######## spi_slave ########
===== config.mk =====
export PLATFORM = sky130hd
export DESIGN_NAME = spi_slave
export DESIGN_NICKNAME = d
export VERILOG_FILES = /design/src/rtl/spi_slave.sv
export SDC_FILE = /design/constraint.sdc
export NUM_CORES = 1
export LEC_CHECK = 0
export CAP_MARGIN = 15
export CORE_MARGIN = 10
export CORE_UTILIZATION = 47
export CTS_CLUSTER_DIAMETER = 40
export DETAILED_ROUTE_END_ITERATION = 8
export GPL_TIMING_DRIVEN = 0
export HOLD_SLACK_MARGIN = 0.12
export PLACE_DENSITY = 0.73
export SLEW_MARGIN = 20
export SYNTH_ARGS = -nofsm -noshare
export SYNTH_HDL_FRONTEND = slang
export SYNTH_SLANG_ARGS = --single-unit
export TNS_END_PERCENT = 100

===== constraint.sdc =====
create_clock -name clk -period 1.35 [get_ports clk]
set_input_delay 0.27 -clock clk [delete_from_list [all_inputs] [get_ports clk]]
set_output_delay 0.27 -clock clk [all_outputs]
set_load 0.01 [all_outputs]

===== src/rtl/spi_slave.sv =====
// spi_slave -- SPI mode-0 (CPOL=0, CPHA=0) slave sampled entirely in the clk domain.
//
// Ports
//   clk, rst          system clock, asynchronous active-high reset
//   ss_n, sclk, mosi  SPI pins from the master (asynchronous, synchronized here)
//   miso              serial data to the master, MSB first, 0 while not selected
//   tx_data/tx_valid  word offered for the next transfer; tx_ready = holding buffer empty
//   rx_data/rx_valid  last complete word received; rx_ack clears rx_valid
//   rx_overrun        sticky: a word landed while the previous one was unacknowledged
//
// Build option
//   SPI_SLAVE_OVERRUN_EN  when defined, the overrun detector is compiled in;
//                         otherwise rx_overrun is tied to 0.
//
// The master's SCLK high/low times must each be at least 4 clk periods.
module spi_slave #(
   parameter int DWIDTH = 8
) (
   input  logic              clk,
   input  logic              rst,
   input  logic              ss_n,
   input  logic              sclk,
   input  logic              mosi,
   output logic              miso,
   input  logic [DWIDTH-1:0] tx_data,
   input  logic              tx_valid,
   output logic              tx_ready,
   output logic [DWIDTH-1:0] rx_data,
   output logic              rx_valid,
   input  logic              rx_ack,
   output logic              rx_overrun
);

   localparam int CW = $clog2(DWIDTH + 1);

   typedef enum logic {IDLE, SHIFT} state_t;
   state_t state, state_nxt;

   // synchronizers
   logic ss_s1, ss_s2;
   logic sclk_s1, sclk_s2, sclk_d;
   logic mosi_s1, mosi_s2;

   // After reset the slave must see ss_n high before it accepts a frame, so a
   // frame that was cut by reset with ss_n still low is not resumed. The
   // ss_n synchronizer resets to 1, so its output is trusted only once it has
   // been refilled from the pin (prime).
   logic [1:0] prime;
   logic       armed;

   logic [CW-1:0]     bit_cnt;
   logic [DWIDTH-1:0] shreg;
   logic              sample;
   logic              done_q;
   logic [DWIDTH-1:0] tx_buf;
   logic              tx_full;

   logic rise, fall, act, comp, load, tx_acc;

   always_ff @(posedge clk or posedge rst) begin
      if (rst) begin
         ss_s1   <= 1'b1;
         ss_s2   <= 1'b1;
         sclk_s1 <= 1'b0;
         sclk_s2 <= 1'b0;
         sclk_d  <= 1'b0;
         mosi_s1 <= 1'b0;
         mosi_s2 <= 1'b0;
         prime   <= 2'b00;
         armed   <= 1'b0;
      end else begin
         ss_s1   <= ss_n;
         ss_s2   <= ss_s1;
         sclk_s1 <= sclk;
         sclk_s2 <= sclk_s1;
         sclk_d  <= sclk_s2;
         mosi_s1 <= mosi;
         mosi_s2 <= mosi_s1;
         prime   <= {prime[0], 1'b1};
         if (prime[1] && ss_s2)
            armed <= 1'b1;
      end
   end

   assign rise   = sclk_s2 & ~sclk_d;
   assign fall   = ~sclk_s2 & sclk_d;
   assign act    = (state == SHIFT) && !ss_s2;
   assign comp   = act && fall && (bit_cnt == CW'(DWIDTH));
   assign tx_acc = tx_valid & ~tx_full;

   // FSM
   always_ff @(posedge clk or posedge rst) begin
      if (rst) state <= IDLE;
      else     state <= state_nxt;
   end

   // done_q marks the clk after a word completed: the completed word is
   // copied out and the next one is loaded in the same clk.
   always_comb begin
      state_nxt = state;
      load      = 1'b0;
      case (state)
         IDLE: begin
            if (armed && !ss_s2) begin
               state_nxt = SHIFT;
               load      = 1'b1;
            end
         end
         SHIFT: begin
            if (ss_s2)
               state_nxt = IDLE;
            else if (done_q)
               load = 1'b1;
         end
         default: state_nxt = IDLE;
      endcase
   end

   // shift datapath
   always_ff @(posedge clk or posedge rst) begin
      if (rst) begin
         bit_cnt <= '0;
         shreg   <= '0;
         sample  <= 1'b0;
         done_q  <= 1'b0;
      end else begin
         done_q <= comp;

         if (!act || comp)
            bit_cnt <= '0;
         else if (rise)
            bit_cnt <= bit_cnt + 1'b1;

         if (act && rise)
            sample <= mosi_s2;

         if (load)
            shreg <= tx_full ? tx_buf : '0;
         else if (act && fall)
            shreg <= {shreg[DWIDTH-2:0], sample};
      end
   end

   // transmit holding buffer; a load consumes the old word, an accept in the
   // same clk still leaves the buffer full with the new word
   always_ff @(posedge clk or posedge rst) begin
      if (rst) begin
         tx_buf  <= '0;
         tx_full <= 1'b0;
      end else begin
         if (tx_acc) begin
            tx_buf  <= tx_data;
            tx_full <= 1'b1;
         end else if (load && tx_full) begin
            tx_full <= 1'b0;
         end
      end
   end

   assign tx_ready = ~tx_full;
   assign miso     = (state == SHIFT) ? shreg[DWIDTH-1] : 1'b0;

   // receive side; a new word wins over an acknowledge in the same clk
   always_ff @(posedge clk or posedge rst) begin
      if (rst) begin
         rx_data  <= '0;
         rx_valid <= 1'b0;
      end else begin
         if (done_q) begin
            rx_data  <= shreg;
            rx_valid <= 1'b1;
         end else if (rx_ack) begin
            rx_valid <= 1'b0;
         end
      end
   end

`ifdef SPI_SLAVE_OVERRUN_EN
   always_ff @(posedge clk or posedge rst) begin
      if (rst)
         rx_overrun <= 1'b0;
      else if (done_q && rx_valid && !rx_ack)
         rx_overrun <= 1'b1;
      else if (rx_ack)
         rx_overrun <= 1'b0;
   end
`else
   assign rx_overrun = 1'b0;
`endif

endmodule


==> job_summary.md <==
## Synthesis and layout report

| Metric | Value |
|---|---|
| Result of the run | `completed` |
| PD cells | `1442 nW/um^2` |
| Global routing met1 resource utilization | `roughly 11%` |
| Accumulated negative setup slack | `0 ps` |
| Area occupied by multi-input gates | `616.8 sq um` |
| GRT Overall Usage | `9.668%` |
| Number of tap cells inserted | `around 48` |
| Setup-failing EPs final | `0` |
| Hold crit path type | `in2async` |
| Buffer depth of the longest clock path | `2` |
| Int Power | `2417 uW` |
| Number of input and output port buffers inserted | `25` |
| Hold Slack | `between 200 and 250 ps` |
| Routing layer with the top usage in global route | `met2` |
| Fraction of registers with async set/reset | `100.0%` |
| Pre-Repair DR Iteration Count | `3` |
| Fraction of power consumed by the clock network | `31.6%` |
| Crit path max-delay family | `buffers and inverters` |
| Peak supply drop | `0.0009550 V` |
| Proportion of layout cells with a drive suffix above 1 | `26.38%` |
| Kind of end point of the critical path | `output pin` |
| Regs by FF count | `rx_data x8, shreg x8, tx_buf x8` |
| Data arrival, critical path | `1030 ps` |
| Maximum cell stage delay along the critical path | `~360 ps` |
| Std cell rows | `22` |
final timing paths:
| path | endpoint | start |
|---|---|---|
| setup / recovery | tx_ready | tx_full$_DFFE_PP0P_ |
| hold reg to reg | prime[1]$_DFF_PP0_ | prime[0]$_DFF_PP0_ |
| setup reg to reg | tx_buf[2]$_DFFE_PP0P_ | tx_full$_DFFE_PP0P_ |
| min in group clk | prime[1]$_DFF_PP0_ | prime[0]$_DFF_PP0_ |
| hold / removal | sclk_d$_DFF_PP0_ | rst |
| max in group asynchronous | shreg[4]$_DFFE_PP0P_ | rst |
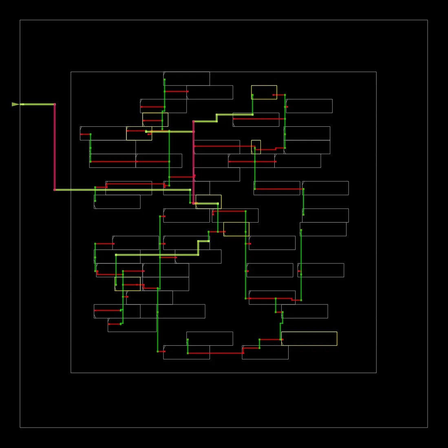
spi_slave: the clock network
maximum clock skew at final layout: 3.954 ps
clk latency late pin: 290 ps
final sequential cell count: 43
number of buffers created by CTS: 5

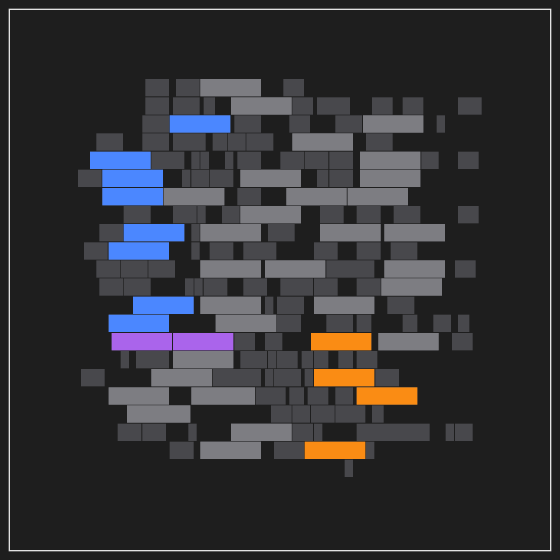
spi_slave: sequential cells colored by netlist name
Other sequential cells in the stronger gray, the rest of the logic in the fainter gray.
signal	color	flops
`tx_buf`	blue	8
`prime`	purple	2
`bit_cnt`	orange	4
not colored	29
post-layout utilization of the core: 61.12%
sequential-cell power consumption: 1670 uW
Register Area: 1079 sq um
fraction of area in registers: 48.56%


######## rns_fwd_conv_flat ########
rns_fwd_conv_flat, logic cells by family:
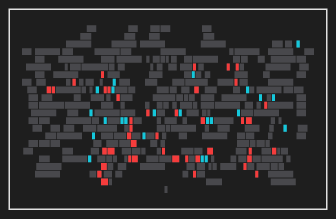
### src/rtl/rns_fwd_conv_if.sv
// Handshake bus for the {15,16,17} forward converter: operand side and residue side.
interface rns_fwd_conv_if;
  localparam int unsigned XW   = 12;
  localparam int unsigned R4W  = 4;
  localparam int unsigned R17W = 5;

  logic            in_valid;
  logic            in_ready;
  logic [XW-1:0]   in_x;
  logic            out_valid;
  logic            out_ready;
  logic [R4W-1:0]  out_r15;
  logic [R4W-1:0]  out_r16;
  logic [R17W-1:0] out_r17;
  logic            out_err;

  // Converter side
  modport slave (
    input  in_valid, in_x, out_ready,
    output in_ready, out_valid, out_r15, out_r16, out_r17, out_err
  );

  // Producer/consumer side
  modport master (
    output in_valid, in_x, out_ready,
    input  in_ready, out_valid, out_r15, out_r16, out_r17, out_err
  );
endinterface

### src/rtl/rns_fwd_conv.sv
// Sequential binary-to-residue converter for moduli {15,16,17}: one nibble per clock,
// end-around-carry accumulation for mod 15 and alternating sum for mod 17.
// Optional macro RNS_RANGE_CHECK_EN adds an out_err flag for X >= 4080.
module rns_fwd_conv (
  input  logic              clk,
  input  logic              rst,
  rns_fwd_conv_if.slave     bus_if
);
  localparam int unsigned NW   = 4;
  localparam int unsigned R17W = 5;

  typedef enum logic [1:0] {IDLE, ACC1, ACC2, DONE} state_t;

  state_t          state_q, state_d;
  logic            ready_q, ready_d;
  logic            valid_q, valid_d;
  logic [NW-1:0]   n0_q, n0_d;
  logic [NW-1:0]   n1_q, n1_d;
  logic [NW-1:0]   n2_q, n2_d;
  logic [NW-1:0]   acc15_q, acc15_d;
  logic [R17W-1:0] acc17_q, acc17_d;
  logic [NW-1:0]   r15_q, r15_d;
  logic [NW-1:0]   r16_q, r16_d;
  logic [R17W-1:0] r17_q, r17_d;
`ifdef RNS_RANGE_CHECK_EN
  logic            range_q, range_d;
  logic            err_q, err_d;
`endif

  logic [NW-1:0]   nib;
  logic [NW:0]     sum15;
  logic [NW-1:0]   acc15_n;
  logic [R17W:0]   diff17;
  logic [R17W:0]   diff17_fix;
  logic [R17W:0]   sum17;
  logic [R17W:0]   sum17_fix;

  // Next-state, datapath and output-register computation
  always_comb begin
    state_d = state_q;
    valid_d = valid_q;
    n0_d    = n0_q;
    n1_d    = n1_q;
    n2_d    = n2_q;
    acc15_d = acc15_q;
    acc17_d = acc17_q;
    r15_d   = r15_q;
    r16_d   = r16_q;
    r17_d   = r17_q;
`ifdef RNS_RANGE_CHECK_EN
    range_d = range_q;
    err_d   = err_q;
`endif

    // Shared mod-15 step: the nibble alternates between n1 (ACC1) and n2 (ACC2)
    nib        = (state_q == ACC2) ? n2_q : n1_q;
    sum15      = {1'b0, acc15_q} + {1'b0, nib};
    acc15_n    = sum15[NW-1:0] + NW'(sum15[NW]);
    diff17     = {1'b0, acc17_q} - {2'b00, n1_q};
    diff17_fix = diff17 + 6'd17;
    sum17      = {1'b0, acc17_q} + {2'b00, n2_q};
    sum17_fix  = sum17 - 6'd17;

    case (state_q)
      IDLE: begin
        if (bus_if.in_valid && ready_q) begin
          n0_d    = bus_if.in_x[3:0];
          n1_d    = bus_if.in_x[7:4];
          n2_d    = bus_if.in_x[11:8];
          acc15_d = bus_if.in_x[3:0];
          acc17_d = {1'b0, bus_if.in_x[3:0]};
`ifdef RNS_RANGE_CHECK_EN
          range_d = (bus_if.in_x >= 12'd4080);
`endif
          state_d = ACC1;
        end
      end
      ACC1: begin
        acc15_d = acc15_n;
        acc17_d = diff17[R17W] ? diff17_fix[R17W-1:0] : diff17[R17W-1:0];
        state_d = ACC2;
      end
      ACC2: begin
        acc15_d = acc15_n;
        acc17_d = (sum17 >= 6'd17) ? sum17_fix[R17W-1:0] : sum17[R17W-1:0];
        r15_d   = (acc15_n == 4'd15) ? 4'd0 : acc15_n;
        r16_d   = n0_q;
        r17_d   = acc17_d;
`ifdef RNS_RANGE_CHECK_EN
        err_d   = range_q;
`endif
        valid_d = 1'b1;
        state_d = DONE;
      end
      DONE: begin
        if (bus_if.out_ready) begin
          valid_d = 1'b0;
          state_d = IDLE;
        end
      end
      default: state_d = IDLE;
    endcase

    ready_d = (state_d == IDLE);
  end

  // State and datapath registers with asynchronous abort
  always_ff @(posedge clk or posedge rst) begin
    if (rst) begin
      state_q <= IDLE;
      ready_q <= 1'b0;
      valid_q <= 1'b0;
      n0_q    <= '0;
      n1_q    <= '0;
      n2_q    <= '0;
      acc15_q <= '0;
      acc17_q <= '0;
      r15_q   <= '0;
      r16_q   <= '0;
      r17_q   <= '0;
`ifdef RNS_RANGE_CHECK_EN
      range_q <= 1'b0;
      err_q   <= 1'b0;
`endif
    end else begin
      state_q <= state_d;
      ready_q <= ready_d;
      valid_q <= valid_d;
      n0_q    <= n0_d;
      n1_q    <= n1_d;
      n2_q    <= n2_d;
      acc15_q <= acc15_d;
      acc17_q <= acc17_d;
      r15_q   <= r15_d;
      r16_q   <= r16_d;
      r17_q   <= r17_d;
`ifdef RNS_RANGE_CHECK_EN
      range_q <= range_d;
      err_q   <= err_d;
`endif
    end
  end

  assign bus_if.in_ready  = ready_q;
  assign bus_if.out_valid = valid_q;
  assign bus_if.out_r15   = r15_q;
  assign bus_if.out_r16   = r16_q;
  assign bus_if.out_r17   = r17_q;
`ifdef RNS_RANGE_CHECK_EN
  assign bus_if.out_err   = err_q;
`else
  assign bus_if.out_err   = 1'b0;
`endif

endmodule

### src/flat_wrapper.sv
// flat-port wrapper written by rule: the top's interface ports become plain ports
module rns_fwd_conv_flat 
  (clk, rst, bus_if_in_valid, bus_if_in_x, bus_if_out_ready, bus_if_in_ready, bus_if_out_valid, bus_if_out_r15, bus_if_out_r16, bus_if_out_r17, bus_if_out_err);
  rns_fwd_conv_if bus_if_i ();
  input  logic clk;
  input  logic rst;
  input wire logic [$bits(bus_if_i.in_valid)-1:0] bus_if_in_valid;
  input wire logic [$bits(bus_if_i.in_x)-1:0] bus_if_in_x;
  input wire logic [$bits(bus_if_i.out_ready)-1:0] bus_if_out_ready;
  output wire logic [$bits(bus_if_i.in_ready)-1:0] bus_if_in_ready;
  output wire logic [$bits(bus_if_i.out_valid)-1:0] bus_if_out_valid;
  output wire logic [$bits(bus_if_i.out_r15)-1:0] bus_if_out_r15;
  output wire logic [$bits(bus_if_i.out_r16)-1:0] bus_if_out_r16;
  output wire logic [$bits(bus_if_i.out_r17)-1:0] bus_if_out_r17;
  output wire logic [$bits(bus_if_i.out_err)-1:0] bus_if_out_err;
  assign bus_if_i.in_valid = bus_if_in_valid;
  assign bus_if_i.in_x = bus_if_in_x;
  assign bus_if_i.out_ready = bus_if_out_ready;
  assign bus_if_in_ready = bus_if_i.in_ready;
  assign bus_if_out_valid = bus_if_i.out_valid;
  assign bus_if_out_r15 = bus_if_i.out_r15;
  assign bus_if_out_r16 = bus_if_i.out_r16;
  assign bus_if_out_r17 = bus_if_i.out_r17;
  assign bus_if_out_err = bus_if_i.out_err;
  rns_fwd_conv u_core (.clk(clk), .rst(rst), .bus_if(bus_if_i));
endmodule
### config.mk
export PLATFORM = sky130hd
export DESIGN_NAME = rns_fwd_conv_flat
export DESIGN_NICKNAME = d
export VERILOG_FILES = /design/src/rtl/rns_fwd_conv_if.sv /design/src/rtl/rns_fwd_conv.sv /design/src/flat_wrapper.sv
export SDC_FILE = /design/constraint.sdc
export NUM_CORES = 1
export LEC_CHECK = 0
export CORE_ASPECT_RATIO = 0.6
export CORE_MARGIN = 4
export CORE_UTILIZATION = 40
export DETAILED_ROUTE_END_ITERATION = 8
export GPL_ROUTABILITY_DRIVEN = 0
export PLACE_DENSITY = 0.65
export SYNTH_ARGS = -nofsm -noshare
export SYNTH_HDL_FRONTEND = slang
export SYNTH_SLANG_ARGS = --single-unit
export TNS_END_PERCENT = 100
### constraint.sdc
create_clock -name clk -period 3.43 [get_ports clk]
set_clock_uncertainty 0.15 [all_clocks]
set_input_delay 0.686 -clock clk [delete_from_list [all_inputs] [get_ports clk]]
set_output_delay 0.686 -clock clk [all_outputs]
set_load 0.05 [all_outputs]
==> job_summary.md <==
## Synthesis and layout report

| Metric | Value |
|---|---|
| Result of the run | `completed` |
| Flip-flop and latch count after synthesis | `38` |
| Combinational family with the most area after synthesis | `AND-OR/OR-AND gates` |
| Post-layout utilization of the core | `between 50% and 60%` |
| Data arrival, critical path | `3260 ps` |
| Pre-Repair DR Iteration Count | `5` |
| Clock tree sinks | `38` |
| Area share of fa/ha/maj cells after synthesis | `12.37%` |
| Fraction of registers with async set/reset | `100.0%` |
| Detailed Route WL | `6201 microns` |
| Number of max-cap violations | `0` |
| Synth Cell Area | `2609 sq um` |
| Chain of cells forming the critical path | `inv_1, ha_1, mux2_2, ha_1, fa_2, a21oi_2, o21bai_1, ha_1, ha_1, xor2_2, nor2b_4, a21oi_1, a21o_1` |
| Global routing met1 resource utilization | `between 20% and 30%` |
| Number of input and output port buffers inserted | `30` |
| Clock tree from TritonCTS | `yes` |
| Cell depth of the worst hold path | `1` |
| Hold Slack | `335.8 ps` |
| Flip-flops with a built-in enable | `0` |
| Startpoint of the lowest-slack register-to-register path | `u_core.state_q[0]$_DFF_PP0_` |
| Synthesized area per cell | `9.771 sq um` |
| Setup-failing EPs final | `0` |
| Area occupied by multi-input gates | `1549 sq um` |
| Most frequently placed logic cells in the final layout | `sky130_fd_sc_hd__dfrtp_1 (37), sky130_fd_sc_hd__clkdlybuf4s50_1 (30), sky130_fd_sc_hd__nand2_1 (24)` |
| Vias in the first global route | `just under 2,000` |
| Maximum net fanout on the critical path | `5` |
| Die width | `between 100 and 150 microns` |
| CP Depth | `13` |
| Worst min-delay path endpoint | `u_core.bus_if.out_r15[3]$_DFFE_PP0P_` |
| Global-route track usage on met3 | `5.214%` |
| Most common cell type on the critical path | `sky130_fd_sc_hd__ha_1` |
| Proportion of layout cells with a drive suffix above 1 | `10.93%` |
| Fraction of area in registers | `30.35%` |
| Share of Yosys cell area claimed by the top area cell type | `between 30% and 40%` |
| Detailed Route Iter0 Violations | `156` |
| Final Hold Vio Count | `0` |
| Highest metal layer with signal wires | `met4` |
## Picture notes: 'logic cells by family' of rns_fwd_conv_flat
family	color	cells
NAND gates	red	41
inverters	cyan	23
most frequent standard cell in the layout excluding fill and tap cells: sky130_fd_sc_hd__dfrtp_1
non-filler cells in the finished layout: 386
share of the final layout cell area in multi-input gates: 49.38%

-- synthesized netlist by cell type (all sizes together), types with 2 or more instances --
cell     count
mux2        19
nand3        9
xnor2        4
a31oi        3
a21o         6
fa           3
xor2         8
a21oi       18
and3         2
or3          2
dfrtp       38
inv         22
a221oi       3
buf          3
a2111oi      2
nand3b       3
o2111ai      2
o21ai       12
o21a         2
nand2       24
ha          21
nand2b       3
nor3         2
nor2        12
a311oi       4
clkbuf       7
o211ai       2
nand4        2
nor2b        3
o22ai        7

######## axis_skew ########
axis_skew, the clock network:
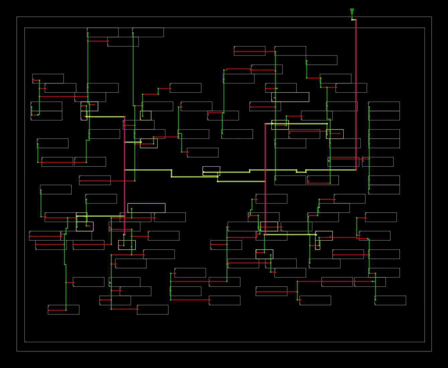
axis_skew, metal 1:
Supply wires on this layer in gray.
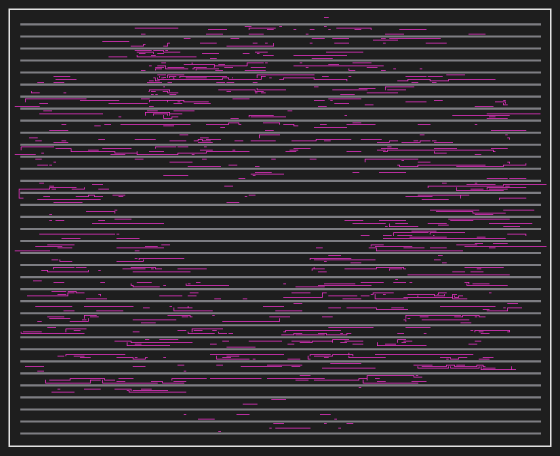
axis_skew, logic cells by family:
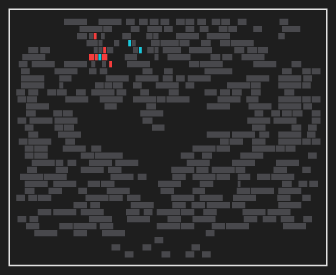
$ cat src/rtl/axis_skew.sv
// Input skew stage: turns one R-lane stream beat per cycle into a diagonal wavefront
// (lane r delayed r+1 advances) and self-drains after s_last. Option: SKEW_ZERO_FILL_EN.
module axis_skew #(
    parameter int R = 4,
    parameter int W = 8
) (
    input  logic                c,
    input  logic                rng,
    input  logic                s_valid,
    output logic                s_ready,
    input  logic [R-1:0][W-1:0] s_data,
    input  logic                s_last,
    input  logic                m_ready,
    output logic [R-1:0][W-1:0] m_data,
    output logic [R-1:0]        m_valid,
    output logic [R-1:0]        m_last,
    output logic                busy,
    output logic [1:0]          fsm_state
);

    localparam int CW = (R > 1) ? $clog2(R) : 1;
    localparam logic [CW-1:0] DLAST = CW'((R > 1) ? (R - 2) : 0);

    typedef enum logic [1:0] {
        IDLE  = 2'd0,
        RUN   = 2'd1,
        DRAIN = 2'd2
    } state_t;

    state_t        state;
    logic [CW-1:0] dcnt;
    logic          accept;
    logic          adv;

    // Handshake: a beat transfers when s_valid & s_ready. s_ready never looks at s_valid,
    // and the whole wavefront moves only on adv, so a stalled array freezes every lane.
    assign s_ready   = m_ready & (state != DRAIN);
    assign accept    = s_valid & s_ready;
    assign adv       = m_ready & ((state == DRAIN) | accept);
    assign fsm_state = state;

    always_ff @(posedge c or negedge rng) begin
        if (!rng) begin
            state <= IDLE;
            dcnt  <= '0;
            busy  <= 1'b0;
        end else begin
            case (state)
                IDLE, RUN: begin
                    if (accept) begin
                        if (s_last) begin
                            if (R > 1) begin
                                state <= DRAIN;
                                dcnt  <= '0;
                                busy  <= 1'b1;
                            end else begin
                                state <= IDLE;
                                busy  <= 1'b0;
                            end
                        end else begin
                            state <= RUN;
                            busy  <= 1'b1;
                        end
                    end
                end
                DRAIN: begin
                    // R-1 bubble advances push the final beat out of the longest lane.
                    if (adv) begin
                        dcnt <= dcnt + 1'b1;
                        if (dcnt == DLAST) begin
                            state <= IDLE;
                            busy  <= 1'b0;
                        end
                    end
                end
                default: begin
                    state <= IDLE;
                    busy  <= 1'b0;
                end
            endcase
        end
    end

    for (genvar r = 0; r < R; r++) begin : g_lane
        logic [W-1:0] d_q [0:r];
        logic         v_q [0:r];
        logic         l_q [0:r];
        logic [W-1:0] fill;

`ifdef SKEW_ZERO_FILL_EN
        assign fill = accept ? s_data[r] : '0;
`else
        assign fill = s_data[r];
`endif

        always_ff @(posedge c or negedge rng) begin
            if (!rng) begin
                for (int i = 0; i <= r; i++) begin
                    d_q[i] <= '0;
                    v_q[i] <= 1'b0;
                    l_q[i] <= 1'b0;
                end
            end else if (adv) begin
                d_q[0] <= fill;
                v_q[0] <= accept;
                l_q[0] <= accept & s_last;
                for (int i = 1; i <= r; i++) begin
                    d_q[i] <= d_q[i-1];
                    v_q[i] <= v_q[i-1];
                    l_q[i] <= l_q[i-1];
                end
            end
        end

        assign m_data[r]  = d_q[r];
        assign m_valid[r] = v_q[r];
        assign m_last[r]  = l_q[r];
    end

endmodule
$ cat config.mk
export PLATFORM = sky130hd
export DESIGN_NAME = axis_skew
export DESIGN_NICKNAME = d
export VERILOG_FILES = /design/src/rtl/axis_skew.sv
export SDC_FILE = /design/constraint.sdc
export NUM_CORES = 1
export LEC_CHECK = 0
export ABC_CLOCK_PERIOD_IN_PS = 2100
export CAP_MARGIN = 40
export CORE_ASPECT_RATIO = 0.8
export CORE_MARGIN = 2
export CORE_UTILIZATION = 35
export CTS_BUF_LIST = sky130_fd_sc_hd__clkbuf_8
export CTS_CLUSTER_DIAMETER = 100
export DETAILED_ROUTE_END_ITERATION = 7
export HOLD_SLACK_MARGIN = 0.08
export PLACE_DENSITY = 0.61
export SYNTH_ARGS = -nofsm -noshare
export SYNTH_HDL_FRONTEND = slang
export SYNTH_SLANG_ARGS = --single-unit
$ cat constraint.sdc
create_clock -name c -period 2.1 [get_ports c]
set_input_delay 0.315 -clock c [delete_from_list [all_inputs] [get_ports c]]
set_output_delay 0.315 -clock c [all_outputs]
set_load 0.005 [all_outputs]
==> job_summary.md <==
## Synthesis and layout report

| Metric | Value |
|---|---|
| Slew at the pin with the worst max-slew slack | `493.1 ps` |
| Register with the highest flop count | `g_lane.d_q` |
| Register Area | `2327 sq um` |
| Kind of critical path | `reg2out` |
| Number of antenna diodes | `0` |
| Fraction of area in registers | `47.30%` |
| Inverter tally of the final layout excluding the clock network | `3` |
| CTS root buffer | `sky130_fd_sc_hd__clkbuf_8` |
| Result of the run | `completed` |
| Unrepaired setup endpoints after global routing | `no` |
| Cell class with the largest area share | `registers` |
| Most frequently placed logic cells in the final layout | `sky130_fd_sc_hd__dfrtp_1 (93), sky130_fd_sc_hd__clkdlybuf4s50_1 (79), sky130_fd_sc_hd__mux2_2 (47)` |
| Top power group | `sequential cells` |
| Fraction of power consumed by the clock network | `between 20% and 30%` |
| Buf/Inv on CP | `1` |
| Area of the core | `10,890 sq um` |
| Register share after synthesis | `59.62%` |
| Relative area of clock buffers and inverters in the final design | `4.552%` |
| Detailed Route WL | `6143 microns` |
| Final Worst Setup Slack | `between 100 and 150 ps` |
| Kind of end point of the critical path | `output pin` |
## Picture notes: 'the clock network' of axis_skew
clock tree sinks: 93
reported clock group power: 1310 uW

## Picture notes: 'metal 1' of axis_skew
share of all routed wire	45%
wire length on this layer	2,790 microns
nets with wire on the layer	295

## Picture notes: 'logic cells by family' of axis_skew
family	color	cells
NAND gates	red	6
inverters	cyan	3

## cell families after synthesis
family | count (synthesis) | synth area share (%)
DFF | 93 | 59.62
adders and majority gates | 1 | 0.3205
buffers and inverters | 40 | 7.436
and+or+nand+nor | 10 | 1.506
AOI/OAI and AO/OA | 14 | 2.180
muxes | 87 | 28.94
## per-layer routing
layer,global-route usage [%],vias up,routed length [microns]
li1,-,945,-
met1,13.93,990,2788
met2,15.86,53,2829
met3,4.688,10,414
met4,4.509,0,111
met5,0,-,0
## what timing repair did
action	4_1_cts	5_1_grt
hold buffers	1	0
endpoints found under the hold margin	93	0
gates resized	0	0
buffers inserted	0	0

######## load_store_unit ########
load_store_unit, supply network:
Pins as bars on the die edge.
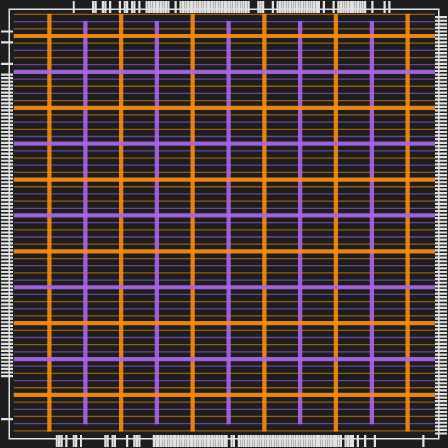
$ cat src/rtl/lsu_pkg.sv
// ============================================================================
// Module   : lsu_pkg
// Purpose  : Shared types, funct3 codes and size/sign helpers for the LSU.
// Revision : 1.0 - initial release
// ============================================================================
`default_nettype none

package lsu_pkg;

  typedef enum logic [2:0] {
    ST_IDLE     = 3'd0,
    ST_ISSUE_RD = 3'd1,
    ST_WAIT_RD  = 3'd2,
    ST_WRITE    = 3'd3,
    ST_RESP     = 3'd4
  } lsu_state_t;

  // Access-size field is funct3[1:0]; funct3[2] selects zero-extension on loads.
  localparam logic [1:0] SZ_B = 2'b00;
  localparam logic [1:0] SZ_H = 2'b01;
  localparam logic [1:0] SZ_W = 2'b10;
  localparam logic [1:0] SZ_D = 2'b11;
  localparam logic [2:0] F3_LOAD_ILLEGAL = 3'b111;

  function automatic logic [3:0] size_bytes(input logic [2:0] funct3);
    case (funct3[1:0])
      SZ_B:    return 4'd1;
      SZ_H:    return 4'd2;
      SZ_W:    return 4'd4;
      default: return 4'd8;
    endcase
  endfunction

  function automatic logic load_signed(input logic [2:0] funct3);
    return ~funct3[2];
  endfunction

endpackage

`default_nettype wire

$ cat src/rtl/lsu_lane_align.sv
// ============================================================================
// Module   : lsu_lane_align
// Purpose  : Combinational load extract/extend and sub-word store merge.
// Revision : 1.0 - initial release
// ============================================================================
`default_nettype none

module lsu_lane_align
  import lsu_pkg::*;
(
  input  logic [2:0]  lane,
  input  logic [2:0]  funct3,
  input  logic [63:0] old_word,
  input  logic [63:0] new_data,
  output logic [63:0] load_data,
  output logic [63:0] merged_word
);

  logic [5:0]  w_shift;
  logic [63:0] w_shifted;
  logic [63:0] w_size_mask;
  logic [63:0] w_lane_mask;
  logic        w_sign;

  assign w_shift   = {lane, 3'b000};
  assign w_shifted = old_word >> w_shift;
  assign w_sign    = load_signed(funct3);

  always_comb begin
    load_data   = w_shifted;
    w_size_mask = '1;
    case (funct3[1:0])
      SZ_B: begin
        load_data   = {{56{w_sign & w_shifted[7]}}, w_shifted[7:0]};
        w_size_mask = 64'h0000_0000_0000_00FF;
      end
      SZ_H: begin
        load_data   = {{48{w_sign & w_shifted[15]}}, w_shifted[15:0]};
        w_size_mask = 64'h0000_0000_0000_FFFF;
      end
      SZ_W: begin
        load_data   = {{32{w_sign & w_shifted[31]}}, w_shifted[31:0]};
        w_size_mask = 64'h0000_0000_FFFF_FFFF;
      end
      default: begin
        load_data   = w_shifted;
        w_size_mask = '1;
      end
    endcase
  end

  // Only the addressed bytes of the old word are replaced.
  assign w_lane_mask = w_size_mask << w_shift;
  assign merged_word = (old_word & ~w_lane_mask) | ((new_data << w_shift) & w_lane_mask);

endmodule

`default_nettype wire

$ cat src/rtl/load_store_unit.sv
// ============================================================================
// Module   : load_store_unit
// Purpose  : RV64 load/store initiator for a 64-bit word-granular data memory.
//            LSU_MISALIGN_CHECK_EN: misaligned accesses return an error
//            instead of being forced to natural alignment.
// Revision : 1.0 - initial release
// ============================================================================
`default_nettype none

module load_store_unit
  import lsu_pkg::*;
#(
  parameter int ADDR_WIDTH = 64,
  parameter int DATA_WIDTH = 64
) (
  input  logic                  clk_in,
  input  logic                  reset_in,
  input  logic                  req_valid_in,
  output logic                  req_ready_out,
  input  logic                  req_write_in,
  input  logic [2:0]            req_funct3_in,
  input  logic [ADDR_WIDTH-1:0] req_address_in,
  input  logic [DATA_WIDTH-1:0] req_data_in,
  output logic                  resp_valid_out,
  output logic [DATA_WIDTH-1:0] resp_data_out,
  output logic                  resp_err_out,
  output logic [ADDR_WIDTH-1:0] mem_address_out,
  output logic [DATA_WIDTH-1:0] mem_data_out,
  output logic                  mem_writeEnable_out,
  output logic                  mem_readEnable_out,
  input  logic [DATA_WIDTH-1:0] mem_data_in
);

  lsu_state_t            state, state_nxt;
  logic                  r_write;
  logic [2:0]            r_funct3;
  logic [ADDR_WIDTH-1:0] r_addr;
  logic [DATA_WIDTH-1:0] r_wdata;
  logic [DATA_WIDTH-1:0] r_resp_data;
  logic                  r_err;

  logic                  w_illegal;
  logic                  w_err;
  logic [2:0]            w_lowmask;
  logic [ADDR_WIDTH-1:0] w_acc_addr;
  logic [DATA_WIDTH-1:0] w_load_data;
  logic [DATA_WIDTH-1:0] w_merged;

  assign w_illegal = req_write_in ? req_funct3_in[2] : (req_funct3_in == F3_LOAD_ILLEGAL);
  assign w_lowmask = 3'(size_bytes(req_funct3_in) - 4'd1);

`ifdef LSU_MISALIGN_CHECK_EN
  assign w_err      = w_illegal | (|(req_address_in[2:0] & w_lowmask));
  assign w_acc_addr = req_address_in;
`else
  assign w_err      = w_illegal;
  assign w_acc_addr = {req_address_in[ADDR_WIDTH-1:3], req_address_in[2:0] & ~w_lowmask};
`endif

  // r_wdata carries the raw store data until the read returns, then the merged word.
  lsu_lane_align u_lane_align (
    .lane        (r_addr[2:0]),
    .funct3      (r_funct3),
    .old_word    (mem_data_in),
    .new_data    (r_wdata),
    .load_data   (w_load_data),
    .merged_word (w_merged)
  );

  always_comb begin
    state_nxt = state;
    case (state)
      ST_IDLE: begin
        if (req_valid_in) begin
          if (w_err)                                      state_nxt = ST_RESP;
          else if (req_write_in && req_funct3_in[1:0] == SZ_D) state_nxt = ST_WRITE;
          else                                            state_nxt = ST_ISSUE_RD;
        end
      end
      ST_ISSUE_RD: state_nxt = ST_WAIT_RD;
      ST_WAIT_RD:  state_nxt = r_write ? ST_WRITE : ST_RESP;
      ST_WRITE:    state_nxt = ST_RESP;
      ST_RESP:     state_nxt = ST_IDLE;
      default:     state_nxt = ST_IDLE;
    endcase
  end

  always_ff @(posedge clk_in) begin
    if (reset_in) begin
      state       <= ST_IDLE;
      r_write     <= 1'b0;
      r_funct3    <= '0;
      r_addr      <= '0;
      r_wdata     <= '0;
      r_resp_data <= '0;
      r_err       <= 1'b0;
    end else begin
      state <= state_nxt;
      case (state)
        ST_IDLE: begin
          if (req_valid_in) begin
            r_write     <= req_write_in;
            r_funct3    <= req_funct3_in;
            r_addr      <= w_acc_addr;
            r_wdata     <= req_data_in;
            r_resp_data <= '0;
            r_err       <= w_err;
          end
        end
        ST_WAIT_RD: begin
          if (r_write) r_wdata     <= w_merged;
          else         r_resp_data <= w_load_data;
        end
        default: ;
      endcase
    end
  end

  assign req_ready_out       = (state == ST_IDLE);
  assign resp_valid_out      = (state == ST_RESP);
  assign resp_data_out       = r_resp_data;
  assign resp_err_out        = r_err;
  assign mem_address_out     = {r_addr[ADDR_WIDTH-1:3], 3'b000};
  assign mem_data_out        = r_wdata;
  assign mem_readEnable_out  = (state == ST_ISSUE_RD);
  assign mem_writeEnable_out = (state == ST_WRITE) & ~reset_in;

endmodule

`default_nettype wire

$ cat config.mk
export PLATFORM = sky130hd
export DESIGN_NAME = load_store_unit
export DESIGN_NICKNAME = d
export VERILOG_FILES = /design/src/rtl/lsu_pkg.sv /design/src/rtl/lsu_lane_align.sv /design/src/rtl/load_store_unit.sv
export SDC_FILE = /design/constraint.sdc
export NUM_CORES = 1
export LEC_CHECK = 0
export CORE_UTILIZATION = 48
export CTS_BUF_LIST = sky130_fd_sc_hd__clkbuf_8
export CTS_CLUSTER_SIZE = 30
export DETAILED_ROUTE_END_ITERATION = 7
export GPL_ROUTABILITY_DRIVEN = 0
export GPL_TIMING_DRIVEN = 0
export PLACE_DENSITY_LB_ADDON = 0.1
export REMOVE_ABC_BUFFERS = 1
export SETUP_SLACK_MARGIN = 0.02
export SYNTH_ARGS = -nofsm -noshare
export SYNTH_HDL_FRONTEND = slang
export SYNTH_SLANG_ARGS = --single-unit
$ cat constraint.sdc
create_clock -name clk_in -period 6.1 [get_ports clk_in]
set_input_delay 1.22 -clock clk_in [delete_from_list [all_inputs] [get_ports clk_in]]
set_output_delay 1.22 -clock clk_in [all_outputs]
set_load 0.005 [all_outputs]
==> job_summary.md <==
## Synthesis and layout report

| Metric | Value |
|---|---|
| Number of tap cells inserted | `330` |
| Detailed Route Iter0 Violations | `~1,300` |
| Area of the synthesized netlist per yosys stat | `12,310 sq um` |
| Core utilization before placement | `48.90%` |
| Inverter tally of the final layout excluding the clock network | `9` |
| Filler Cells Inserted | `around 2,200` |
| Number of ordinary and repair buffers in the finished layout | `418` |
| Relative contribution of sequential cells to total power | `43.1%` |
| Synthesized area per cell | `approximately 8.6 sq um` |
| Fraction of registers with async set/reset | `0%` |
| Result of the run | `finished with violations` |
| Detailed Route WL | `47,400 microns` |
| Top cells by area | `sky130_fd_sc_hd__dfxtp_1 (33%), sky130_fd_sc_hd__mux4_2 (9.0%), sky130_fd_sc_hd__nand2_1 (7.7%)` |
| Clock tree sinks | `200` |
| Routed length on met2 | `21,750 microns` |
| Number of pins exceeding their max-slew limit in the final report | `9` |
| Pre-CTS setup slack | `2031 ps` |
| Global routing met1 resource utilization | `a little over two fifths` |
| Fraction of area in registers | `24.45%` |
| Post-CTS setup buffers | `0` |
| Pin count of the biggest net entering global routing | `85` |
| Number of max-cap violations | `1` |
| Number of buffers created by CTS | `17` |
| CTS clk-pin slew, worst paths | `~100 ps` |
| Proportion of layout cells with a drive suffix above 1 | `approximately a tenth` |
| Net Sw Power | `1280 uW` |
| Flip-flop and latch count after synthesis | `roughly 200` |
| Logic pwr share | `32.2%` |
| Area share of fa/ha/maj cells after synthesis | `0%` |
| Total via count after detailed routing | `12,668` |
| Violated checks | `capacitance limit, slew limit` |
| Fraction of power consumed by the clock network | `24.7%` |
| PD cells | `about 220 nW/um^2` |
Notes on 'supply network' of load_store_unit above:
net	color
VDD	purple
VSS	orange
met5 straps	11
signal pins	396

## critical path: stages
cell and delay [ps]:
sky130_fd_sc_hd__buf_4 490, sky130_fd_sc_hd__buf_16 350, sky130_fd_sc_hd__nor2_1 90, sky130_fd_sc_hd__and3_1 190, sky130_fd_sc_hd__clkdlybuf4s50_1 440
## power by group through the flow
stage	sequential [uW]	clock, uW	combinational [uW]
final	1550	884	1160
after global routing	1560	939	1230
after CTS	1540	896	1150
after detailed placement	1570	0	1140
after global placement	1590	0	1070
after floorplan	1560	0	501

######## cdc_evt_req_gen ########
cdc_evt_req_gen, metal 1:
Supply wires on this layer in gray.
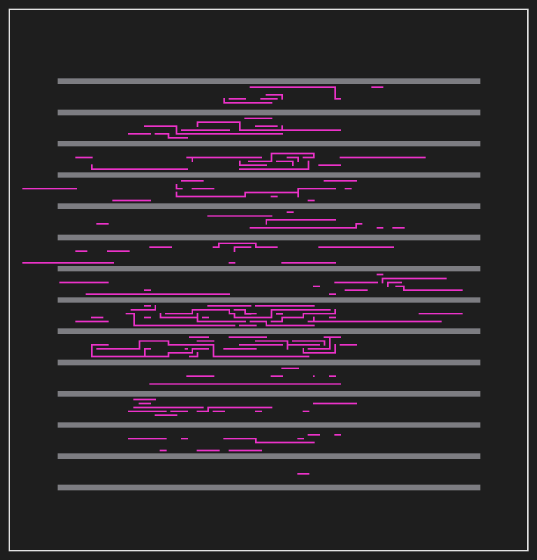
cdc_evt_req_gen, sequential cells colored by netlist name:
Other sequential cells in the stronger gray, the rest of the logic in the fainter gray.
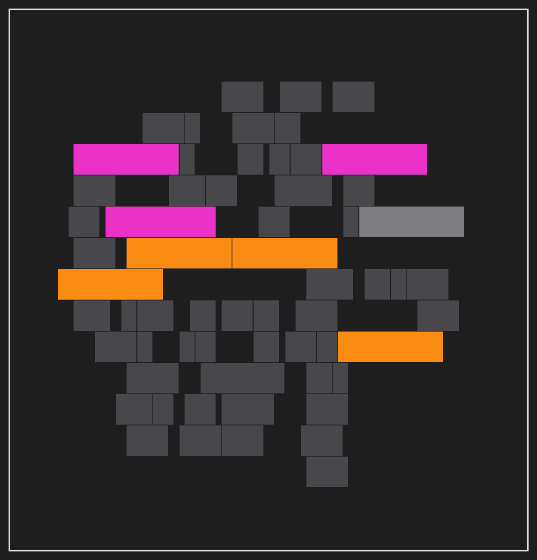
cdc_evt_req_gen, the clock network:
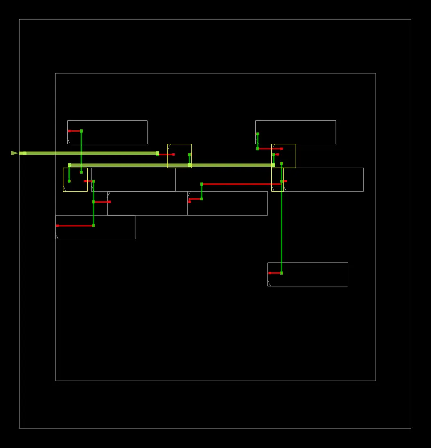
[config.mk]
export PLATFORM = sky130hd
export DESIGN_NAME = cdc_evt_req_gen
export DESIGN_NICKNAME = d
export VERILOG_FILES = /design/src/rtl/cdc_evt_pkg.sv /design/src/rtl/cdc_evt_pend_cnt.sv /design/src/rtl/cdc_evt_req_gen.sv
export SDC_FILE = /design/constraint.sdc
export NUM_CORES = 1
export LEC_CHECK = 0
export CAP_MARGIN = 10
export CORE_AREA = 4 4 41 43
export DETAILED_ROUTE_END_ITERATION = 16
export DIE_AREA = 0 0 45 47
export GPL_TIMING_DRIVEN = 0
export PLACE_DENSITY = 0.71
export SLEW_MARGIN = 20
export SYNTH_ARGS = -nofsm -noshare
export SYNTH_HDL_FRONTEND = slang
export SYNTH_SLANG_ARGS = --single-unit
[constraint.sdc]
create_clock -name clk -period 5.65 [get_ports clk]
set_input_delay 1.13 -clock clk [delete_from_list [all_inputs] [get_ports clk]]
set_output_delay 1.13 -clock clk [all_outputs]
set_load 0.03 [all_outputs]
[src/rtl/cdc_evt_pkg.sv]
// cdc_evt_pkg: shared state encoding, default widths and the saturating next-count helper
package cdc_evt_pkg;
    typedef enum logic [2:0] {
        ST_IDLE = 3'b001,
        ST_REQ  = 3'b010,
        ST_RET  = 3'b100
    } state_t;
    localparam int CNT_W_DEF = 4;
    localparam int TMO_W_DEF = 8;
    function automatic int unsigned sat_next(input int unsigned cnt, input int unsigned max,
                                             input logic inc, input logic dec);
        return (inc && !dec) ? ((cnt == max) ? cnt : cnt + 1) : ((dec && !inc) ? cnt - 1 : cnt);
    endfunction
endpackage

[src/rtl/cdc_evt_pend_cnt.sv]
// cdc_evt_pend_cnt: saturating up/down pending-event counter with sticky overflow flag
module cdc_evt_pend_cnt
    import cdc_evt_pkg::*;
#(
    parameter int CNT_W = CNT_W_DEF
) (
    input  logic             clk,
    input  logic             rst_b,
    input  logic             inc,
    input  logic             dec,
    input  logic             clr,
    output logic [CNT_W-1:0] cnt,
    output logic             ovf
);
    localparam int unsigned MAX = (32'd1 << CNT_W) - 32'd1;
    logic drop;
    assign drop = inc && !dec && (cnt == {CNT_W{1'b1}});
    always_ff @(posedge clk or negedge rst_b) begin
        if (!rst_b) begin
            cnt <= '0;
            ovf <= 1'b0;
        end else begin
            cnt <= CNT_W'(sat_next(32'(cnt), MAX, inc, dec));
            ovf <= drop | (ovf & ~clr);
        end
    end
endmodule

[src/rtl/cdc_evt_req_gen.sv]
// cdc_evt_req_gen: four-phase request generator with queued events.
// Define CDC_EVT_TIMEOUT_EN to add the handshake timeout and tmo_o.
module cdc_evt_req_gen
    import cdc_evt_pkg::*;
#(
    parameter int CNT_W = CNT_W_DEF,
    parameter int TMO_W = TMO_W_DEF
) (
    input  logic             clk,
    input  logic             rst_b,
    input  logic             evt_i,
    input  logic             ack_i,
    input  logic             ovf_clr_i,
    output logic             req_o,
    output logic             busy_o,
    output logic [CNT_W-1:0] pend_cnt_o,
    output logic             ovf_o
`ifdef CDC_EVT_TIMEOUT_EN
    ,
    output logic             tmo_o
`endif
);
    state_t state, state_nxt;
    logic   launch;
    // a stale ack left over from an earlier handshake blocks launching
    assign launch = (state == ST_IDLE) && (pend_cnt_o != '0) && !ack_i;
    assign req_o  = state[1];
    assign busy_o = (state != ST_IDLE) || (pend_cnt_o != '0);
    cdc_evt_pend_cnt #(.CNT_W(CNT_W)) u_pend (
        .clk   (clk),
        .rst_b (rst_b),
        .inc   (evt_i),
        .dec   (launch),
        .clr   (ovf_clr_i),
        .cnt   (pend_cnt_o),
        .ovf   (ovf_o)
    );
`ifdef CDC_EVT_TIMEOUT_EN
    localparam logic [TMO_W-1:0] TMO_LAST = {{(TMO_W-1){1'b1}}, 1'b0};
    logic [TMO_W-1:0] tmo_cnt;
    logic             tmo_hit;
    // the abort edge is the one at which the counter would reach all-ones
    assign tmo_hit = (state != ST_IDLE) && (tmo_cnt == TMO_LAST);
    always_ff @(posedge clk or negedge rst_b) begin
        if (!rst_b) begin
            tmo_cnt <= '0;
            tmo_o   <= 1'b0;
        end else begin
            tmo_cnt <= (state_nxt != state || state == ST_IDLE) ? '0 : tmo_cnt + 1'b1;
            tmo_o   <= tmo_hit | (tmo_o & ~ovf_clr_i);
        end
    end
`else
    logic unused_tmo_w;
    assign unused_tmo_w = ^TMO_W;
`endif
    always_comb begin
        state_nxt = state;
        case (state)
            ST_IDLE: state_nxt = launch ? ST_REQ : ST_IDLE;
            ST_REQ:  state_nxt = ack_i ? ST_RET : ST_REQ;
            ST_RET:  state_nxt = ack_i ? ST_RET : ST_IDLE;
            default: state_nxt = ST_IDLE;
        endcase
`ifdef CDC_EVT_TIMEOUT_EN
        if (tmo_hit) state_nxt = ST_IDLE;
`endif
    end
    always_ff @(posedge clk or negedge rst_b) begin
        if (!rst_b) state <= ST_IDLE;
        else state <= state_nxt;
    end
endmodule

==> job_summary.md <==
## Synthesis and layout report

| Metric | Value |
|---|---|
| Result of the run | `completed` |
| Antenna violations before repair | `0` |
| Peak supply drop | `0.0002610 V` |
| Pre-CTS setup slack | `between 2000 and 2500 ps` |
| Highest achievable clock rate | `271.5 MHz` |
| Slew at the pin with the worst max-slew slack | `~430 ps` |
| Post-DR vias/cell | `5.224` |
| Startpoint of the lowest-slack register-to-register path | `u_pend.cnt[1]$_DFFE_PN0P_` |
| Highest metal layer with signal wires | `met3` |
| Share of Yosys cell area claimed by the top area cell type | `35.44%` |
| Detail Route Antenna Nets | `0` |
| CTS root buffer | `sky130_fd_sc_hd__clkbuf_4` |
| WL per Instance | `12.26 microns` |
| Number of input and output port buffers inserted | `11` |
| Leakage power | `0.0002763 uW` |
| Final non-filler cell area | `649.4 sq um` |
| Clock tree from TritonCTS | `yes` |
| Start point of the worst min-delay path | `state[2]$_DFF_PN0_` |
| Die width | `45 microns` |
| Buffer depth of the longest clock path | `2` |
| Area of the core | `1301 sq um` |
| Metal-1 WL | `449 microns` |
| Register-to-register setup slack | `~3200 ps` |
| Vias in the first global route | `368` |
| Post-CTS setup buffers | `0` |
| Worst min-delay path endpoint | `state[1]$_DFF_PN0_` |
Notes on 'metal 1' of cdc_evt_req_gen above:
longest straight run	16.6 microns
nets with wire on the layer	65
main direction	horizontal
wire length on this layer	449 microns
share of all routed wire	48%

Notes on 'sequential cells colored by netlist name' of cdc_evt_req_gen above:
signal	color	flops
`u_pend.cnt`	orange	4
`state`	magenta	3
not colored	1

Notes on 'the clock network' of cdc_evt_req_gen above:
number of buffers created by CTS: 3
final sequential cell count: 8
clock buffer count in the final layout: 4

cell families (layout without fill, tap and decap cells):
family	after synthesis	count (layout)	synth area share, %
adder cells (fa/ha/maj)	3	3	9.113
XOR/XNOR	3	3	5.317
AND/OR/NAND/NOR	14	14	19.50
buffers and inverters	3	18	2.278
multiplexers	5	5	10.13
flip-flops	8	8	40.76
AND-OR/OR-AND	10	10	12.92
power breakdown:
group          leakage (uW)  switching (uW)  internal [uW]  total, uW
registers         0.0000964            38.2           84.8        123
logic              0.000165             112            108        220
clock network     0.0000150            18.4           26.9       45.3
total              0.000276             168            219        388

######## request_unit ########
request_unit, sequential cells colored by netlist name:
Other sequential cells in the stronger gray, the rest of the logic in the fainter gray.
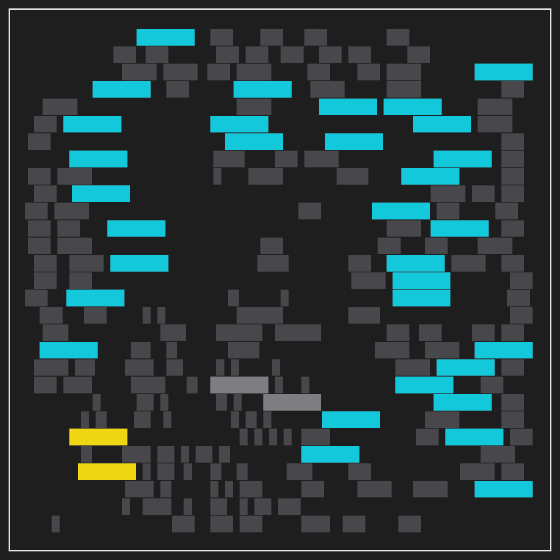
request_unit, supply network:
Pins as bars on the die edge.
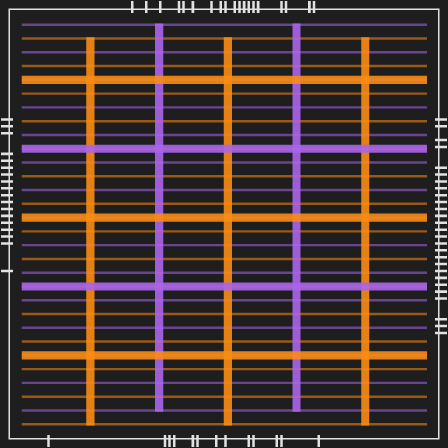
[config.mk]
export PLATFORM = sky130hd
export DESIGN_NAME = request_unit
export DESIGN_NICKNAME = d
export VERILOG_FILES = /design/src/rtl/cpu_types_pkg.sv /design/src/rtl/request_watchdog.sv /design/src/rtl/request_unit.sv
export SDC_FILE = /design/constraint.sdc
export NUM_CORES = 1
export LEC_CHECK = 0
export ABC_AREA = 1
export CAP_MARGIN = 5
export CELL_PAD_IN_SITES_DETAIL_PLACEMENT = 1
export CELL_PAD_IN_SITES_GLOBAL_PLACEMENT = 2
export CORE_MARGIN = 2
export CORE_UTILIZATION = 26
export DETAILED_ROUTE_END_ITERATION = 8
export PLACE_DENSITY = 0.86
export SLEW_MARGIN = 20
export SYNTH_ARGS = -nofsm -noshare
export SYNTH_HDL_FRONTEND = slang
export SYNTH_HIERARCHICAL = 1
export SYNTH_SLANG_ARGS = --single-unit
[constraint.sdc]
create_clock -name clk -period 1.7 [get_ports clk]
set_input_delay 0.255 -clock clk [delete_from_list [all_inputs] [get_ports clk]]
set_output_delay 0.255 -clock clk [all_outputs]
set_load 0.02 [all_outputs]
[src/rtl/cpu_types_pkg.sv]
// rtl/cpu_types_pkg.sv - shared CPU types: request sequencer states and data op
package cpu_types_pkg;

  typedef enum logic [1:0] {
    FETCH  = 2'd0,
    EXEC   = 2'd1,
    DATA   = 2'd2,
    HALTED = 2'd3
  } req_state_e;

  typedef enum logic {
    OP_RD = 1'b0,
    OP_WR = 1'b1
  } mem_op_e;

endpackage

[src/rtl/request_watchdog.sv]
// rtl/request_watchdog.sv - wait-cycle counter; flags the cycle that would reach MAX_WAIT
module request_watchdog #(
  parameter int MAX_WAIT = 255
) (
  input  logic clk,
  input  logic rst,
  input  logic clear,
  input  logic inc,
  output logic expire
);
  localparam int CNT_W = $clog2(MAX_WAIT + 1);

  logic [CNT_W-1:0] cnt_q, cnt_d;

  always_comb begin
    cnt_d = cnt_q;
    if (clear) begin
      cnt_d = '0;
    end else if (inc) begin
      cnt_d = cnt_q + CNT_W'(1);
    end
  end

  // Only a wait cycle can expire, so a hit on the limit cycle wins.
  assign expire = inc && (cnt_q == CNT_W'(MAX_WAIT - 1));

  always_ff @(posedge clk or posedge rst) begin
    if (rst) begin
      cnt_q <= '0;
    end else begin
      cnt_q <= cnt_d;
    end
  end
endmodule

[src/rtl/request_unit.sv]
// rtl/request_unit.sv - fetch/exec/data sequencer in front of the decoder; watchdog under REQUEST_WATCHDOG_EN
module request_unit #(
  parameter int WORD_W   = 32,
  parameter int MAX_WAIT = 255
) (
  input  logic              clk,
  input  logic              n_rst,
  input  logic [WORD_W-1:0] imemload,
  input  logic              ihit,
  input  logic              dhit,
  input  logic              MemRd,
  input  logic              MemWr,
  input  logic              HALT,
  output logic [WORD_W-1:0] instr,
  output logic              iREN,
  output logic              dREN,
  output logic              dWEN,
  output logic              PCEn,
  output logic              halt,
  output logic              err
);
  import cpu_types_pkg::*;

  req_state_e        state_q, state_d;
  logic [WORD_W-1:0] instr_q, instr_d;
  mem_op_e           op_q, op_d;
  logic              req_q, req_d;
  logic              err_q, err_d;
  logic              pcen;
  logic              waiting;
  logic              wd_expire;

  assign waiting = ((state_q == FETCH) && !ihit) || ((state_q == DATA) && !dhit);

`ifdef REQUEST_WATCHDOG_EN
  request_watchdog #(
    .MAX_WAIT (MAX_WAIT)
  ) u_watchdog (
    .clk    (clk),
    .rst    (n_rst),
    .clear  (state_d != state_q),
    .inc    (waiting),
    .expire (wd_expire)
  );
`else
  assign wd_expire = 1'b0;
`endif

  always_comb begin
    state_d = state_q;
    instr_d = instr_q;
    op_d    = op_q;
    req_d   = req_q;
    err_d   = err_q;
    pcen    = 1'b0;
    case (state_q)
      FETCH: begin
        if (ihit) begin
          instr_d = imemload;
          state_d = EXEC;
        end else if (wd_expire) begin
          err_d   = 1'b1;
          state_d = HALTED;
        end
      end
      EXEC: begin
        if (HALT) begin
          state_d = HALTED;
        end else if (MemWr || MemRd) begin
          op_d    = MemWr ? OP_WR : OP_RD;
          req_d   = 1'b1;
          state_d = DATA;
        end else begin
          pcen    = 1'b1;
          state_d = FETCH;
        end
      end
      DATA: begin
        if (dhit) begin
          pcen    = 1'b1;
          req_d   = 1'b0;
          state_d = FETCH;
        end else if (wd_expire) begin
          err_d   = 1'b1;
          req_d   = 1'b0;
          state_d = HALTED;
        end
      end
      default: begin
        req_d = 1'b0;
      end
    endcase
  end

  always_ff @(posedge clk or posedge n_rst) begin
    if (n_rst) begin
      state_q <= FETCH;
      instr_q <= '0;
      op_q    <= OP_RD;
      req_q   <= 1'b0;
      err_q   <= 1'b0;
    end else begin
      state_q <= state_d;
      instr_q <= instr_d;
      op_q    <= op_d;
      req_q   <= req_d;
      err_q   <= err_d;
    end
  end

  assign instr = instr_q;
  assign iREN  = (state_q == FETCH);
  assign dREN  = req_q && (op_q == OP_RD);
  assign dWEN  = req_q && (op_q == OP_WR);
  assign PCEn  = pcen;
  assign halt  = (state_q == HALTED);
  assign err   = err_q;
endmodule

==> job_summary.md <==
## Synthesis and layout report

| Metric | Value |
|---|---|
| Pin count of the biggest net entering global routing | `31` |
| Post-DR vias/cell | `4.145` |
| Global routing met1 resource utilization | `15.69%` |
| Number of ordinary and repair buffers in the finished layout | `85` |
| Hpwl dp | `2940 microns` |
| Kind of end point of the critical path | `output pin` |
| Routing layer with the top usage in global route | `met2` |
| Instance area after placement | `roughly 2600 sq um` |
| Number of pins exceeding their max-slew limit in the final report | `0` |
| WL per Instance | `roughly 14 microns` |
| Most frequent standard cell in the layout excluding fill and tap cells | `sky130_fd_sc_hd__clkdlybuf4s50_1` |
| Most common reg cell | `sky130_fd_sc_hd__dfrtp_1` |
| Clock buffer count in the final layout | `6` |
| Clk latency late pin | `280 ps` |
| OpenROAD warning count | `31` |
| Number of tap cells inserted | `between 70 and 80` |
| GRT Overall Usage | `11.75%` |
| Std cell rows | `29` |
| Met3 wire length | `265 microns` |
| Final Worst Setup Slack | `roughly 73 ps` |
| Die boundary height | `approximately 85 microns` |
| Post-layout min period | `around 1600 ps` |
| # DRC | `0` |
| Top cells by area | `sky130_fd_sc_hd__dfrtp_1 (53%), sky130_fd_sc_hd__mux2_4 (27%), sky130_fd_sc_hd__ha_1 (4.5%)` |
| Wire length of the first global-routing pass | `6679 microns` |
| Startpoint of the lowest-slack register-to-register path | `state_q[0]$_DFFE_PP0P_` |
| Data arrival, critical path | `1370 ps` |
| Filler Cells Inserted | `roughly 680` |
| Global-route congestion overflow total | `0` |
| Net count of the finished layout | `250` |
| Die Size | `7142 sq um` |
| Count leader, synth | `sky130_fd_sc_hd__dfrtp_1` |
| Antenna violations before repair | `0` |
| Buffer depth of the longest clock path | `2` |
| Required time of the critical path | `1440 ps` |
| Result of the run | `completed` |
| Register share after synthesis | `between 50% and 60%` |
| CP startpoint | `state_q[0]$_DFFE_PP0P_` |
| Global-route track usage on met3 | `3.933%` |
| Maximum cell stage delay along the critical path | `430 ps` |
| Area of the core | `6314 sq um` |
## Picture notes: 'sequential cells colored by netlist name' of request_unit
signal	color	flops
`instr`	cyan	32
`state_q`	yellow	2
not colored	2

## Picture notes: 'supply network' of request_unit
net	color
VSS	orange
VDD	purple
signal pins	77
met4 straps	5

-- what timing repair did --
action	in CTS	in global routing
cloned	0	0
setup buffers	0	0
resized	7	6
pin swaps	0	0
hold buffers	0	0
setup endpoints to repair	3	4
-- power breakdown --
group / internal (uW) / leakage (uW) / total (uW) / switching, uW
Combinational: 1640 / 0.000839 / 2850 / 1220
Clock: 279 / 0.0000410 / 570 / 291
Sequential: 1300 / 0.000426 / 1570 / 269
Total: 3210 / 0.00131 / 4990 / 1780
-- sequential cells by signal, summed over array words and instances (netlist names) --
name,flops
op_q,1
instr,32
state_q,2
req_q,1

######## sum_uart_tx ########
sum_uart_tx, logic cells by family:
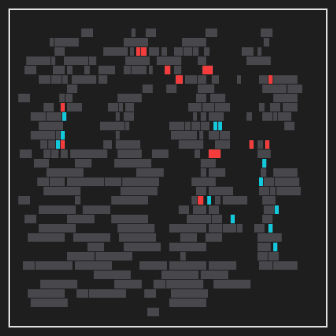
sum_uart_tx, sequential cells colored by netlist name:
Other sequential cells in the stronger gray, the rest of the logic in the fainter gray.
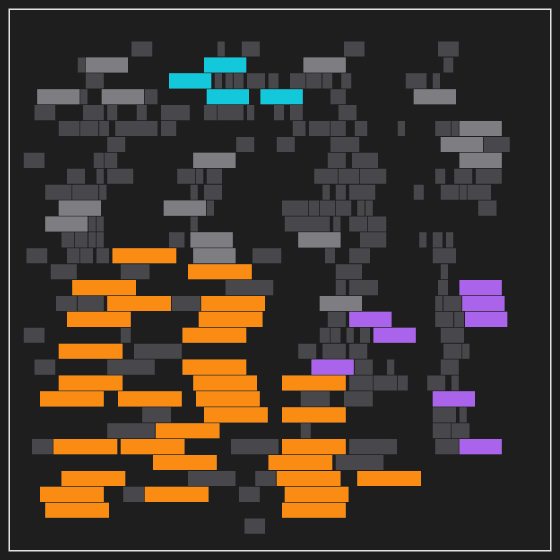
## src/rtl/sum_uart_tx.sv

```systemverilog
// Buffers adder sums in a small FIFO and serializes each one as an 8N1 UART frame (LSB first).
// Latency: 1 cycle from push into an empty FIFO to the start bit. Backpressure: in_ready drops while the FIFO is full.
module sum_uart_tx #(
  parameter int CLKS_PER_BIT = 16,
  parameter int FIFO_DEPTH   = 4
) (
  input  logic                        clk,
  input  logic                        rst,
  input  logic [7:0]                  in_data,
  input  logic                        in_valid,
  output logic                        in_ready,
  output logic                        tx,
  output logic                        busy,
  output logic [$clog2(FIFO_DEPTH):0] fifo_count
);

  localparam int AW = $clog2(FIFO_DEPTH);
  localparam int BW = $clog2(CLKS_PER_BIT);

  typedef enum logic [1:0] {IDLE, START, DATA, STOP} state_t;

  state_t          state;
  logic [BW-1:0]   baud;
  logic [2:0]      bit_idx;
  logic [7:0]      shift;
  logic [7:0]      mem [FIFO_DEPTH];
  logic [AW-1:0]   wr_ptr;
  logic [AW-1:0]   rd_ptr;
  logic            push;
  logic            pop;
  logic            bit_end;

  assign in_ready = (fifo_count != (AW+1)'(FIFO_DEPTH));
  assign push     = in_valid && in_ready;
  assign bit_end  = (baud == BW'(CLKS_PER_BIT - 1));

  // Pop decisions use the registered count, so a byte pushed this edge is seen next edge.
  always_comb begin
    pop = 1'b0;
    if (fifo_count != '0) begin
      if (state == IDLE)
        pop = 1'b1;
      else if (state == STOP && bit_end)
        pop = 1'b1;
    end
  end

  always_ff @(posedge clk) begin
    if (push)
      mem[wr_ptr] <= in_data;
  end

  always_ff @(posedge clk) begin
    if (rst) begin
      wr_ptr     <= '0;
      rd_ptr     <= '0;
      fifo_count <= '0;
    end else begin
      if (push)
        wr_ptr <= wr_ptr + AW'(1);
      if (pop)
        rd_ptr <= rd_ptr + AW'(1);
      case ({push, pop})
        2'b10:   fifo_count <= fifo_count + (AW+1)'(1);
        2'b01:   fifo_count <= fifo_count - (AW+1)'(1);
        default: fifo_count <= fifo_count;
      endcase
    end
  end

  always_ff @(posedge clk) begin
    if (rst) begin
      state   <= IDLE;
      tx      <= 1'b1;
      busy    <= 1'b0;
      baud    <= '0;
      bit_idx <= '0;
      shift   <= '0;
    end else begin
      case (state)
        IDLE: begin
          baud <= '0;
          if (pop) begin
            shift <= mem[rd_ptr];
            state <= START;
            tx    <= 1'b0;
            busy  <= 1'b1;
          end
        end
        START: begin
          if (bit_end) begin
            baud    <= '0;
            bit_idx <= '0;
            state   <= DATA;
            tx      <= shift[0];
          end else begin
            baud <= baud + BW'(1);
          end
        end
        DATA: begin
          if (bit_end) begin
            baud <= '0;
            if (bit_idx == 3'd7) begin
              state <= STOP;
              tx    <= 1'b1;
            end else begin
              // tx takes the next bit directly so it lines up with the shift.
              shift   <= shift >> 1;
              tx      <= shift[1];
              bit_idx <= bit_idx + 3'd1;
            end
          end else begin
            baud <= baud + BW'(1);
          end
        end
        STOP: begin
          if (bit_end) begin
            baud <= '0;
            if (pop) begin
              shift <= mem[rd_ptr];
              state <= START;
              tx    <= 1'b0;
            end else begin
              state <= IDLE;
              busy  <= 1'b0;
            end
          end else begin
            baud <= baud + BW'(1);
          end
        end
        default: begin
          state <= IDLE;
          tx    <= 1'b1;
          busy  <= 1'b0;
        end
      endcase
    end
  end

endmodule

```

## config.mk

```make
export PLATFORM = sky130hd
export DESIGN_NAME = sum_uart_tx
export DESIGN_NICKNAME = d
export VERILOG_FILES = /design/src/rtl/sum_uart_tx.sv
export SDC_FILE = /design/constraint.sdc
export NUM_CORES = 1
export LEC_CHECK = 0
export CAP_MARGIN = 0
export CELL_PAD_IN_SITES_DETAIL_PLACEMENT = 0
export CELL_PAD_IN_SITES_GLOBAL_PLACEMENT = 2
export CORE_MARGIN = 2
export CORE_UTILIZATION = 35
export CTS_BUF_LIST = sky130_fd_sc_hd__clkbuf_4 sky130_fd_sc_hd__clkbuf_8
export CTS_CLUSTER_SIZE = 25
export DETAILED_ROUTE_END_ITERATION = 12
export GPL_ROUTABILITY_DRIVEN = 1
export PLACE_DENSITY_LB_ADDON = 0.1
export SLEW_MARGIN = 30
export SYNTH_ARGS = -nofsm -noshare
export SYNTH_HDL_FRONTEND = slang
export SYNTH_SLANG_ARGS = --single-unit
```

## constraint.sdc

```tcl
create_clock -name clk -period 4.9 [get_ports clk]
set_input_delay 0.49 -clock clk [delete_from_list [all_inputs] [get_ports clk]]
set_output_delay 0.49 -clock clk [all_outputs]
set_load 0.03 [all_outputs]
```

==> job_summary.md <==
## Synthesis and layout report

| Metric | Value |
|---|---|
| CTS root buffer | `sky130_fd_sc_hd__clkbuf_8` |
| Routability congestion estimate from global placement | `~0.78` |
| Core utilization before placement | `35.73%` |
| Non-filler cells in the finished layout | `331` |
| Synth Cell Area | `between 2000 and 3000 sq um` |
| WL per Instance | `15.66 microns` |
| Int Power | `between 1000 and 1500 uW` |
| Final non-filler cell area | `3109 sq um` |
| Global routing met1 resource utilization | `between 10% and 20%` |
| Count leader, synth | `sky130_fd_sc_hd__edfxtp_1` |
| Net count of the finished layout | `249` |
| Hpwl dp | `3526 microns` |
| Die boundary height | `just over 90 microns` |
| Post-route total power | `between 1500 and 2000 uW` |
| Vias in the first global route | `1,830` |
| Top power group | `sequential cells` |
| CP Depth | `9` |
| Flip-flop and latch count after synthesis | `60` |
| Result of the run | `completed` |
| Number of levels in the clock H-tree | `3` |
| Data arrival, critical path | `approximately 2800 ps` |
| Wire length of the first global-routing pass | `8921 microns` |
| Hold crit path type | `reg2reg` |
| Number of hold buffers added after CTS | `0` |
| Maximum cell stage delay along the critical path | `410 ps` |
| Net Sw Power | `620.9 uW` |
| Setup-failing EPs final | `0` |
| Clock tree sinks | `60` |
| Inverter tally of the final layout excluding the clock network | `12` |
| Area share of fa/ha/maj cells after synthesis | `about 6.7%` |
| Final Worst Setup Slack | `2356 ps` |
| Number of max-cap violations | `0` |
| Post-DR vias/cell | `between 5 and 6` |
| Filler Cells Inserted | `722` |
| Post-layout min period | `2544 ps` |
## Picture notes: 'logic cells by family' of sum_uart_tx
family	color	cells
NAND gates	red	12
inverters	cyan	12

## Picture notes: 'sequential cells colored by netlist name' of sum_uart_tx
signal	color	flops
`shift`	purple	8
`mem`	orange	32
`baud`	cyan	4
not colored	16

==> flip-flops by register name (all words and copies together), names as in the netlist, named ones only <==
| name | cells |
|---|---|
| mem | 32 |
| rd_ptr | 2 |
| tx | 1 |
| fifo_count | 3 |
| busy | 1 |
| wr_ptr | 2 |
| shift | 8 |
| baud | 4 |
| bit_idx | 3 |
| state | 2 |
==> per-layer routing <==
layer  wire, microns  up-vias
li1                -      809
met1            2465      824
met2            2467       25
met3             142        9
met4             110        0
met5               0        -

######## hb_pulse_conditioner ########
hb_pulse_conditioner, logic cells by family:
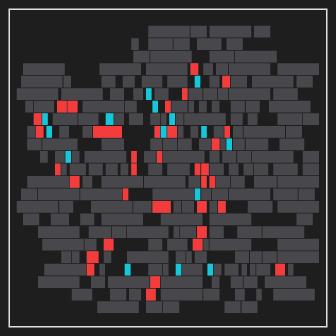
hb_pulse_conditioner, the clock network:
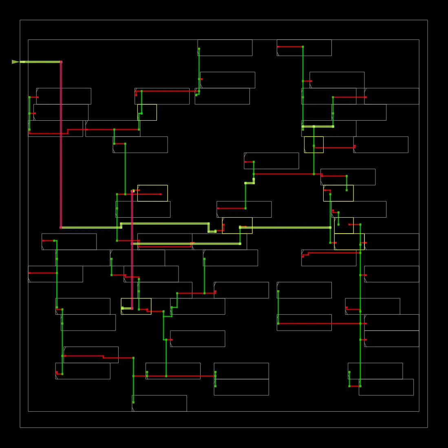
## src/rtl/hb_pulse_conditioner.sv

```systemverilog
// Heartbeat front end: synchronises and debounces the raw sensor pulse,
// enforces a refractory window after each accepted beat, emits a one-cycle
// beat strobe, measures beat-to-beat period and drives the LED/buzzer alert.
//
// Period FSM
//   state     | meaning
//   S_IDLE    | no reference beat yet (after reset)
//   S_RUN     | reference beat taken, elapsed count running
//   S_TIMEOUT | MAX_PERIOD cycles without a beat, elapsed count frozen
module hb_pulse_conditioner #(
  parameter int SYNC_STAGES       = 2,
  parameter int DEBOUNCE_CYCLES   = 4,
  parameter int REFRACTORY_CYCLES = 200,
  parameter int ALERT_CYCLES      = 100,
  parameter int PERIOD_W          = 11,
  parameter int MAX_PERIOD        = 2000
) (
  input  logic                clk,
  input  logic                reset,
  input  logic                heart_pulse,
  input  logic                mute,
  output logic                beat_strobe,
  output logic [PERIOD_W-1:0] period_count,
  output logic                period_valid,
  output logic                timeout,
  output logic                LED,
  output logic                buzzer
);

  localparam int REFR_W  = (REFRACTORY_CYCLES > 0) ? $clog2(REFRACTORY_CYCLES + 1) : 1;
  localparam int ALERT_W = (ALERT_CYCLES > 1) ? $clog2(ALERT_CYCLES) : 1;

  localparam logic [REFR_W-1:0]   REFR_LOAD  = REFR_W'(REFRACTORY_CYCLES);
  localparam logic [ALERT_W-1:0]  ALERT_LOAD = ALERT_W'(ALERT_CYCLES - 1);
  localparam logic [3:0]          DB_LAST    = 4'(DEBOUNCE_CYCLES - 1);
  localparam logic [PERIOD_W-1:0] MAX_P      = PERIOD_W'(MAX_PERIOD);
  localparam logic [PERIOD_W-1:0] ONE_P      = PERIOD_W'(1);

  typedef enum logic [1:0] {
    S_IDLE    = 2'd0,
    S_RUN     = 2'd1,
    S_TIMEOUT = 2'd2
  } state_t;

  logic [SYNC_STAGES-1:0] sync_q;
  logic                   sync_out;
  logic                   filt;
  logic                   filt_d;
  logic [3:0]             db_cnt;
  logic [REFR_W-1:0]      refr_cnt;
  logic                   rise;
  logic                   accept;
  state_t                 state;
  logic [PERIOD_W-1:0]    elapsed;
  logic [ALERT_W-1:0]     alert_cnt;

  assign sync_out = sync_q[SYNC_STAGES-1];
  assign rise     = filt & ~filt_d;
  assign accept   = rise & (refr_cnt == '0);

  // Input synchroniser: shift raw pulse through SYNC_STAGES flops.
  always_ff @(posedge clk or posedge reset) begin
    if (reset) sync_q <= '0;
    else       sync_q <= {sync_q[SYNC_STAGES-2:0], heart_pulse};
  end

  // Debounce: toggle filtered level after DEBOUNCE_CYCLES disagreeing samples in a row.
  always_ff @(posedge clk or posedge reset) begin
    if (reset) begin
      filt   <= 1'b0;
      db_cnt <= 4'd0;
    end else if (sync_out != filt) begin
      if (db_cnt == DB_LAST) begin
        filt   <= ~filt;
        db_cnt <= 4'd0;
      end else begin
        db_cnt <= db_cnt + 4'd1;
      end
    end else begin
      db_cnt <= 4'd0;
    end
  end

  // Edge accept and refractory down-counter; rising edges inside the window are dropped.
  always_ff @(posedge clk or posedge reset) begin
    if (reset) begin
      filt_d      <= 1'b0;
      beat_strobe <= 1'b0;
      refr_cnt    <= '0;
    end else begin
      filt_d      <= filt;
      beat_strobe <= accept;
      if (accept)               refr_cnt <= REFR_LOAD;
      else if (refr_cnt != '0)  refr_cnt <= refr_cnt - 1'b1;
    end
  end

  // Period FSM: elapsed holds cycles since the last accepted beat, so the
  // value seen on the next accept edge is the beat-to-beat distance.
  always_ff @(posedge clk or posedge reset) begin
    if (reset) begin
      state        <= S_IDLE;
      elapsed      <= '0;
      period_count <= '0;
      period_valid <= 1'b0;
      timeout      <= 1'b0;
    end else begin
      case (state)
        S_IDLE, S_TIMEOUT: begin
          if (accept) begin
            state   <= S_RUN;
            elapsed <= ONE_P;
            timeout <= 1'b0;
          end
        end
        S_RUN: begin
          if (accept) begin
            period_count <= elapsed;
            period_valid <= 1'b1;
            elapsed      <= ONE_P;
          end else if (elapsed >= MAX_P) begin
            state        <= S_TIMEOUT;
            timeout      <= 1'b1;
            period_valid <= 1'b0;
          end else begin
            elapsed <= elapsed + ONE_P;
          end
        end
        default: state <= S_IDLE;
      endcase
    end
  end

  // Alert window: LED on for ALERT_CYCLES after each strobe, restarted by a new strobe.
  always_ff @(posedge clk or posedge reset) begin
    if (reset) begin
      LED       <= 1'b0;
      alert_cnt <= '0;
    end else if (beat_strobe) begin
      LED       <= 1'b1;
      alert_cnt <= ALERT_LOAD;
    end else if (LED) begin
      if (alert_cnt == '0) LED <= 1'b0;
      else                 alert_cnt <= alert_cnt - 1'b1;
    end
  end

  assign buzzer = LED & ~mute;

endmodule

```

## config.mk

```make
export PLATFORM = sky130hd
export DESIGN_NAME = hb_pulse_conditioner
export DESIGN_NICKNAME = d
export VERILOG_FILES = /design/src/rtl/hb_pulse_conditioner.sv
export SDC_FILE = /design/constraint.sdc
export NUM_CORES = 1
export LEC_CHECK = 0
export CORE_UTILIZATION = 57
export CTS_CLUSTER_SIZE = 14
export DETAILED_ROUTE_END_ITERATION = 16
export PLACE_DENSITY = 0.87
export SYNTH_ARGS = -nofsm -noshare
export SYNTH_HDL_FRONTEND = slang
export SYNTH_SLANG_ARGS = --single-unit
```

## constraint.sdc

```tcl
create_clock -name clk -period 2.4 [get_ports clk]
set_input_delay 0.48 -clock clk [delete_from_list [all_inputs] [get_ports clk]]
set_output_delay 0.48 -clock clk [all_outputs]
set_load 0.01 [all_outputs]
```

==> job_summary.md <==
## Synthesis and layout report

| Metric | Value |
|---|---|
| Result of the run | `completed` |
| Routed length on met2 | `between 2000 and 2500 microns` |
| Crit path max-delay family | `simple AND/OR/NAND/NOR gates` |
| Fraction of registers with async set/reset | `100.0%` |
| Kind of critical path | `reg2reg` |
| Final Hold Vio Count | `0` |
| Number of buffers created by CTS | `5` |
| Buffer depth of the longest clock path | `2` |
| Startpoint kind of the worst setup timing path | `flip-flop` |
| Cell resize tally after clock tree synthesis | `0` |
| Net count after synthesis | `about 240` |
| Cell count after synthesis | `227` |
| Critical register-to-register path endpoint | `elapsed[9]$_DFFE_PP0P_` |
| Yosys stat cell total | `227` |
| Die boundary height | `~69 microns` |
| Yosys xor share | `under 10%` |
| Detail Route Antenna Nets | `0` |
| Net Sw Power | `942.4 uW` |
| Peak supply drop | `between 0.0005 and 0.0006 V` |
| Relative contribution of sequential cells to total power | `52.4%` |
| CP Depth | `7` |
| Proportion of layout cells with a drive suffix above 1 | `12.45%` |
| Wire length of the first global-routing pass | `roughly 8000 microns` |
| Area of the synthesized netlist per yosys stat | `between 2000 and 3000 sq um` |
| Flip-flop and latch count after synthesis | `51` |
| Routing layer with the top usage in global route | `met2` |
| Post-CTS setup buffers | `0` |
| Data arrival, critical path | `2300 ps` |
About 'logic cells by family' of hb_pulse_conditioner:
family	color	cells
inverters	cyan	15
NAND gates	red	34

About 'the clock network' of hb_pulse_conditioner:
final sequential cell count: 51
clock tree sinks: 51
reported clock group power: 506 uW
clk latency late pin: 300 ps
maximum clock skew at final layout: 8.097 ps

sequential cells by signal (all words and copies together) (netlist names):
name          cells
LED               1
alert_cnt         7
beat_strobe       1
db_cnt            4
elapsed          11
filt              1
filt_d            1
period_count     11
period_valid      1
refr_cnt          8
state             2
sync_q            2
timeout           1
power by group through the flow:
stage | Clock [uW] | Combinational, uW | Sequential [uW]
2_1_floorplan | 0 | 589 | 1270
3_5_place_dp | 0 | 705 | 1340
5_1_grt | 560 | 810 | 1370
3_3_place_gp | 0 | 668 | 1330
4_1_cts | 521 | 710 | 1330
6_report | 506 | 705 | 1340

######## ext_bus_arbiter ########
===== src/rtl/ext_bus_pkg.sv =====
// Shared types and constants for the external bus arbiter (0xC000-0xFFFF window).
package ext_bus_pkg;

  typedef enum logic [1:0] {
    IDLE   = 2'd0,
    ACCESS = 2'd1,
    RESP   = 2'd2
  } state_t;

  localparam logic [15:0] EXT_BASE     = 16'hC000;
  localparam logic [15:0] TIMEOUT_DATA = 16'hDEAD;

endpackage


===== src/rtl/rr_arb2.sv =====
// Two-request round-robin picker, purely combinational; on a tie the master that was not `last` wins.
module rr_arb2 (
  input  logic [1:0] req,
  input  logic       last,
  output logic [1:0] gnt,
  output logic       winner
);

  always_comb begin
    winner = req[1];
    if (req == 2'b11) winner = ~last;
    gnt = 2'b00;
    if (req != 2'b00) gnt = winner ? 2'b10 : 2'b01;
  end

endmodule


===== src/rtl/ext_bus_arbiter.sv =====
// Two-master arbiter onto the shared external slave bus; req->ack in 3 cycles minimum, stalls on slave_rdy.
// ARB_TIMEOUT_EN adds an abort after TIMEOUT_CYC wait cycles, returning TIMEOUT_DATA on reads and pulsing err.
module ext_bus_arbiter
  import ext_bus_pkg::*;
#(
  parameter int unsigned ADDR_W      = 16,
  parameter int unsigned DATA_W      = 16,
  parameter int unsigned TIMEOUT_CYC = 255
) (
  input  logic              clk,
  input  logic              rst,
  input  logic              m0_req,
  input  logic              m0_we,
  input  logic [ADDR_W-1:0] m0_addr,
  input  logic [DATA_W-1:0] m0_wdata,
  output logic              m0_ack,
  output logic [DATA_W-1:0] m0_rdata,
  input  logic              m1_req,
  input  logic              m1_we,
  input  logic [ADDR_W-1:0] m1_addr,
  input  logic [DATA_W-1:0] m1_wdata,
  output logic              m1_ack,
  output logic [DATA_W-1:0] m1_rdata,
  output logic              slave_re,
  output logic              slave_we,
  output logic [ADDR_W-1:0] slave_addr,
  output logic [DATA_W-1:0] slave_wdata,
  input  logic [DATA_W-1:0] slave_rdata,
  input  logic              slave_rdy,
  output logic              busy,
  output logic              err
);

  state_t state, next_state;
  logic [1:0] gnt;
  logic winner, last, sel, we_l;
  logic timeout_hit, done;
  logic [DATA_W-1:0] rdata_in;

  rr_arb2 u_rr_arb2 (
    .req    ({m1_req, m0_req}),
    .last   (last),
    .gnt    (gnt),
    .winner (winner)
  );

`ifdef ARB_TIMEOUT_EN
  localparam int CNT_CLOG = $clog2(TIMEOUT_CYC + 1);
  localparam int CNT_W    = (CNT_CLOG > 8) ? CNT_CLOG : 8;

  logic [CNT_W-1:0] to_cnt;
  logic to_flag;

  // A slave_rdy landing on the final wait cycle is a normal completion.
  assign timeout_hit = (state == ACCESS) && !slave_rdy &&
                       (to_cnt == CNT_W'(TIMEOUT_CYC - 1));
  assign rdata_in    = timeout_hit ? DATA_W'(TIMEOUT_DATA) : slave_rdata;
  assign err         = (state == RESP) && to_flag;

  always_ff @(posedge clk) begin
    if (rst) begin
      to_cnt  <= '0;
      to_flag <= 1'b0;
    end else begin
      if (state == IDLE) to_cnt <= '0;
      else if (state == ACCESS && !slave_rdy) to_cnt <= to_cnt + 1'b1;
      if (state == ACCESS) to_flag <= timeout_hit;
    end
  end
`else
  logic unused_cfg;

  assign unused_cfg  = (TIMEOUT_CYC != 0);
  assign timeout_hit = 1'b0;
  assign rdata_in    = slave_rdata;
  assign err         = 1'b0;
`endif

  assign done = (state == ACCESS) && (slave_rdy || timeout_hit);

  always_ff @(posedge clk) begin
    if (rst) state <= IDLE;
    else     state <= next_state;
  end

  always_comb begin
    next_state = state;
    case (state)
      IDLE:    if (|gnt) next_state = ACCESS;
      ACCESS:  if (done) next_state = RESP;
      RESP:    next_state = IDLE;
      default: next_state = IDLE;
    endcase
  end

  always_comb begin
    slave_re = 1'b0;
    slave_we = 1'b0;
    m0_ack   = 1'b0;
    m1_ack   = 1'b0;
    busy     = (state != IDLE);
    case (state)
      ACCESS: begin
        slave_re = ~we_l;
        slave_we = we_l;
      end
      RESP: begin
        m0_ack = ~sel;
        m1_ack = sel;
      end
      default: ;
    endcase
  end

  // Payload is sampled only in IDLE, so masters may drop or change req mid-transaction.
  always_ff @(posedge clk) begin
    if (rst) begin
      last        <= 1'b1;
      sel         <= 1'b0;
      we_l        <= 1'b0;
      slave_addr  <= '0;
      slave_wdata <= '0;
      m0_rdata    <= '0;
      m1_rdata    <= '0;
    end else begin
      if (state == IDLE && (|gnt)) begin
        sel         <= winner;
        last        <= winner;
        we_l        <= winner ? m1_we    : m0_we;
        slave_addr  <= winner ? m1_addr  : m0_addr;
        slave_wdata <= winner ? m1_wdata : m0_wdata;
      end
      if (done && !we_l) begin
        if (sel) m1_rdata <= rdata_in;
        else     m0_rdata <= rdata_in;
      end
    end
  end

endmodule

===== config.mk =====
export PLATFORM = sky130hd
export DESIGN_NAME = ext_bus_arbiter
export DESIGN_NICKNAME = d
export VERILOG_FILES = /design/src/rtl/ext_bus_pkg.sv /design/src/rtl/rr_arb2.sv /design/src/rtl/ext_bus_arbiter.sv
export SDC_FILE = /design/constraint.sdc
export NUM_CORES = 1
export LEC_CHECK = 0
export ABC_AREA = 1
export CORE_UTILIZATION = 40
export DETAILED_ROUTE_END_ITERATION = 7
export MAX_ROUTING_LAYER = met4
export PLACE_DENSITY = 0.85
export SYNTH_ARGS = -nofsm -noshare
export SYNTH_HDL_FRONTEND = slang
export SYNTH_SLANG_ARGS = --single-unit

===== constraint.sdc =====
create_clock -name clk -period 1.95 [get_ports clk]
set_input_delay 0.2925 -clock clk [delete_from_list [all_inputs] [get_ports clk]]
set_output_delay 0.2925 -clock clk [all_outputs]
set_load 0.05 [all_outputs]

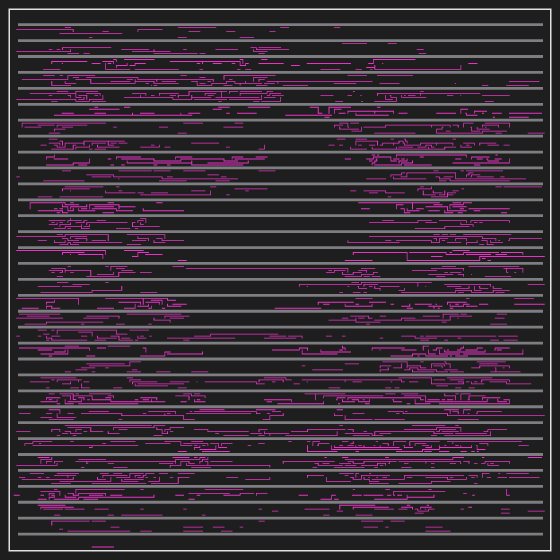
ext_bus_arbiter: metal 1
Supply wires on this layer in gray.
wire length on this layer	3,830 microns
longest straight run	27.6 microns
global routing met1 resource utilization: 26.18%
total via count after detailed routing: 3,511

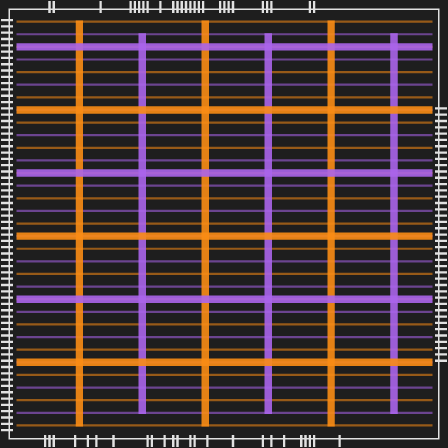
ext_bus_arbiter: supply network
Pins as bars on the die edge.
net	color
VDD	purple
VSS	orange
met5 straps	6
met4 straps	6
rows	32
met1 rails	33

==> job_summary.md <==
## Synthesis and layout report

| Metric | Value |
|---|---|
| Buf/Inv on CP | `1` |
| Cell count after synthesis | `502` |
| Logic pwr share | `31.8%` |
| Final non-filler cell area | `5109 sq um` |
| Result of the run | `completed` |
| Area of the core | `7807 sq um` |
| Proportion of layout cells with a drive suffix above 1 | `between 6 and 7%` |
| Final Hold Vio Count | `0` |
| Data arrival, critical path | `1510 ps` |
| Global-route track usage on met3 | `approximately 6.4%` |
| Instance area after placement | `4910 sq um` |
| Core utilization before placement | `a little over two fifths` |
| Detail Route Antenna Nets | `0` |
| Std cell rows | `32` |
| Vias in the first global route | `3,368` |
| Maximum cell stage delay along the critical path | `approximately 800 ps` |
| Max_slew headroom | `62.01%` |
| Startpoint of the lowest-slack register-to-register path | `sel$_SDFFE_PP0P_` |
| Number of max-cap violations | `0` |
| Clock tree sinks | `69` |
| Inverter tally of the final layout excluding the clock network | `88` |
| Maximum clock skew at final layout | `between 5 and 6 ps` |
| Yosys warnings | `0` |
| Synth Cell Area | `3259 sq um` |
| Yosys stat cell total | `502` |
| CTS root buffer | `sky130_fd_sc_hd__clkbuf_8` |
| Pin count of the biggest net entering global routing | `40` |
| Antenna violations before repair | `0` |
| Post-layout min period | `1806 ps` |
| Startpoint kind of the worst setup timing path | `flip-flop` |
| Distinct cell type count after synthesis | `22` |
| PD cells | `797.3 nW/um^2` |
| Number of input and output port buffers inserted | `155` |
| Top power group | `sequential cells` |
| Non-filler cells in the finished layout | `between 700 and 800` |
| Number of antenna diodes | `0` |
| Synth top cells by count | `sky130_fd_sc_hd__nand2_1 (135), sky130_fd_sc_hd__inv_1 (84), sky130_fd_sc_hd__nor2_1 (70)` |
| Number of buffers created by CTS | `9` |
| Fraction of registers with async set/reset | `0%` |
| Most frequent standard cell in the layout excluding fill and tap cells | `sky130_fd_sc_hd__clkdlybuf4s50_1` |
| Detailed Route Iter0 Violations | `between 100 and 150` |
cell families (layout without fill, tap and decap cells):
family,count (synthesis),count (layout),synth area share [%]
AND/OR/NAND/NOR,247,247,31.67
buffers and inverters,117,266,15.32
AND-OR/OR-AND,68,68,10.52
flip-flops,69,69,42.38
other,1,1,0.1151
routing by layer:
metal  part of all wire, %  vias up
li1                      -     1793
met1                    41     1552
met2                    48      152
met3                   8.8       14
met4                   1.5        0
met5                     0        -

######## uart_tx_arbiter_flat ########
uart_tx_arbiter_flat, the clock network:
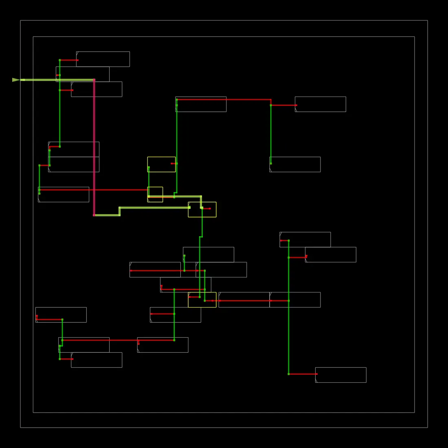
===== src/rtl/uart_tx_arbiter_if.sv =====
// Handshake bundle between the packet sources and the arbiter, and between the arbiter and uart_tx.
// The arbiter takes the master modport. Testbenches and producers take the slave modport.
interface uart_tx_arbiter_if #(
   parameter int NUM_REQ    = 4,
   parameter int DATA_WIDTH = 8
);
   logic [NUM_REQ*DATA_WIDTH-1:0] req_data;
   logic [NUM_REQ-1:0]            req_valid;
   logic [NUM_REQ-1:0]            req_last;
   logic [NUM_REQ-1:0]            req_ready;
   logic [DATA_WIDTH-1:0]         tx_data;
   logic                          tx_valid;
   logic                          tx_ready;

   modport master (
      input  req_data, req_valid, req_last, tx_ready,
      output req_ready, tx_data, tx_valid
   );

   modport slave (
      output req_data, req_valid, req_last, tx_ready,
      input  req_ready, tx_data, tx_valid
   );
endinterface


===== src/rtl/uart_tx_arbiter.sv =====
// Round-robin packet arbiter in front of a single uart_tx. The grant is locked for one packet.
// Each packet is sent as a header word carrying the source ID, followed by its payload.
module uart_tx_arbiter #(
   parameter int                    NUM_REQ     = 4,
   parameter int                    DATA_WIDTH  = 8,
   parameter int                    MAX_PKT_LEN = 64,
   parameter logic [DATA_WIDTH-1:0] HDR_MARK    = 8'hA0,
   localparam int                   ID_W        = (NUM_REQ > 1) ? $clog2(NUM_REQ) : 1
) (
   input  logic              clk,
   input  logic              rstn,
   uart_tx_arbiter_if.master bus,
   output logic [ID_W-1:0]   grant_id,
   output logic              busy,
   output logic              pkt_overrun
);
   localparam int          CNT_W = $clog2(MAX_PKT_LEN + 1);
   localparam int unsigned N     = NUM_REQ;

   typedef enum logic [1:0] {IDLE, HEADER, PAYLOAD} state_t;

   state_t                state;
   logic [ID_W-1:0]       ptr;
   logic [ID_W-1:0]       winner;
   logic                  found;
   int unsigned           idx;
   logic [CNT_W-1:0]      beat_cnt;
   logic [CNT_W-1:0]      beat_nxt;
   logic                  can_load;
   logic                  sel_valid;
   logic                  sel_last;
   logic [DATA_WIDTH-1:0] sel_data;
   logic [DATA_WIDTH-1:0] hdr_word;

   assign can_load = !bus.tx_valid || bus.tx_ready;
   assign busy     = (state != IDLE);
   assign hdr_word = {HDR_MARK[DATA_WIDTH-1:ID_W], grant_id};
   assign beat_nxt = beat_cnt + 1'b1;

   // Search starts one past the last winner, so every requester gets a turn.
   always_comb begin
      found  = 1'b0;
      winner = '0;
      idx    = 0;
      for (int unsigned k = 1; k <= N; k++) begin
         idx = (32'(ptr) + k) % N;
         for (int unsigned j = 0; j < N; j++) begin
            if (!found && idx == j && bus.req_valid[j]) begin
               found  = 1'b1;
               winner = ID_W'(j);
            end
         end
      end
   end

   always_comb begin
      sel_valid     = 1'b0;
      sel_last      = 1'b0;
      sel_data      = '0;
      bus.req_ready = '0;
      for (int unsigned i = 0; i < N; i++) begin
         if (grant_id == ID_W'(i)) begin
            sel_valid        = bus.req_valid[i];
            sel_last         = bus.req_last[i];
            sel_data         = bus.req_data[i*DATA_WIDTH +: DATA_WIDTH];
            bus.req_ready[i] = (state == PAYLOAD) && can_load;
         end
      end
   end

   always_ff @(posedge clk or negedge rstn) begin
      if (!rstn) begin
         state        <= IDLE;
         ptr          <= ID_W'(NUM_REQ - 1);
         grant_id     <= '0;
         beat_cnt     <= '0;
         bus.tx_valid <= 1'b0;
         bus.tx_data  <= '0;
         pkt_overrun  <= 1'b0;
      end else begin
         pkt_overrun <= 1'b0;
         if (bus.tx_ready) bus.tx_valid <= 1'b0;
         unique case (state)
            IDLE: begin
               if (found) begin
                  grant_id <= winner;
                  ptr      <= winner;
                  beat_cnt <= '0;
                  state    <= HEADER;
               end
            end
            HEADER: begin
               if (can_load) begin
                  bus.tx_data  <= hdr_word;
                  bus.tx_valid <= 1'b1;
                  state        <= PAYLOAD;
               end
            end
            PAYLOAD: begin
               if (sel_valid && can_load) begin
                  bus.tx_data  <= sel_data;
                  bus.tx_valid <= 1'b1;
                  beat_cnt     <= beat_nxt;
                  if (sel_last) begin
                     state <= IDLE;
                  end else if (beat_nxt == CNT_W'(MAX_PKT_LEN)) begin
                     state       <= IDLE;
                     pkt_overrun <= 1'b1;
                  end
               end
            end
            default: state <= IDLE;
         endcase
      end
   end
endmodule


===== src/flat_wrapper.sv =====
// flat-port wrapper written by rule: the top's interface ports become plain ports
module uart_tx_arbiter_flat 
#(
   parameter int                    NUM_REQ     = 4,
   parameter int                    DATA_WIDTH  = 8,
   parameter int                    MAX_PKT_LEN = 64,
   parameter logic [DATA_WIDTH-1:0] HDR_MARK    = 8'hA0,
   localparam int                   ID_W        = (NUM_REQ > 1) ? $clog2(NUM_REQ) : 1
)
  (clk, rstn, grant_id, busy, pkt_overrun, bus_req_data, bus_req_valid, bus_req_last, bus_tx_ready, bus_req_ready, bus_tx_data, bus_tx_valid);
  uart_tx_arbiter_if #(.NUM_REQ(NUM_REQ), .DATA_WIDTH(DATA_WIDTH)) bus_i ();
  input  logic clk;
  input  logic rstn;
  output logic [ID_W-1:0] grant_id;
  output logic busy;
  output logic pkt_overrun;
  input wire logic [$bits(bus_i.req_data)-1:0] bus_req_data;
  input wire logic [$bits(bus_i.req_valid)-1:0] bus_req_valid;
  input wire logic [$bits(bus_i.req_last)-1:0] bus_req_last;
  input wire logic [$bits(bus_i.tx_ready)-1:0] bus_tx_ready;
  output wire logic [$bits(bus_i.req_ready)-1:0] bus_req_ready;
  output wire logic [$bits(bus_i.tx_data)-1:0] bus_tx_data;
  output wire logic [$bits(bus_i.tx_valid)-1:0] bus_tx_valid;
  assign bus_i.req_data = bus_req_data;
  assign bus_i.req_valid = bus_req_valid;
  assign bus_i.req_last = bus_req_last;
  assign bus_i.tx_ready = bus_tx_ready;
  assign bus_req_ready = bus_i.req_ready;
  assign bus_tx_data = bus_i.tx_data;
  assign bus_tx_valid = bus_i.tx_valid;
  uart_tx_arbiter #(.NUM_REQ(NUM_REQ), .DATA_WIDTH(DATA_WIDTH), .MAX_PKT_LEN(MAX_PKT_LEN), .HDR_MARK(HDR_MARK)) u_core (.clk(clk), .rstn(rstn), .bus(bus_i), .grant_id(grant_id), .busy(busy), .pkt_overrun(pkt_overrun));
endmodule

===== config.mk =====
export PLATFORM = sky130hd
export DESIGN_NAME = uart_tx_arbiter_flat
export DESIGN_NICKNAME = d
export VERILOG_FILES = /design/src/rtl/uart_tx_arbiter_if.sv /design/src/rtl/uart_tx_arbiter.sv /design/src/flat_wrapper.sv
export SDC_FILE = /design/constraint.sdc
export NUM_CORES = 1
export LEC_CHECK = 0
export CAP_MARGIN = 20
export CELL_PAD_IN_SITES_DETAIL_PLACEMENT = 0
export CELL_PAD_IN_SITES_GLOBAL_PLACEMENT = 1
export CORE_MARGIN = 2
export CORE_UTILIZATION = 32
export DETAILED_ROUTE_END_ITERATION = 16
export PLACE_DENSITY_LB_ADDON = 0.08
export SKIP_CTS_REPAIR_TIMING = 1
export SLEW_MARGIN = 20
export SYNTH_ARGS = -nofsm -noshare
export SYNTH_HDL_FRONTEND = slang
export SYNTH_SLANG_ARGS = --single-unit

===== constraint.sdc =====
create_clock -name clk -period 2.34 [get_ports clk]
set_clock_uncertainty 0.2 [all_clocks]
set_input_delay 0.468 -clock clk [delete_from_list [all_inputs] [get_ports clk]]
set_output_delay 0.468 -clock clk [all_outputs]
set_load 0.005 [all_outputs]

==> job_summary.md <==
## Synthesis and layout report

| Metric | Value |
|---|---|
| WL per Instance | `15.33 microns` |
| Combinational family with the most area after synthesis | `simple AND/OR/NAND/NOR gates` |
| Yosys stat cell total | `158` |
| Maximum cell stage delay along the critical path | `~520 ps` |
| Result of the run | `completed` |
| Synth Cell Area | `1553 sq um` |
| Startpoint kind of the worst setup timing path | `input port` |
| Die Size | `5426 sq um` |
| Instance area after placement | `2354 sq um` |
| Area fraction in mux cells | `18.61%` |
| PD cells | `approximately 1000 nW/um^2` |
| Share of synthesized cell area in and, or, nand and nor gates | `between 20% and 30%` |
| Highest achievable clock rate | `444.6 MHz` |
| CP startpoint | `bus_req_valid[0]` |
| Chain of cells forming the critical path | `clkdlybuf4s50_1, mux2i_1, nor3_4, nor3_1, buf_4, or3_1, a21oi_1` |
| Routed length on met2 | `2207 microns` |
## Picture notes: 'the clock network' of uart_tx_arbiter_flat
reported clock group power: 259 uW
clk latency late pin: 270 ps
number of buffers created by CTS: 3
clock buffer count in the final layout: 3

==> where the power goes <==
group	switching, uW	leakage (uW)	internal (uW)
logic	765	0.000836	858
clock network	139	0.0000217	121
registers	109	0.000293	537
==> flip-flops by register name (all words and copies together) (netlist names) <==
signal               count
u_core.bus.tx_data       8
u_core.pkt_overrun       1
u_core.state             2
u_core.bus.tx_valid      1
u_core.beat_cnt          7
u_core.ptr               2
u_core.grant_id          2
==> tightest hold or removal path: stages, from the launching register on <==
cell and delay [ps]:
sky130_fd_sc_hd__dfrtp_1 350, sky130_fd_sc_hd__nand2_1 50, sky130_fd_sc_hd__o21ai_1 60

######## pwm_voice_mixer ########
<file path="src/rtl/pwm_voice_mixer.sv">
`default_nettype none
`timescale 1ns/1ps
// ============================================================================
// Module      : pwm_voice_mixer
// Description : Eight square-wave voices from a shared prescaled tick, summed
//               and turned into a 1-bit PWM audio stream on an 8-cycle frame.
// Revision    : 1.0 - initial release
// ============================================================================
module pwm_voice_mixer #(
    parameter int PRESCALE   = 4,
    parameter int PRESCALE_W = 16
) (
    input  logic        clk,
    input  logic        rst,
    input  logic [15:0] pwm_reg0,
    input  logic [15:0] pwm_reg1,
    input  logic [15:0] pwm_reg2,
    input  logic [15:0] pwm_reg3,
    input  logic [15:0] pwm_reg4,
    input  logic [15:0] pwm_reg5,
    input  logic [15:0] pwm_reg6,
    input  logic [15:0] pwm_reg7,
    output logic        audio_pwm,
    output logic [3:0]  mix_level,
    output logic        frame_start,
    output logic [7:0]  voice_active
);

    localparam logic [PRESCALE_W-1:0] c_PRE_MAX = PRESCALE_W'(PRESCALE - 1);
    localparam logic [PRESCALE_W-1:0] c_PRE_ONE = PRESCALE_W'(1);

    logic [PRESCALE_W-1:0] r_pre_cnt;
    logic                  w_tick;
    logic [15:0]           w_reg [8];
    logic [3:0]            w_pop;
    logic [3:0]            r_mix_level;
    logic [2:0]            r_frm_cnt;
    logic [3:0]            r_lvl_lat;
    logic                  r_audio_pwm;

    assign w_reg[0] = pwm_reg0;
    assign w_reg[1] = pwm_reg1;
    assign w_reg[2] = pwm_reg2;
    assign w_reg[3] = pwm_reg3;
    assign w_reg[4] = pwm_reg4;
    assign w_reg[5] = pwm_reg5;
    assign w_reg[6] = pwm_reg6;
    assign w_reg[7] = pwm_reg7;

    assign w_tick = (r_pre_cnt == c_PRE_MAX);

    always_ff @(posedge clk) begin
        if (rst) begin
            r_pre_cnt <= '0;
        end else if (w_tick) begin
            r_pre_cnt <= '0;
        end else begin
            r_pre_cnt <= r_pre_cnt + c_PRE_ONE;
        end
    end

    for (genvar gi = 0; gi < 8; gi++) begin : g_voice
        logic        w_en;
        logic [14:0] w_hp;
        logic [14:0] r_cnt;
        logic        r_ph;

        assign w_en = w_reg[gi][15];
        assign w_hp = w_reg[gi][14:0];

        // Live control: a lowered half-period toggles on the next tick rather
        // than letting the counter run up through 2^15.
        always_ff @(posedge clk) begin
            if (rst || !w_en || (w_hp == 15'd0)) begin
                r_cnt <= '0;
                r_ph  <= 1'b0;
            end else if (w_tick) begin
                if (r_cnt >= (w_hp - 15'd1)) begin
                    r_cnt <= '0;
                    r_ph  <= ~r_ph;
                end else begin
                    r_cnt <= r_cnt + 15'd1;
                end
            end
        end

        assign voice_active[gi] = r_ph;
    end

    always_comb begin
        w_pop = '0;
        for (int i = 0; i < 8; i++) begin
            w_pop = w_pop + {3'b000, voice_active[i]};
        end
    end

    // Level is latched once per frame so each frame carries a whole duty value.
    always_ff @(posedge clk) begin
        if (rst) begin
            r_mix_level <= '0;
            r_frm_cnt   <= '0;
            r_lvl_lat   <= '0;
            r_audio_pwm <= 1'b0;
        end else begin
            r_mix_level <= w_pop;
            r_frm_cnt   <= r_frm_cnt + 3'd1;
            if (r_frm_cnt == 3'd7) begin
                r_lvl_lat <= r_mix_level;
            end
            r_audio_pwm <= ({1'b0, r_frm_cnt} < r_lvl_lat);
        end
    end

    assign mix_level   = r_mix_level;
    assign audio_pwm   = r_audio_pwm;
    assign frame_start = (r_frm_cnt == 3'd0);

endmodule
`default_nettype wire

</file>
<file path="config.mk">
export PLATFORM = sky130hd
export DESIGN_NAME = pwm_voice_mixer
export DESIGN_NICKNAME = d
export VERILOG_FILES = /design/src/rtl/pwm_voice_mixer.sv
export SDC_FILE = /design/constraint.sdc
export NUM_CORES = 1
export LEC_CHECK = 0
export ABC_AREA = 1
export CAP_MARGIN = 20
export CORE_MARGIN = 2
export CORE_UTILIZATION = 55
export CTS_CLUSTER_DIAMETER = 150
export DETAILED_ROUTE_END_ITERATION = 12
export PLACE_DENSITY = 0.74
export REMOVE_ABC_BUFFERS = 1
export SYNTH_ARGS = -nofsm -noshare
export SYNTH_HDL_FRONTEND = slang
export SYNTH_SLANG_ARGS = --single-unit
export TNS_END_PERCENT = 30
</file>
<file path="constraint.sdc">
create_clock -name clk -period 4.4 [get_ports clk]
set_input_delay 1.32 -clock clk [delete_from_list [all_inputs] [get_ports clk]]
set_output_delay 1.32 -clock clk [all_outputs]
set_load 0.02 [all_outputs]
</file>
==> job_summary.md <==
## Synthesis and layout report

| Metric | Value |
|---|---|
| Hold Slack | `456.7 ps` |
| Maximum cell stage delay along the critical path | `about 430 ps` |
| Clock tree from TritonCTS | `yes` |
| CP startpoint | `pwm_reg5[3]` |
| Post-CTS setup buffers | `0` |
| Area occupied by multi-input gates | `8403 sq um` |
| Synthesized area per cell | `6.557 sq um` |
| Buf/Inv on CP | `2` |
| Area of the core | `22,710 sq um` |
| Cell depth of the worst hold path | `2` |
| Cell resize tally after clock tree synthesis | `0` |
| Yosys xor share | `a little under an eighth` |
| Instance area after placement | `14,390 sq um` |
| Sequential-cell power consumption | `1430 uW` |
| Yosys stat cell total | `1,950` |
| Top cells by area | `sky130_fd_sc_hd__dfxtp_1 (24%), sky130_fd_sc_hd__ha_1 (14%), sky130_fd_sc_hd__nand2_1 (13%)` |
| Result of the run | `completed` |
| Register-to-register setup slack | `1410 ps` |
| Critical register-to-register path endpoint | `mix_level[2]$_SDFF_PP0_` |
| Area overhead of the layout relative to synthesis | `17.09%` |
| Maximum net fanout on the critical path | `13` |
| Die Size | `roughly 24,000 sq um` |
| Detailed Route WL | `approximately 28,000 microns` |
| Int Power | `2529 uW` |
| Metal-1 WL | `13,740 microns` |
| Kind of end point of the critical path | `flip-flop` |
| Combinational Gates | `1,492` |
| Total via count after detailed routing | `11,804` |
| Final Hold Vio Count | `0` |
| Combinational logic power | `between 400 and 500 uW` |
| Final Worst Setup Slack | `between 500 and 600 ps` |
| Most common reg cell | `sky130_fd_sc_hd__dfxtp_1` |
| Start point of the worst min-delay path | `r_lvl_lat[0]$_SDFFE_PP0N_` |
==> state kept, by name, summed over array words and instances (netlist names) <==
signal         cells
audio_pwm          1
g_voice.r_cnt    120
g_voice.r_ph       8
mix_level          4
r_frm_cnt          3
r_lvl_lat          4
r_pre_cnt         16
==> cells in the mapped netlist, drive strengths merged (2+ instances only) <==
cell    instances
nand2         434
nor2          388
inv           272
dfxtp         156
ha            145
nand3         127
xor2          123
a21oi          68
xnor2          51
nor3           45
o21ai          37
nand4          34
buf            27
nand3b         10
and2            9
fa              4
or2             4
a22oi           2
clkbuf          2
nor3b           2
nor4            2
o22ai           2
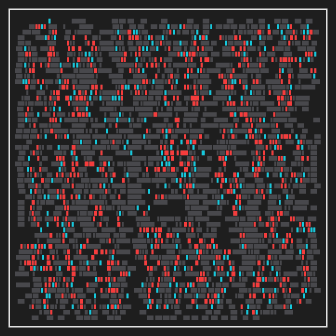
pwm_voice_mixer: logic cells by family
family	color	cells	where
NAND gates	red	605	spread over the die
inverters	cyan	273	spread over the die
non-filler cells in the finished layout: 2,386
most frequent standard cell in the layout excluding fill and tap cells: sky130_fd_sc_hd__nand2_1
share of the final layout cell area in multi-input gates: 56.13%


######## z80_cycle_tracer ########
[config.mk]
export PLATFORM = sky130hd
export DESIGN_NAME = z80_cycle_tracer
export DESIGN_NICKNAME = d
export VERILOG_FILES = /design/src/rtl/bus_monitor_pkg.sv /design/src/rtl/z80_cycle_classifier.sv /design/src/rtl/z80_cycle_tracer.sv
export SDC_FILE = /design/constraint.sdc
export NUM_CORES = 1
export LEC_CHECK = 0
export ABC_AREA = 0
export CAP_MARGIN = 10
export CORE_ASPECT_RATIO = 0.7
export CORE_UTILIZATION = 62
export CTS_BUF_LIST = sky130_fd_sc_hd__clkbuf_8
export CTS_CLUSTER_SIZE = 40
export DETAILED_ROUTE_END_ITERATION = 10
export PLACE_DENSITY_LB_ADDON = 0.12
export SYNTH_ARGS = -nofsm -noshare
export SYNTH_HDL_FRONTEND = slang
export SYNTH_HIERARCHICAL = 1
export SYNTH_SLANG_ARGS = --single-unit
[constraint.sdc]
create_clock -name clk_cpu -period 4 [get_ports clk_cpu]
set_clock_uncertainty 0.05 [all_clocks]
set_input_delay 0.8 -clock clk_cpu [delete_from_list [all_inputs] [get_ports clk_cpu]]
set_output_delay 0.8 -clock clk_cpu [all_outputs]
set_load 0.005 [all_outputs]
[src/rtl/bus_monitor_pkg.sv]
// Shared definitions for the Z80 bus monitor: cycle-type codes, trace record
// layout, capture-FSM state encodings and the cycle-type decode helper.
package bus_monitor_pkg;

  // Cycle type codes stored in each trace record
  localparam logic [2:0] CYC_NONE   = 3'd0;
  localparam logic [2:0] CYC_FETCH  = 3'd1;
  localparam logic [2:0] CYC_MEMRD  = 3'd2;
  localparam logic [2:0] CYC_MEMWR  = 3'd3;
  localparam logic [2:0] CYC_IORD   = 3'd4;
  localparam logic [2:0] CYC_IOWR   = 3'd5;
  localparam logic [2:0] CYC_INTACK = 3'd6;

  localparam int unsigned REC_W = 27;

  typedef struct packed {
    logic [2:0]  typ;
    logic [15:0] addr;
    logic [7:0]  data;
  } trace_rec_t;

  // Capture FSM encodings
  localparam logic [1:0] CAP_RUN  = 2'd0;
  localparam logic [1:0] CAP_POST = 2'd1;
  localparam logic [1:0] CAP_HALT = 2'd2;

  // Inputs are the active-high "seen during this cycle" flags.
  // Interrupt acknowledge wins over opcode fetch since both carry M1.
  function automatic logic [2:0] decode_cycle(input logic m1, input logic rd, input logic wr,
                                              input logic iorq, input logic mreq);
    logic [2:0] t;
    if (m1 && iorq)             t = CYC_INTACK;
    else if (mreq && rd && m1)  t = CYC_FETCH;
    else if (mreq && rd)        t = CYC_MEMRD;
    else if (mreq && wr)        t = CYC_MEMWR;
    else if (iorq && rd)        t = CYC_IORD;
    else if (iorq && wr)        t = CYC_IOWR;
    else                        t = CYC_NONE;
    return t;
  endfunction

endpackage

[src/rtl/z80_cycle_classifier.sv]
// Z80 bus-cycle classifier. Tracks each MREQ/IORQ cycle (refresh excluded),
// latching address/data every clock while active so the final sample before
// release is kept, and raises commit_req combinationally on the release sample.
// Ports: clk_cpu, reset_cpu (async, active-low), CPU bus a_cpu/d_cpu and
// L-active strobes; commit_req and the completed record rec.
module z80_cycle_classifier
  import bus_monitor_pkg::*;
(
  input  logic        clk_cpu,
  input  logic        reset_cpu,
  input  logic [15:0] a_cpu,
  input  logic [7:0]  d_cpu,
  input  logic        wr_cpu,
  input  logic        rd_cpu,
  input  logic        io_req_cpu,
  input  logic        mem_req_cpu,
  input  logic        m1_cpu,
  input  logic        rfsh_cpu,
  output logic        commit_req,
  output trace_rec_t  rec
);

  localparam logic CLS_IDLE   = 1'b0;
  localparam logic CLS_ACTIVE = 1'b1;

  logic        state_q, state_d;
  logic        req, latch, clear;
  logic [15:0] addr_q;
  logic [7:0]  data_q;
  logic        m1_seen_q, rd_seen_q, wr_seen_q, io_seen_q, mem_seen_q;
  logic [2:0]  typ;

  assign req = ~mem_req_cpu | ~io_req_cpu;

  always_comb begin
    state_d = state_q;
    latch   = 1'b0;
    clear   = 1'b0;
    case (state_q)
      CLS_IDLE: begin
        // rfsh_cpu low marks a refresh cycle, which is never traced
        if (req && rfsh_cpu) begin
          state_d = CLS_ACTIVE;
          latch   = 1'b1;
          clear   = 1'b1;
        end
      end
      default: begin
        if (!req) state_d = CLS_IDLE;
        else      latch   = 1'b1;
      end
    endcase
  end

  always_ff @(posedge clk_cpu or negedge reset_cpu) begin
    if (!reset_cpu) begin
      state_q    <= CLS_IDLE;
      addr_q     <= '0;
      data_q     <= '0;
      m1_seen_q  <= 1'b0;
      rd_seen_q  <= 1'b0;
      wr_seen_q  <= 1'b0;
      io_seen_q  <= 1'b0;
      mem_seen_q <= 1'b0;
    end else begin
      state_q <= state_d;
      if (latch) begin
        addr_q     <= a_cpu;
        data_q     <= d_cpu;
        // Strobe flags are sticky across the cycle, restarted on entry
        m1_seen_q  <= (m1_seen_q & ~clear) | ~m1_cpu;
        rd_seen_q  <= (rd_seen_q & ~clear) | ~rd_cpu;
        wr_seen_q  <= (wr_seen_q & ~clear) | ~wr_cpu;
        io_seen_q  <= (io_seen_q & ~clear) | ~io_req_cpu;
        mem_seen_q <= (mem_seen_q & ~clear) | ~mem_req_cpu;
      end
    end
  end

  assign typ = decode_cycle(m1_seen_q, rd_seen_q, wr_seen_q, io_seen_q, mem_seen_q);

  // Cycles that never showed RD/WR (and are not int ack) decode to NONE and are dropped
  assign commit_req = (state_q == CLS_ACTIVE) && !req && (typ != CYC_NONE);
  assign rec        = {typ, addr_q, data_q};

endmodule

[src/rtl/z80_cycle_tracer.sv]
// Z80 bus-cycle tracer: ring buffer of completed bus-cycle records with a
// registered read port (rd_idx 0 = newest) and an optional address trigger.
// Optional feature macro: TRACE_TRIGGER_EN (trigger comparator, POST/HALT
// capture states, triggered/halted outputs). Without it capture always runs.
// Ports: clk_cpu, reset_cpu (async, active-low), CPU bus inputs, arm/freeze
// controls, trig_addr/post_cnt, rd_idx; record outputs rec_addr/rec_data/
// rec_type, rec_count, commit, triggered, halted.
module z80_cycle_tracer
  import bus_monitor_pkg::*;
#(
  parameter  int unsigned DEPTH = 16,
  localparam int unsigned AW    = $clog2(DEPTH)
) (
  input  logic          clk_cpu,
  input  logic          reset_cpu,
  input  logic [15:0]   a_cpu,
  input  logic [7:0]    d_cpu,
  input  logic          wr_cpu,
  input  logic          rd_cpu,
  input  logic          io_req_cpu,
  input  logic          mem_req_cpu,
  input  logic          m1_cpu,
  input  logic          rfsh_cpu,
  input  logic          arm,
  input  logic          freeze,
  input  logic [15:0]   trig_addr,
  input  logic [AW-1:0] post_cnt,
  input  logic [AW-1:0] rd_idx,
  output logic [15:0]   rec_addr,
  output logic [7:0]    rec_data,
  output logic [2:0]    rec_type,
  output logic [AW:0]   rec_count,
  output logic          commit,
  output logic          triggered,
  output logic          halted
);

  trace_rec_t    cls_rec;
  logic          commit_req;
  logic          wr_en;
  logic [REC_W-1:0] buf_q [DEPTH];
  logic [AW-1:0] wr_ptr_q;
  logic [AW-1:0] rd_ptr;
  logic [AW:0]   count_q;
  logic          commit_q;
  trace_rec_t    rd_q;

  z80_cycle_classifier u_classifier (
    .clk_cpu     (clk_cpu),
    .reset_cpu   (reset_cpu),
    .a_cpu       (a_cpu),
    .d_cpu       (d_cpu),
    .wr_cpu      (wr_cpu),
    .rd_cpu      (rd_cpu),
    .io_req_cpu  (io_req_cpu),
    .mem_req_cpu (mem_req_cpu),
    .m1_cpu      (m1_cpu),
    .rfsh_cpu    (rfsh_cpu),
    .commit_req  (commit_req),
    .rec         (cls_rec)
  );

`ifdef TRACE_TRIGGER_EN
  logic [1:0]    cap_q;
  logic [AW-1:0] remain_q;
  logic          trig_q, halt_q;

  // arm beats a coincident commit; freeze holds both storage and countdown
  assign wr_en = commit_req & ~freeze & ~arm & (cap_q != CAP_HALT);

  always_ff @(posedge clk_cpu or negedge reset_cpu) begin
    if (!reset_cpu) begin
      cap_q    <= CAP_RUN;
      remain_q <= '0;
      trig_q   <= 1'b0;
      halt_q   <= 1'b0;
    end else if (arm) begin
      cap_q    <= CAP_RUN;
      remain_q <= '0;
      trig_q   <= 1'b0;
      halt_q   <= 1'b0;
    end else if (wr_en) begin
      case (cap_q)
        CAP_RUN: begin
          if (cls_rec.addr == trig_addr) begin
            trig_q <= 1'b1;
            if (post_cnt == '0) begin
              cap_q  <= CAP_HALT;
              halt_q <= 1'b1;
            end else begin
              cap_q    <= CAP_POST;
              remain_q <= post_cnt;
            end
          end
        end
        CAP_POST: begin
          remain_q <= remain_q - AW'(1);
          if (remain_q == AW'(1)) begin
            cap_q  <= CAP_HALT;
            halt_q <= 1'b1;
          end
        end
        default: ;
      endcase
    end
  end

  assign triggered = trig_q;
  assign halted    = halt_q;
`else
  logic unused_trig;

  assign wr_en       = commit_req & ~freeze & ~arm;
  assign triggered   = 1'b0;
  assign halted      = 1'b0;
  assign unused_trig = ^{trig_addr, post_cnt};
`endif

  always_ff @(posedge clk_cpu) begin
    if (wr_en) buf_q[wr_ptr_q] <= cls_rec;
  end

  always_ff @(posedge clk_cpu or negedge reset_cpu) begin
    if (!reset_cpu) begin
      wr_ptr_q <= '0;
      count_q  <= '0;
      commit_q <= 1'b0;
    end else if (arm) begin
      wr_ptr_q <= '0;
      count_q  <= '0;
      commit_q <= 1'b0;
    end else begin
      commit_q <= wr_en;
      if (wr_en) begin
        wr_ptr_q <= wr_ptr_q + AW'(1);
        if (count_q != (AW+1)'(DEPTH)) count_q <= count_q + (AW+1)'(1);
      end
    end
  end

  // Newest record sits just behind the write pointer
  assign rd_ptr = wr_ptr_q - AW'(1) - rd_idx;

  always_ff @(posedge clk_cpu or negedge reset_cpu) begin
    if (!reset_cpu) begin
      rd_q <= '0;
    end else if ({1'b0, rd_idx} < count_q) begin
      rd_q <= buf_q[rd_ptr];
    end else begin
      rd_q <= '0;
    end
  end

  assign rec_type  = rd_q.typ;
  assign rec_addr  = rd_q.addr;
  assign rec_data  = rd_q.data;
  assign rec_count = count_q;
  assign commit    = commit_q;

endmodule

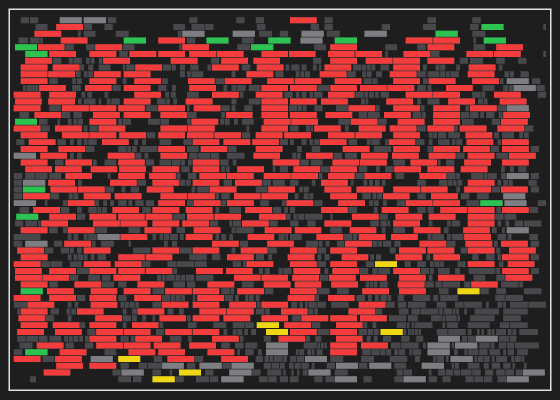
z80_cycle_tracer: sequential cells colored by netlist name
Other sequential cells in the stronger gray, the rest of the logic in the fainter gray.
signal	color	flops
`buf_q`	red	432
`rec_data`	yellow	8
`u_classifier/addr_q`	green	16
sequential-cell power consumption: 6000 uW
Register Area: 14,650 sq um

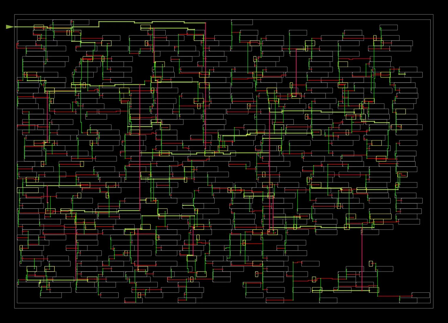
z80_cycle_tracer: the clock network
number of buffers created by CTS: 71
clock tree sinks: 499
clk latency late pin: 610 ps
final sequential cell count: 499

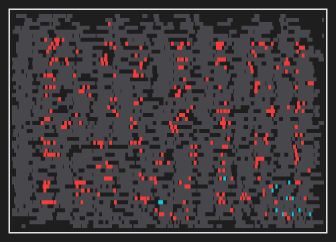
z80_cycle_tracer: logic cells by family
family	color	cells	where
NAND gates	red	297	spread over the die
inverters	cyan	12	bottom right
non-filler cells in the finished layout: 1,835
most frequent standard cell in the layout excluding fill and tap cells: sky130_fd_sc_hd__edfxtp_1
share of the final layout cell area in multi-input gates: 21.81%

==> job_summary.md <==
## Synthesis and layout report

| Metric | Value |
|---|---|
| Flip-flops with a built-in enable | `between 400 and 500` |
| Leakage power | `0.008410 uW` |
| Pre-CTS setup slack | `351.4 ps` |
| Register with the highest flop count | `buf_q` |
| Kind of end point of the critical path | `flip-flop` |
| CTS clk-pin slew, worst paths | `roughly 60 ps` |
| Die Size | `33,010 sq um` |
| Hold Slack | `~300 ps` |
| Core utilization before placement | `63.69%` |
| Synth top cells by count | `sky130_fd_sc_hd__edfxtp_1 (432), sky130_fd_sc_hd__nand3_1 (222), sky130_fd_sc_hd__mux2i_1 (216)` |
| Buffer depth of the longest clock path | `3` |
| Vias in the first global route | `11,148` |
| Most frequently placed logic cells in the final layout | `sky130_fd_sc_hd__edfxtp_1 (432), sky130_fd_sc_hd__nand3_1 (222), sky130_fd_sc_hd__mux2i_1 (216)` |
| Std cell rows | `54` |
| Number of flip-flops under the largest register name | `432` |
| Instance area after placement | `21,710 sq um` |
| Most common cell type on the critical path | `sky130_fd_sc_hd__inv_1` |
| Unrepaired setup endpoints after global routing | `no` |
| Detailed Route Iter0 Violations | `1,102` |
| Number of ordinary and repair buffers in the finished layout | `121` |
| Result of the run | `completed` |
| Hpwl dp | `approximately 22,000 microns` |
| Pin count of the biggest net entering global routing | `between 60 and 70` |
| Fraction of power consumed by the clock network | `36.0%` |
| Post-layout min period | `3089 ps` |
| Count leader, synth | `sky130_fd_sc_hd__edfxtp_1` |
| WL per Instance | `23.51 microns` |
| PD cells | `464.5 nW/um^2` |
| Number of input and output port buffers inserted | `roughly 70` |
| Crit path max-delay family | `adder cells` |
| Fraction of registers with async set/reset | `a little over an eighth` |
| Most common reg cell | `sky130_fd_sc_hd__edfxtp_1` |
| CP Depth | `10` |
| Startpoint kind of the worst setup timing path | `input port` |
| Synth Cell Area | `20,010 sq um` |
| Final non-filler cell area | `23,100 sq um` |
| Post-CTS setup buffers | `0` |
| Number of levels in the clock H-tree | `3` |
[through the flow]
step           power, uW  cells  utilization, %
2_1_floorplan       6605   1245               -
3_3_place_gp        6953   1704           69.10
3_5_place_dp        6976   1704           69.10
4_1_cts            10790   1835           73.54
5_1_grt            11080   1835           73.54
6_report           10730   1835           73.54
[layer usage]
layer / up-vias / track usage [%]
met3: 81 / 5.170
li1: 5061 / -
met4: 0 / 9.121
met5: - / 0
met2: 465 / 39.91
met1: 5704 / 40.55


## Gallery

Logic cells by family.
picture 1
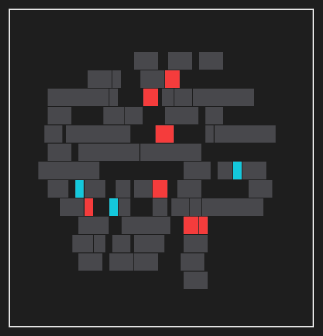
picture 2
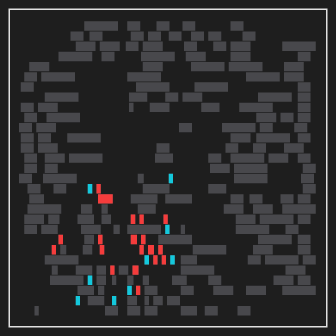
picture 3
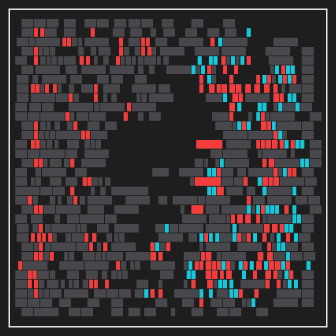
picture 4
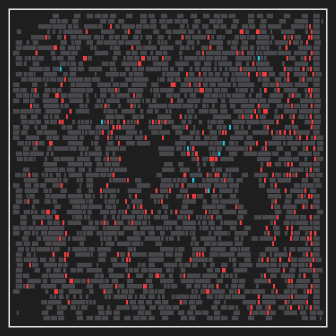
picture 5
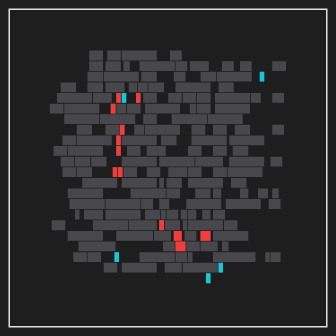
picture 6
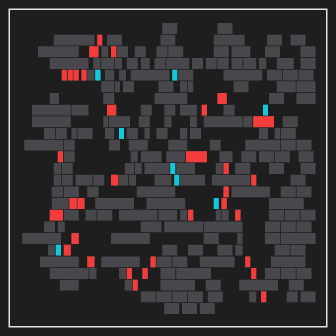
Picture 6 comes from uart_tx_arbiter_flat.
Picture 4 comes from load_store_unit.
Picture 2 comes from request_unit.
Picture 5 comes from spi_slave.
Picture 3 comes from ext_bus_arbiter.
Picture 1 comes from cdc_evt_req_gen.
Of these, most cells: picture 4

Key to picture 4:
family	color	cells
inverters	cyan	9
NAND gates	red	280


==> notes/layouts.md <==
Pictures saved along the way, in no particular order.

The clock network.
panel A
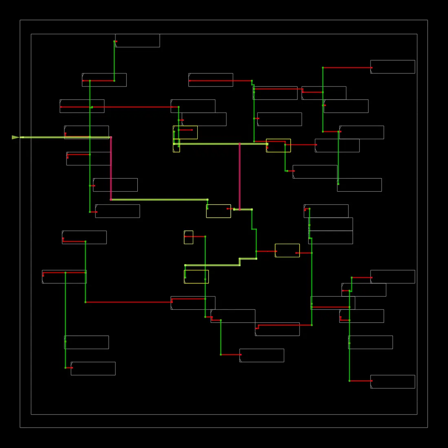
panel B
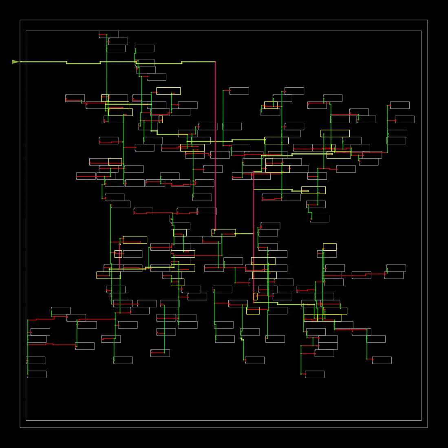
panel C
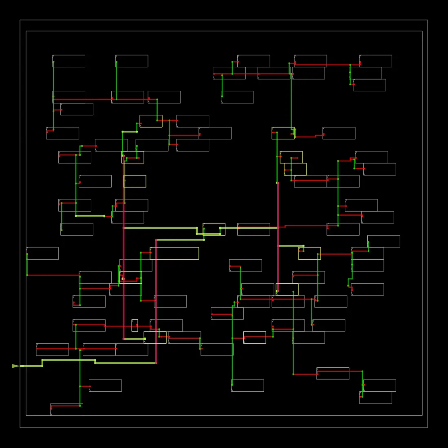
panel D
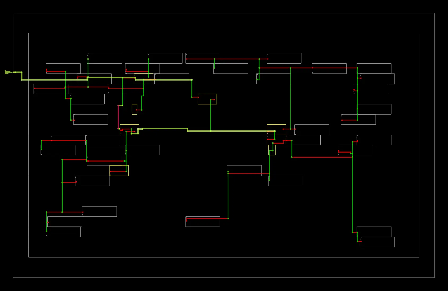
panel E
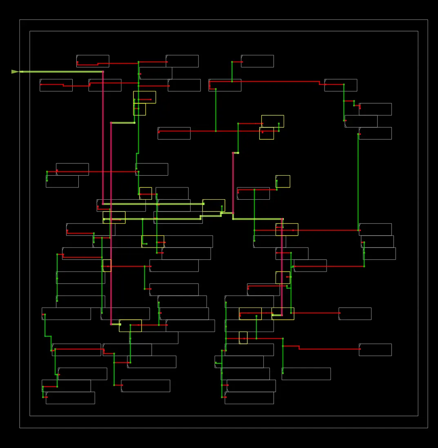
panel F
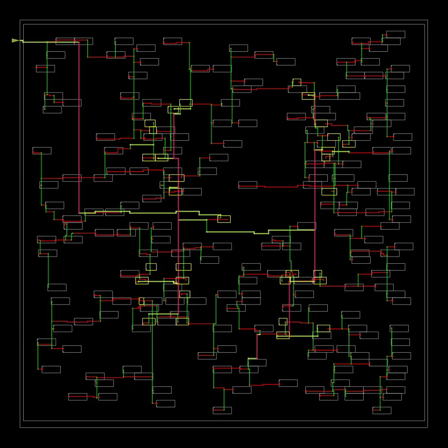
Of these, most sequential cells: panel F
| picture | from |
|---|---|
| panel E | sum_uart_tx |
| panel D | rns_fwd_conv_flat |
| panel B | pwm_voice_mixer |
| panel A | request_unit |
| panel C | ext_bus_arbiter |
| panel F | load_store_unit |

Power is estimated from default activity; no workload was simulated.
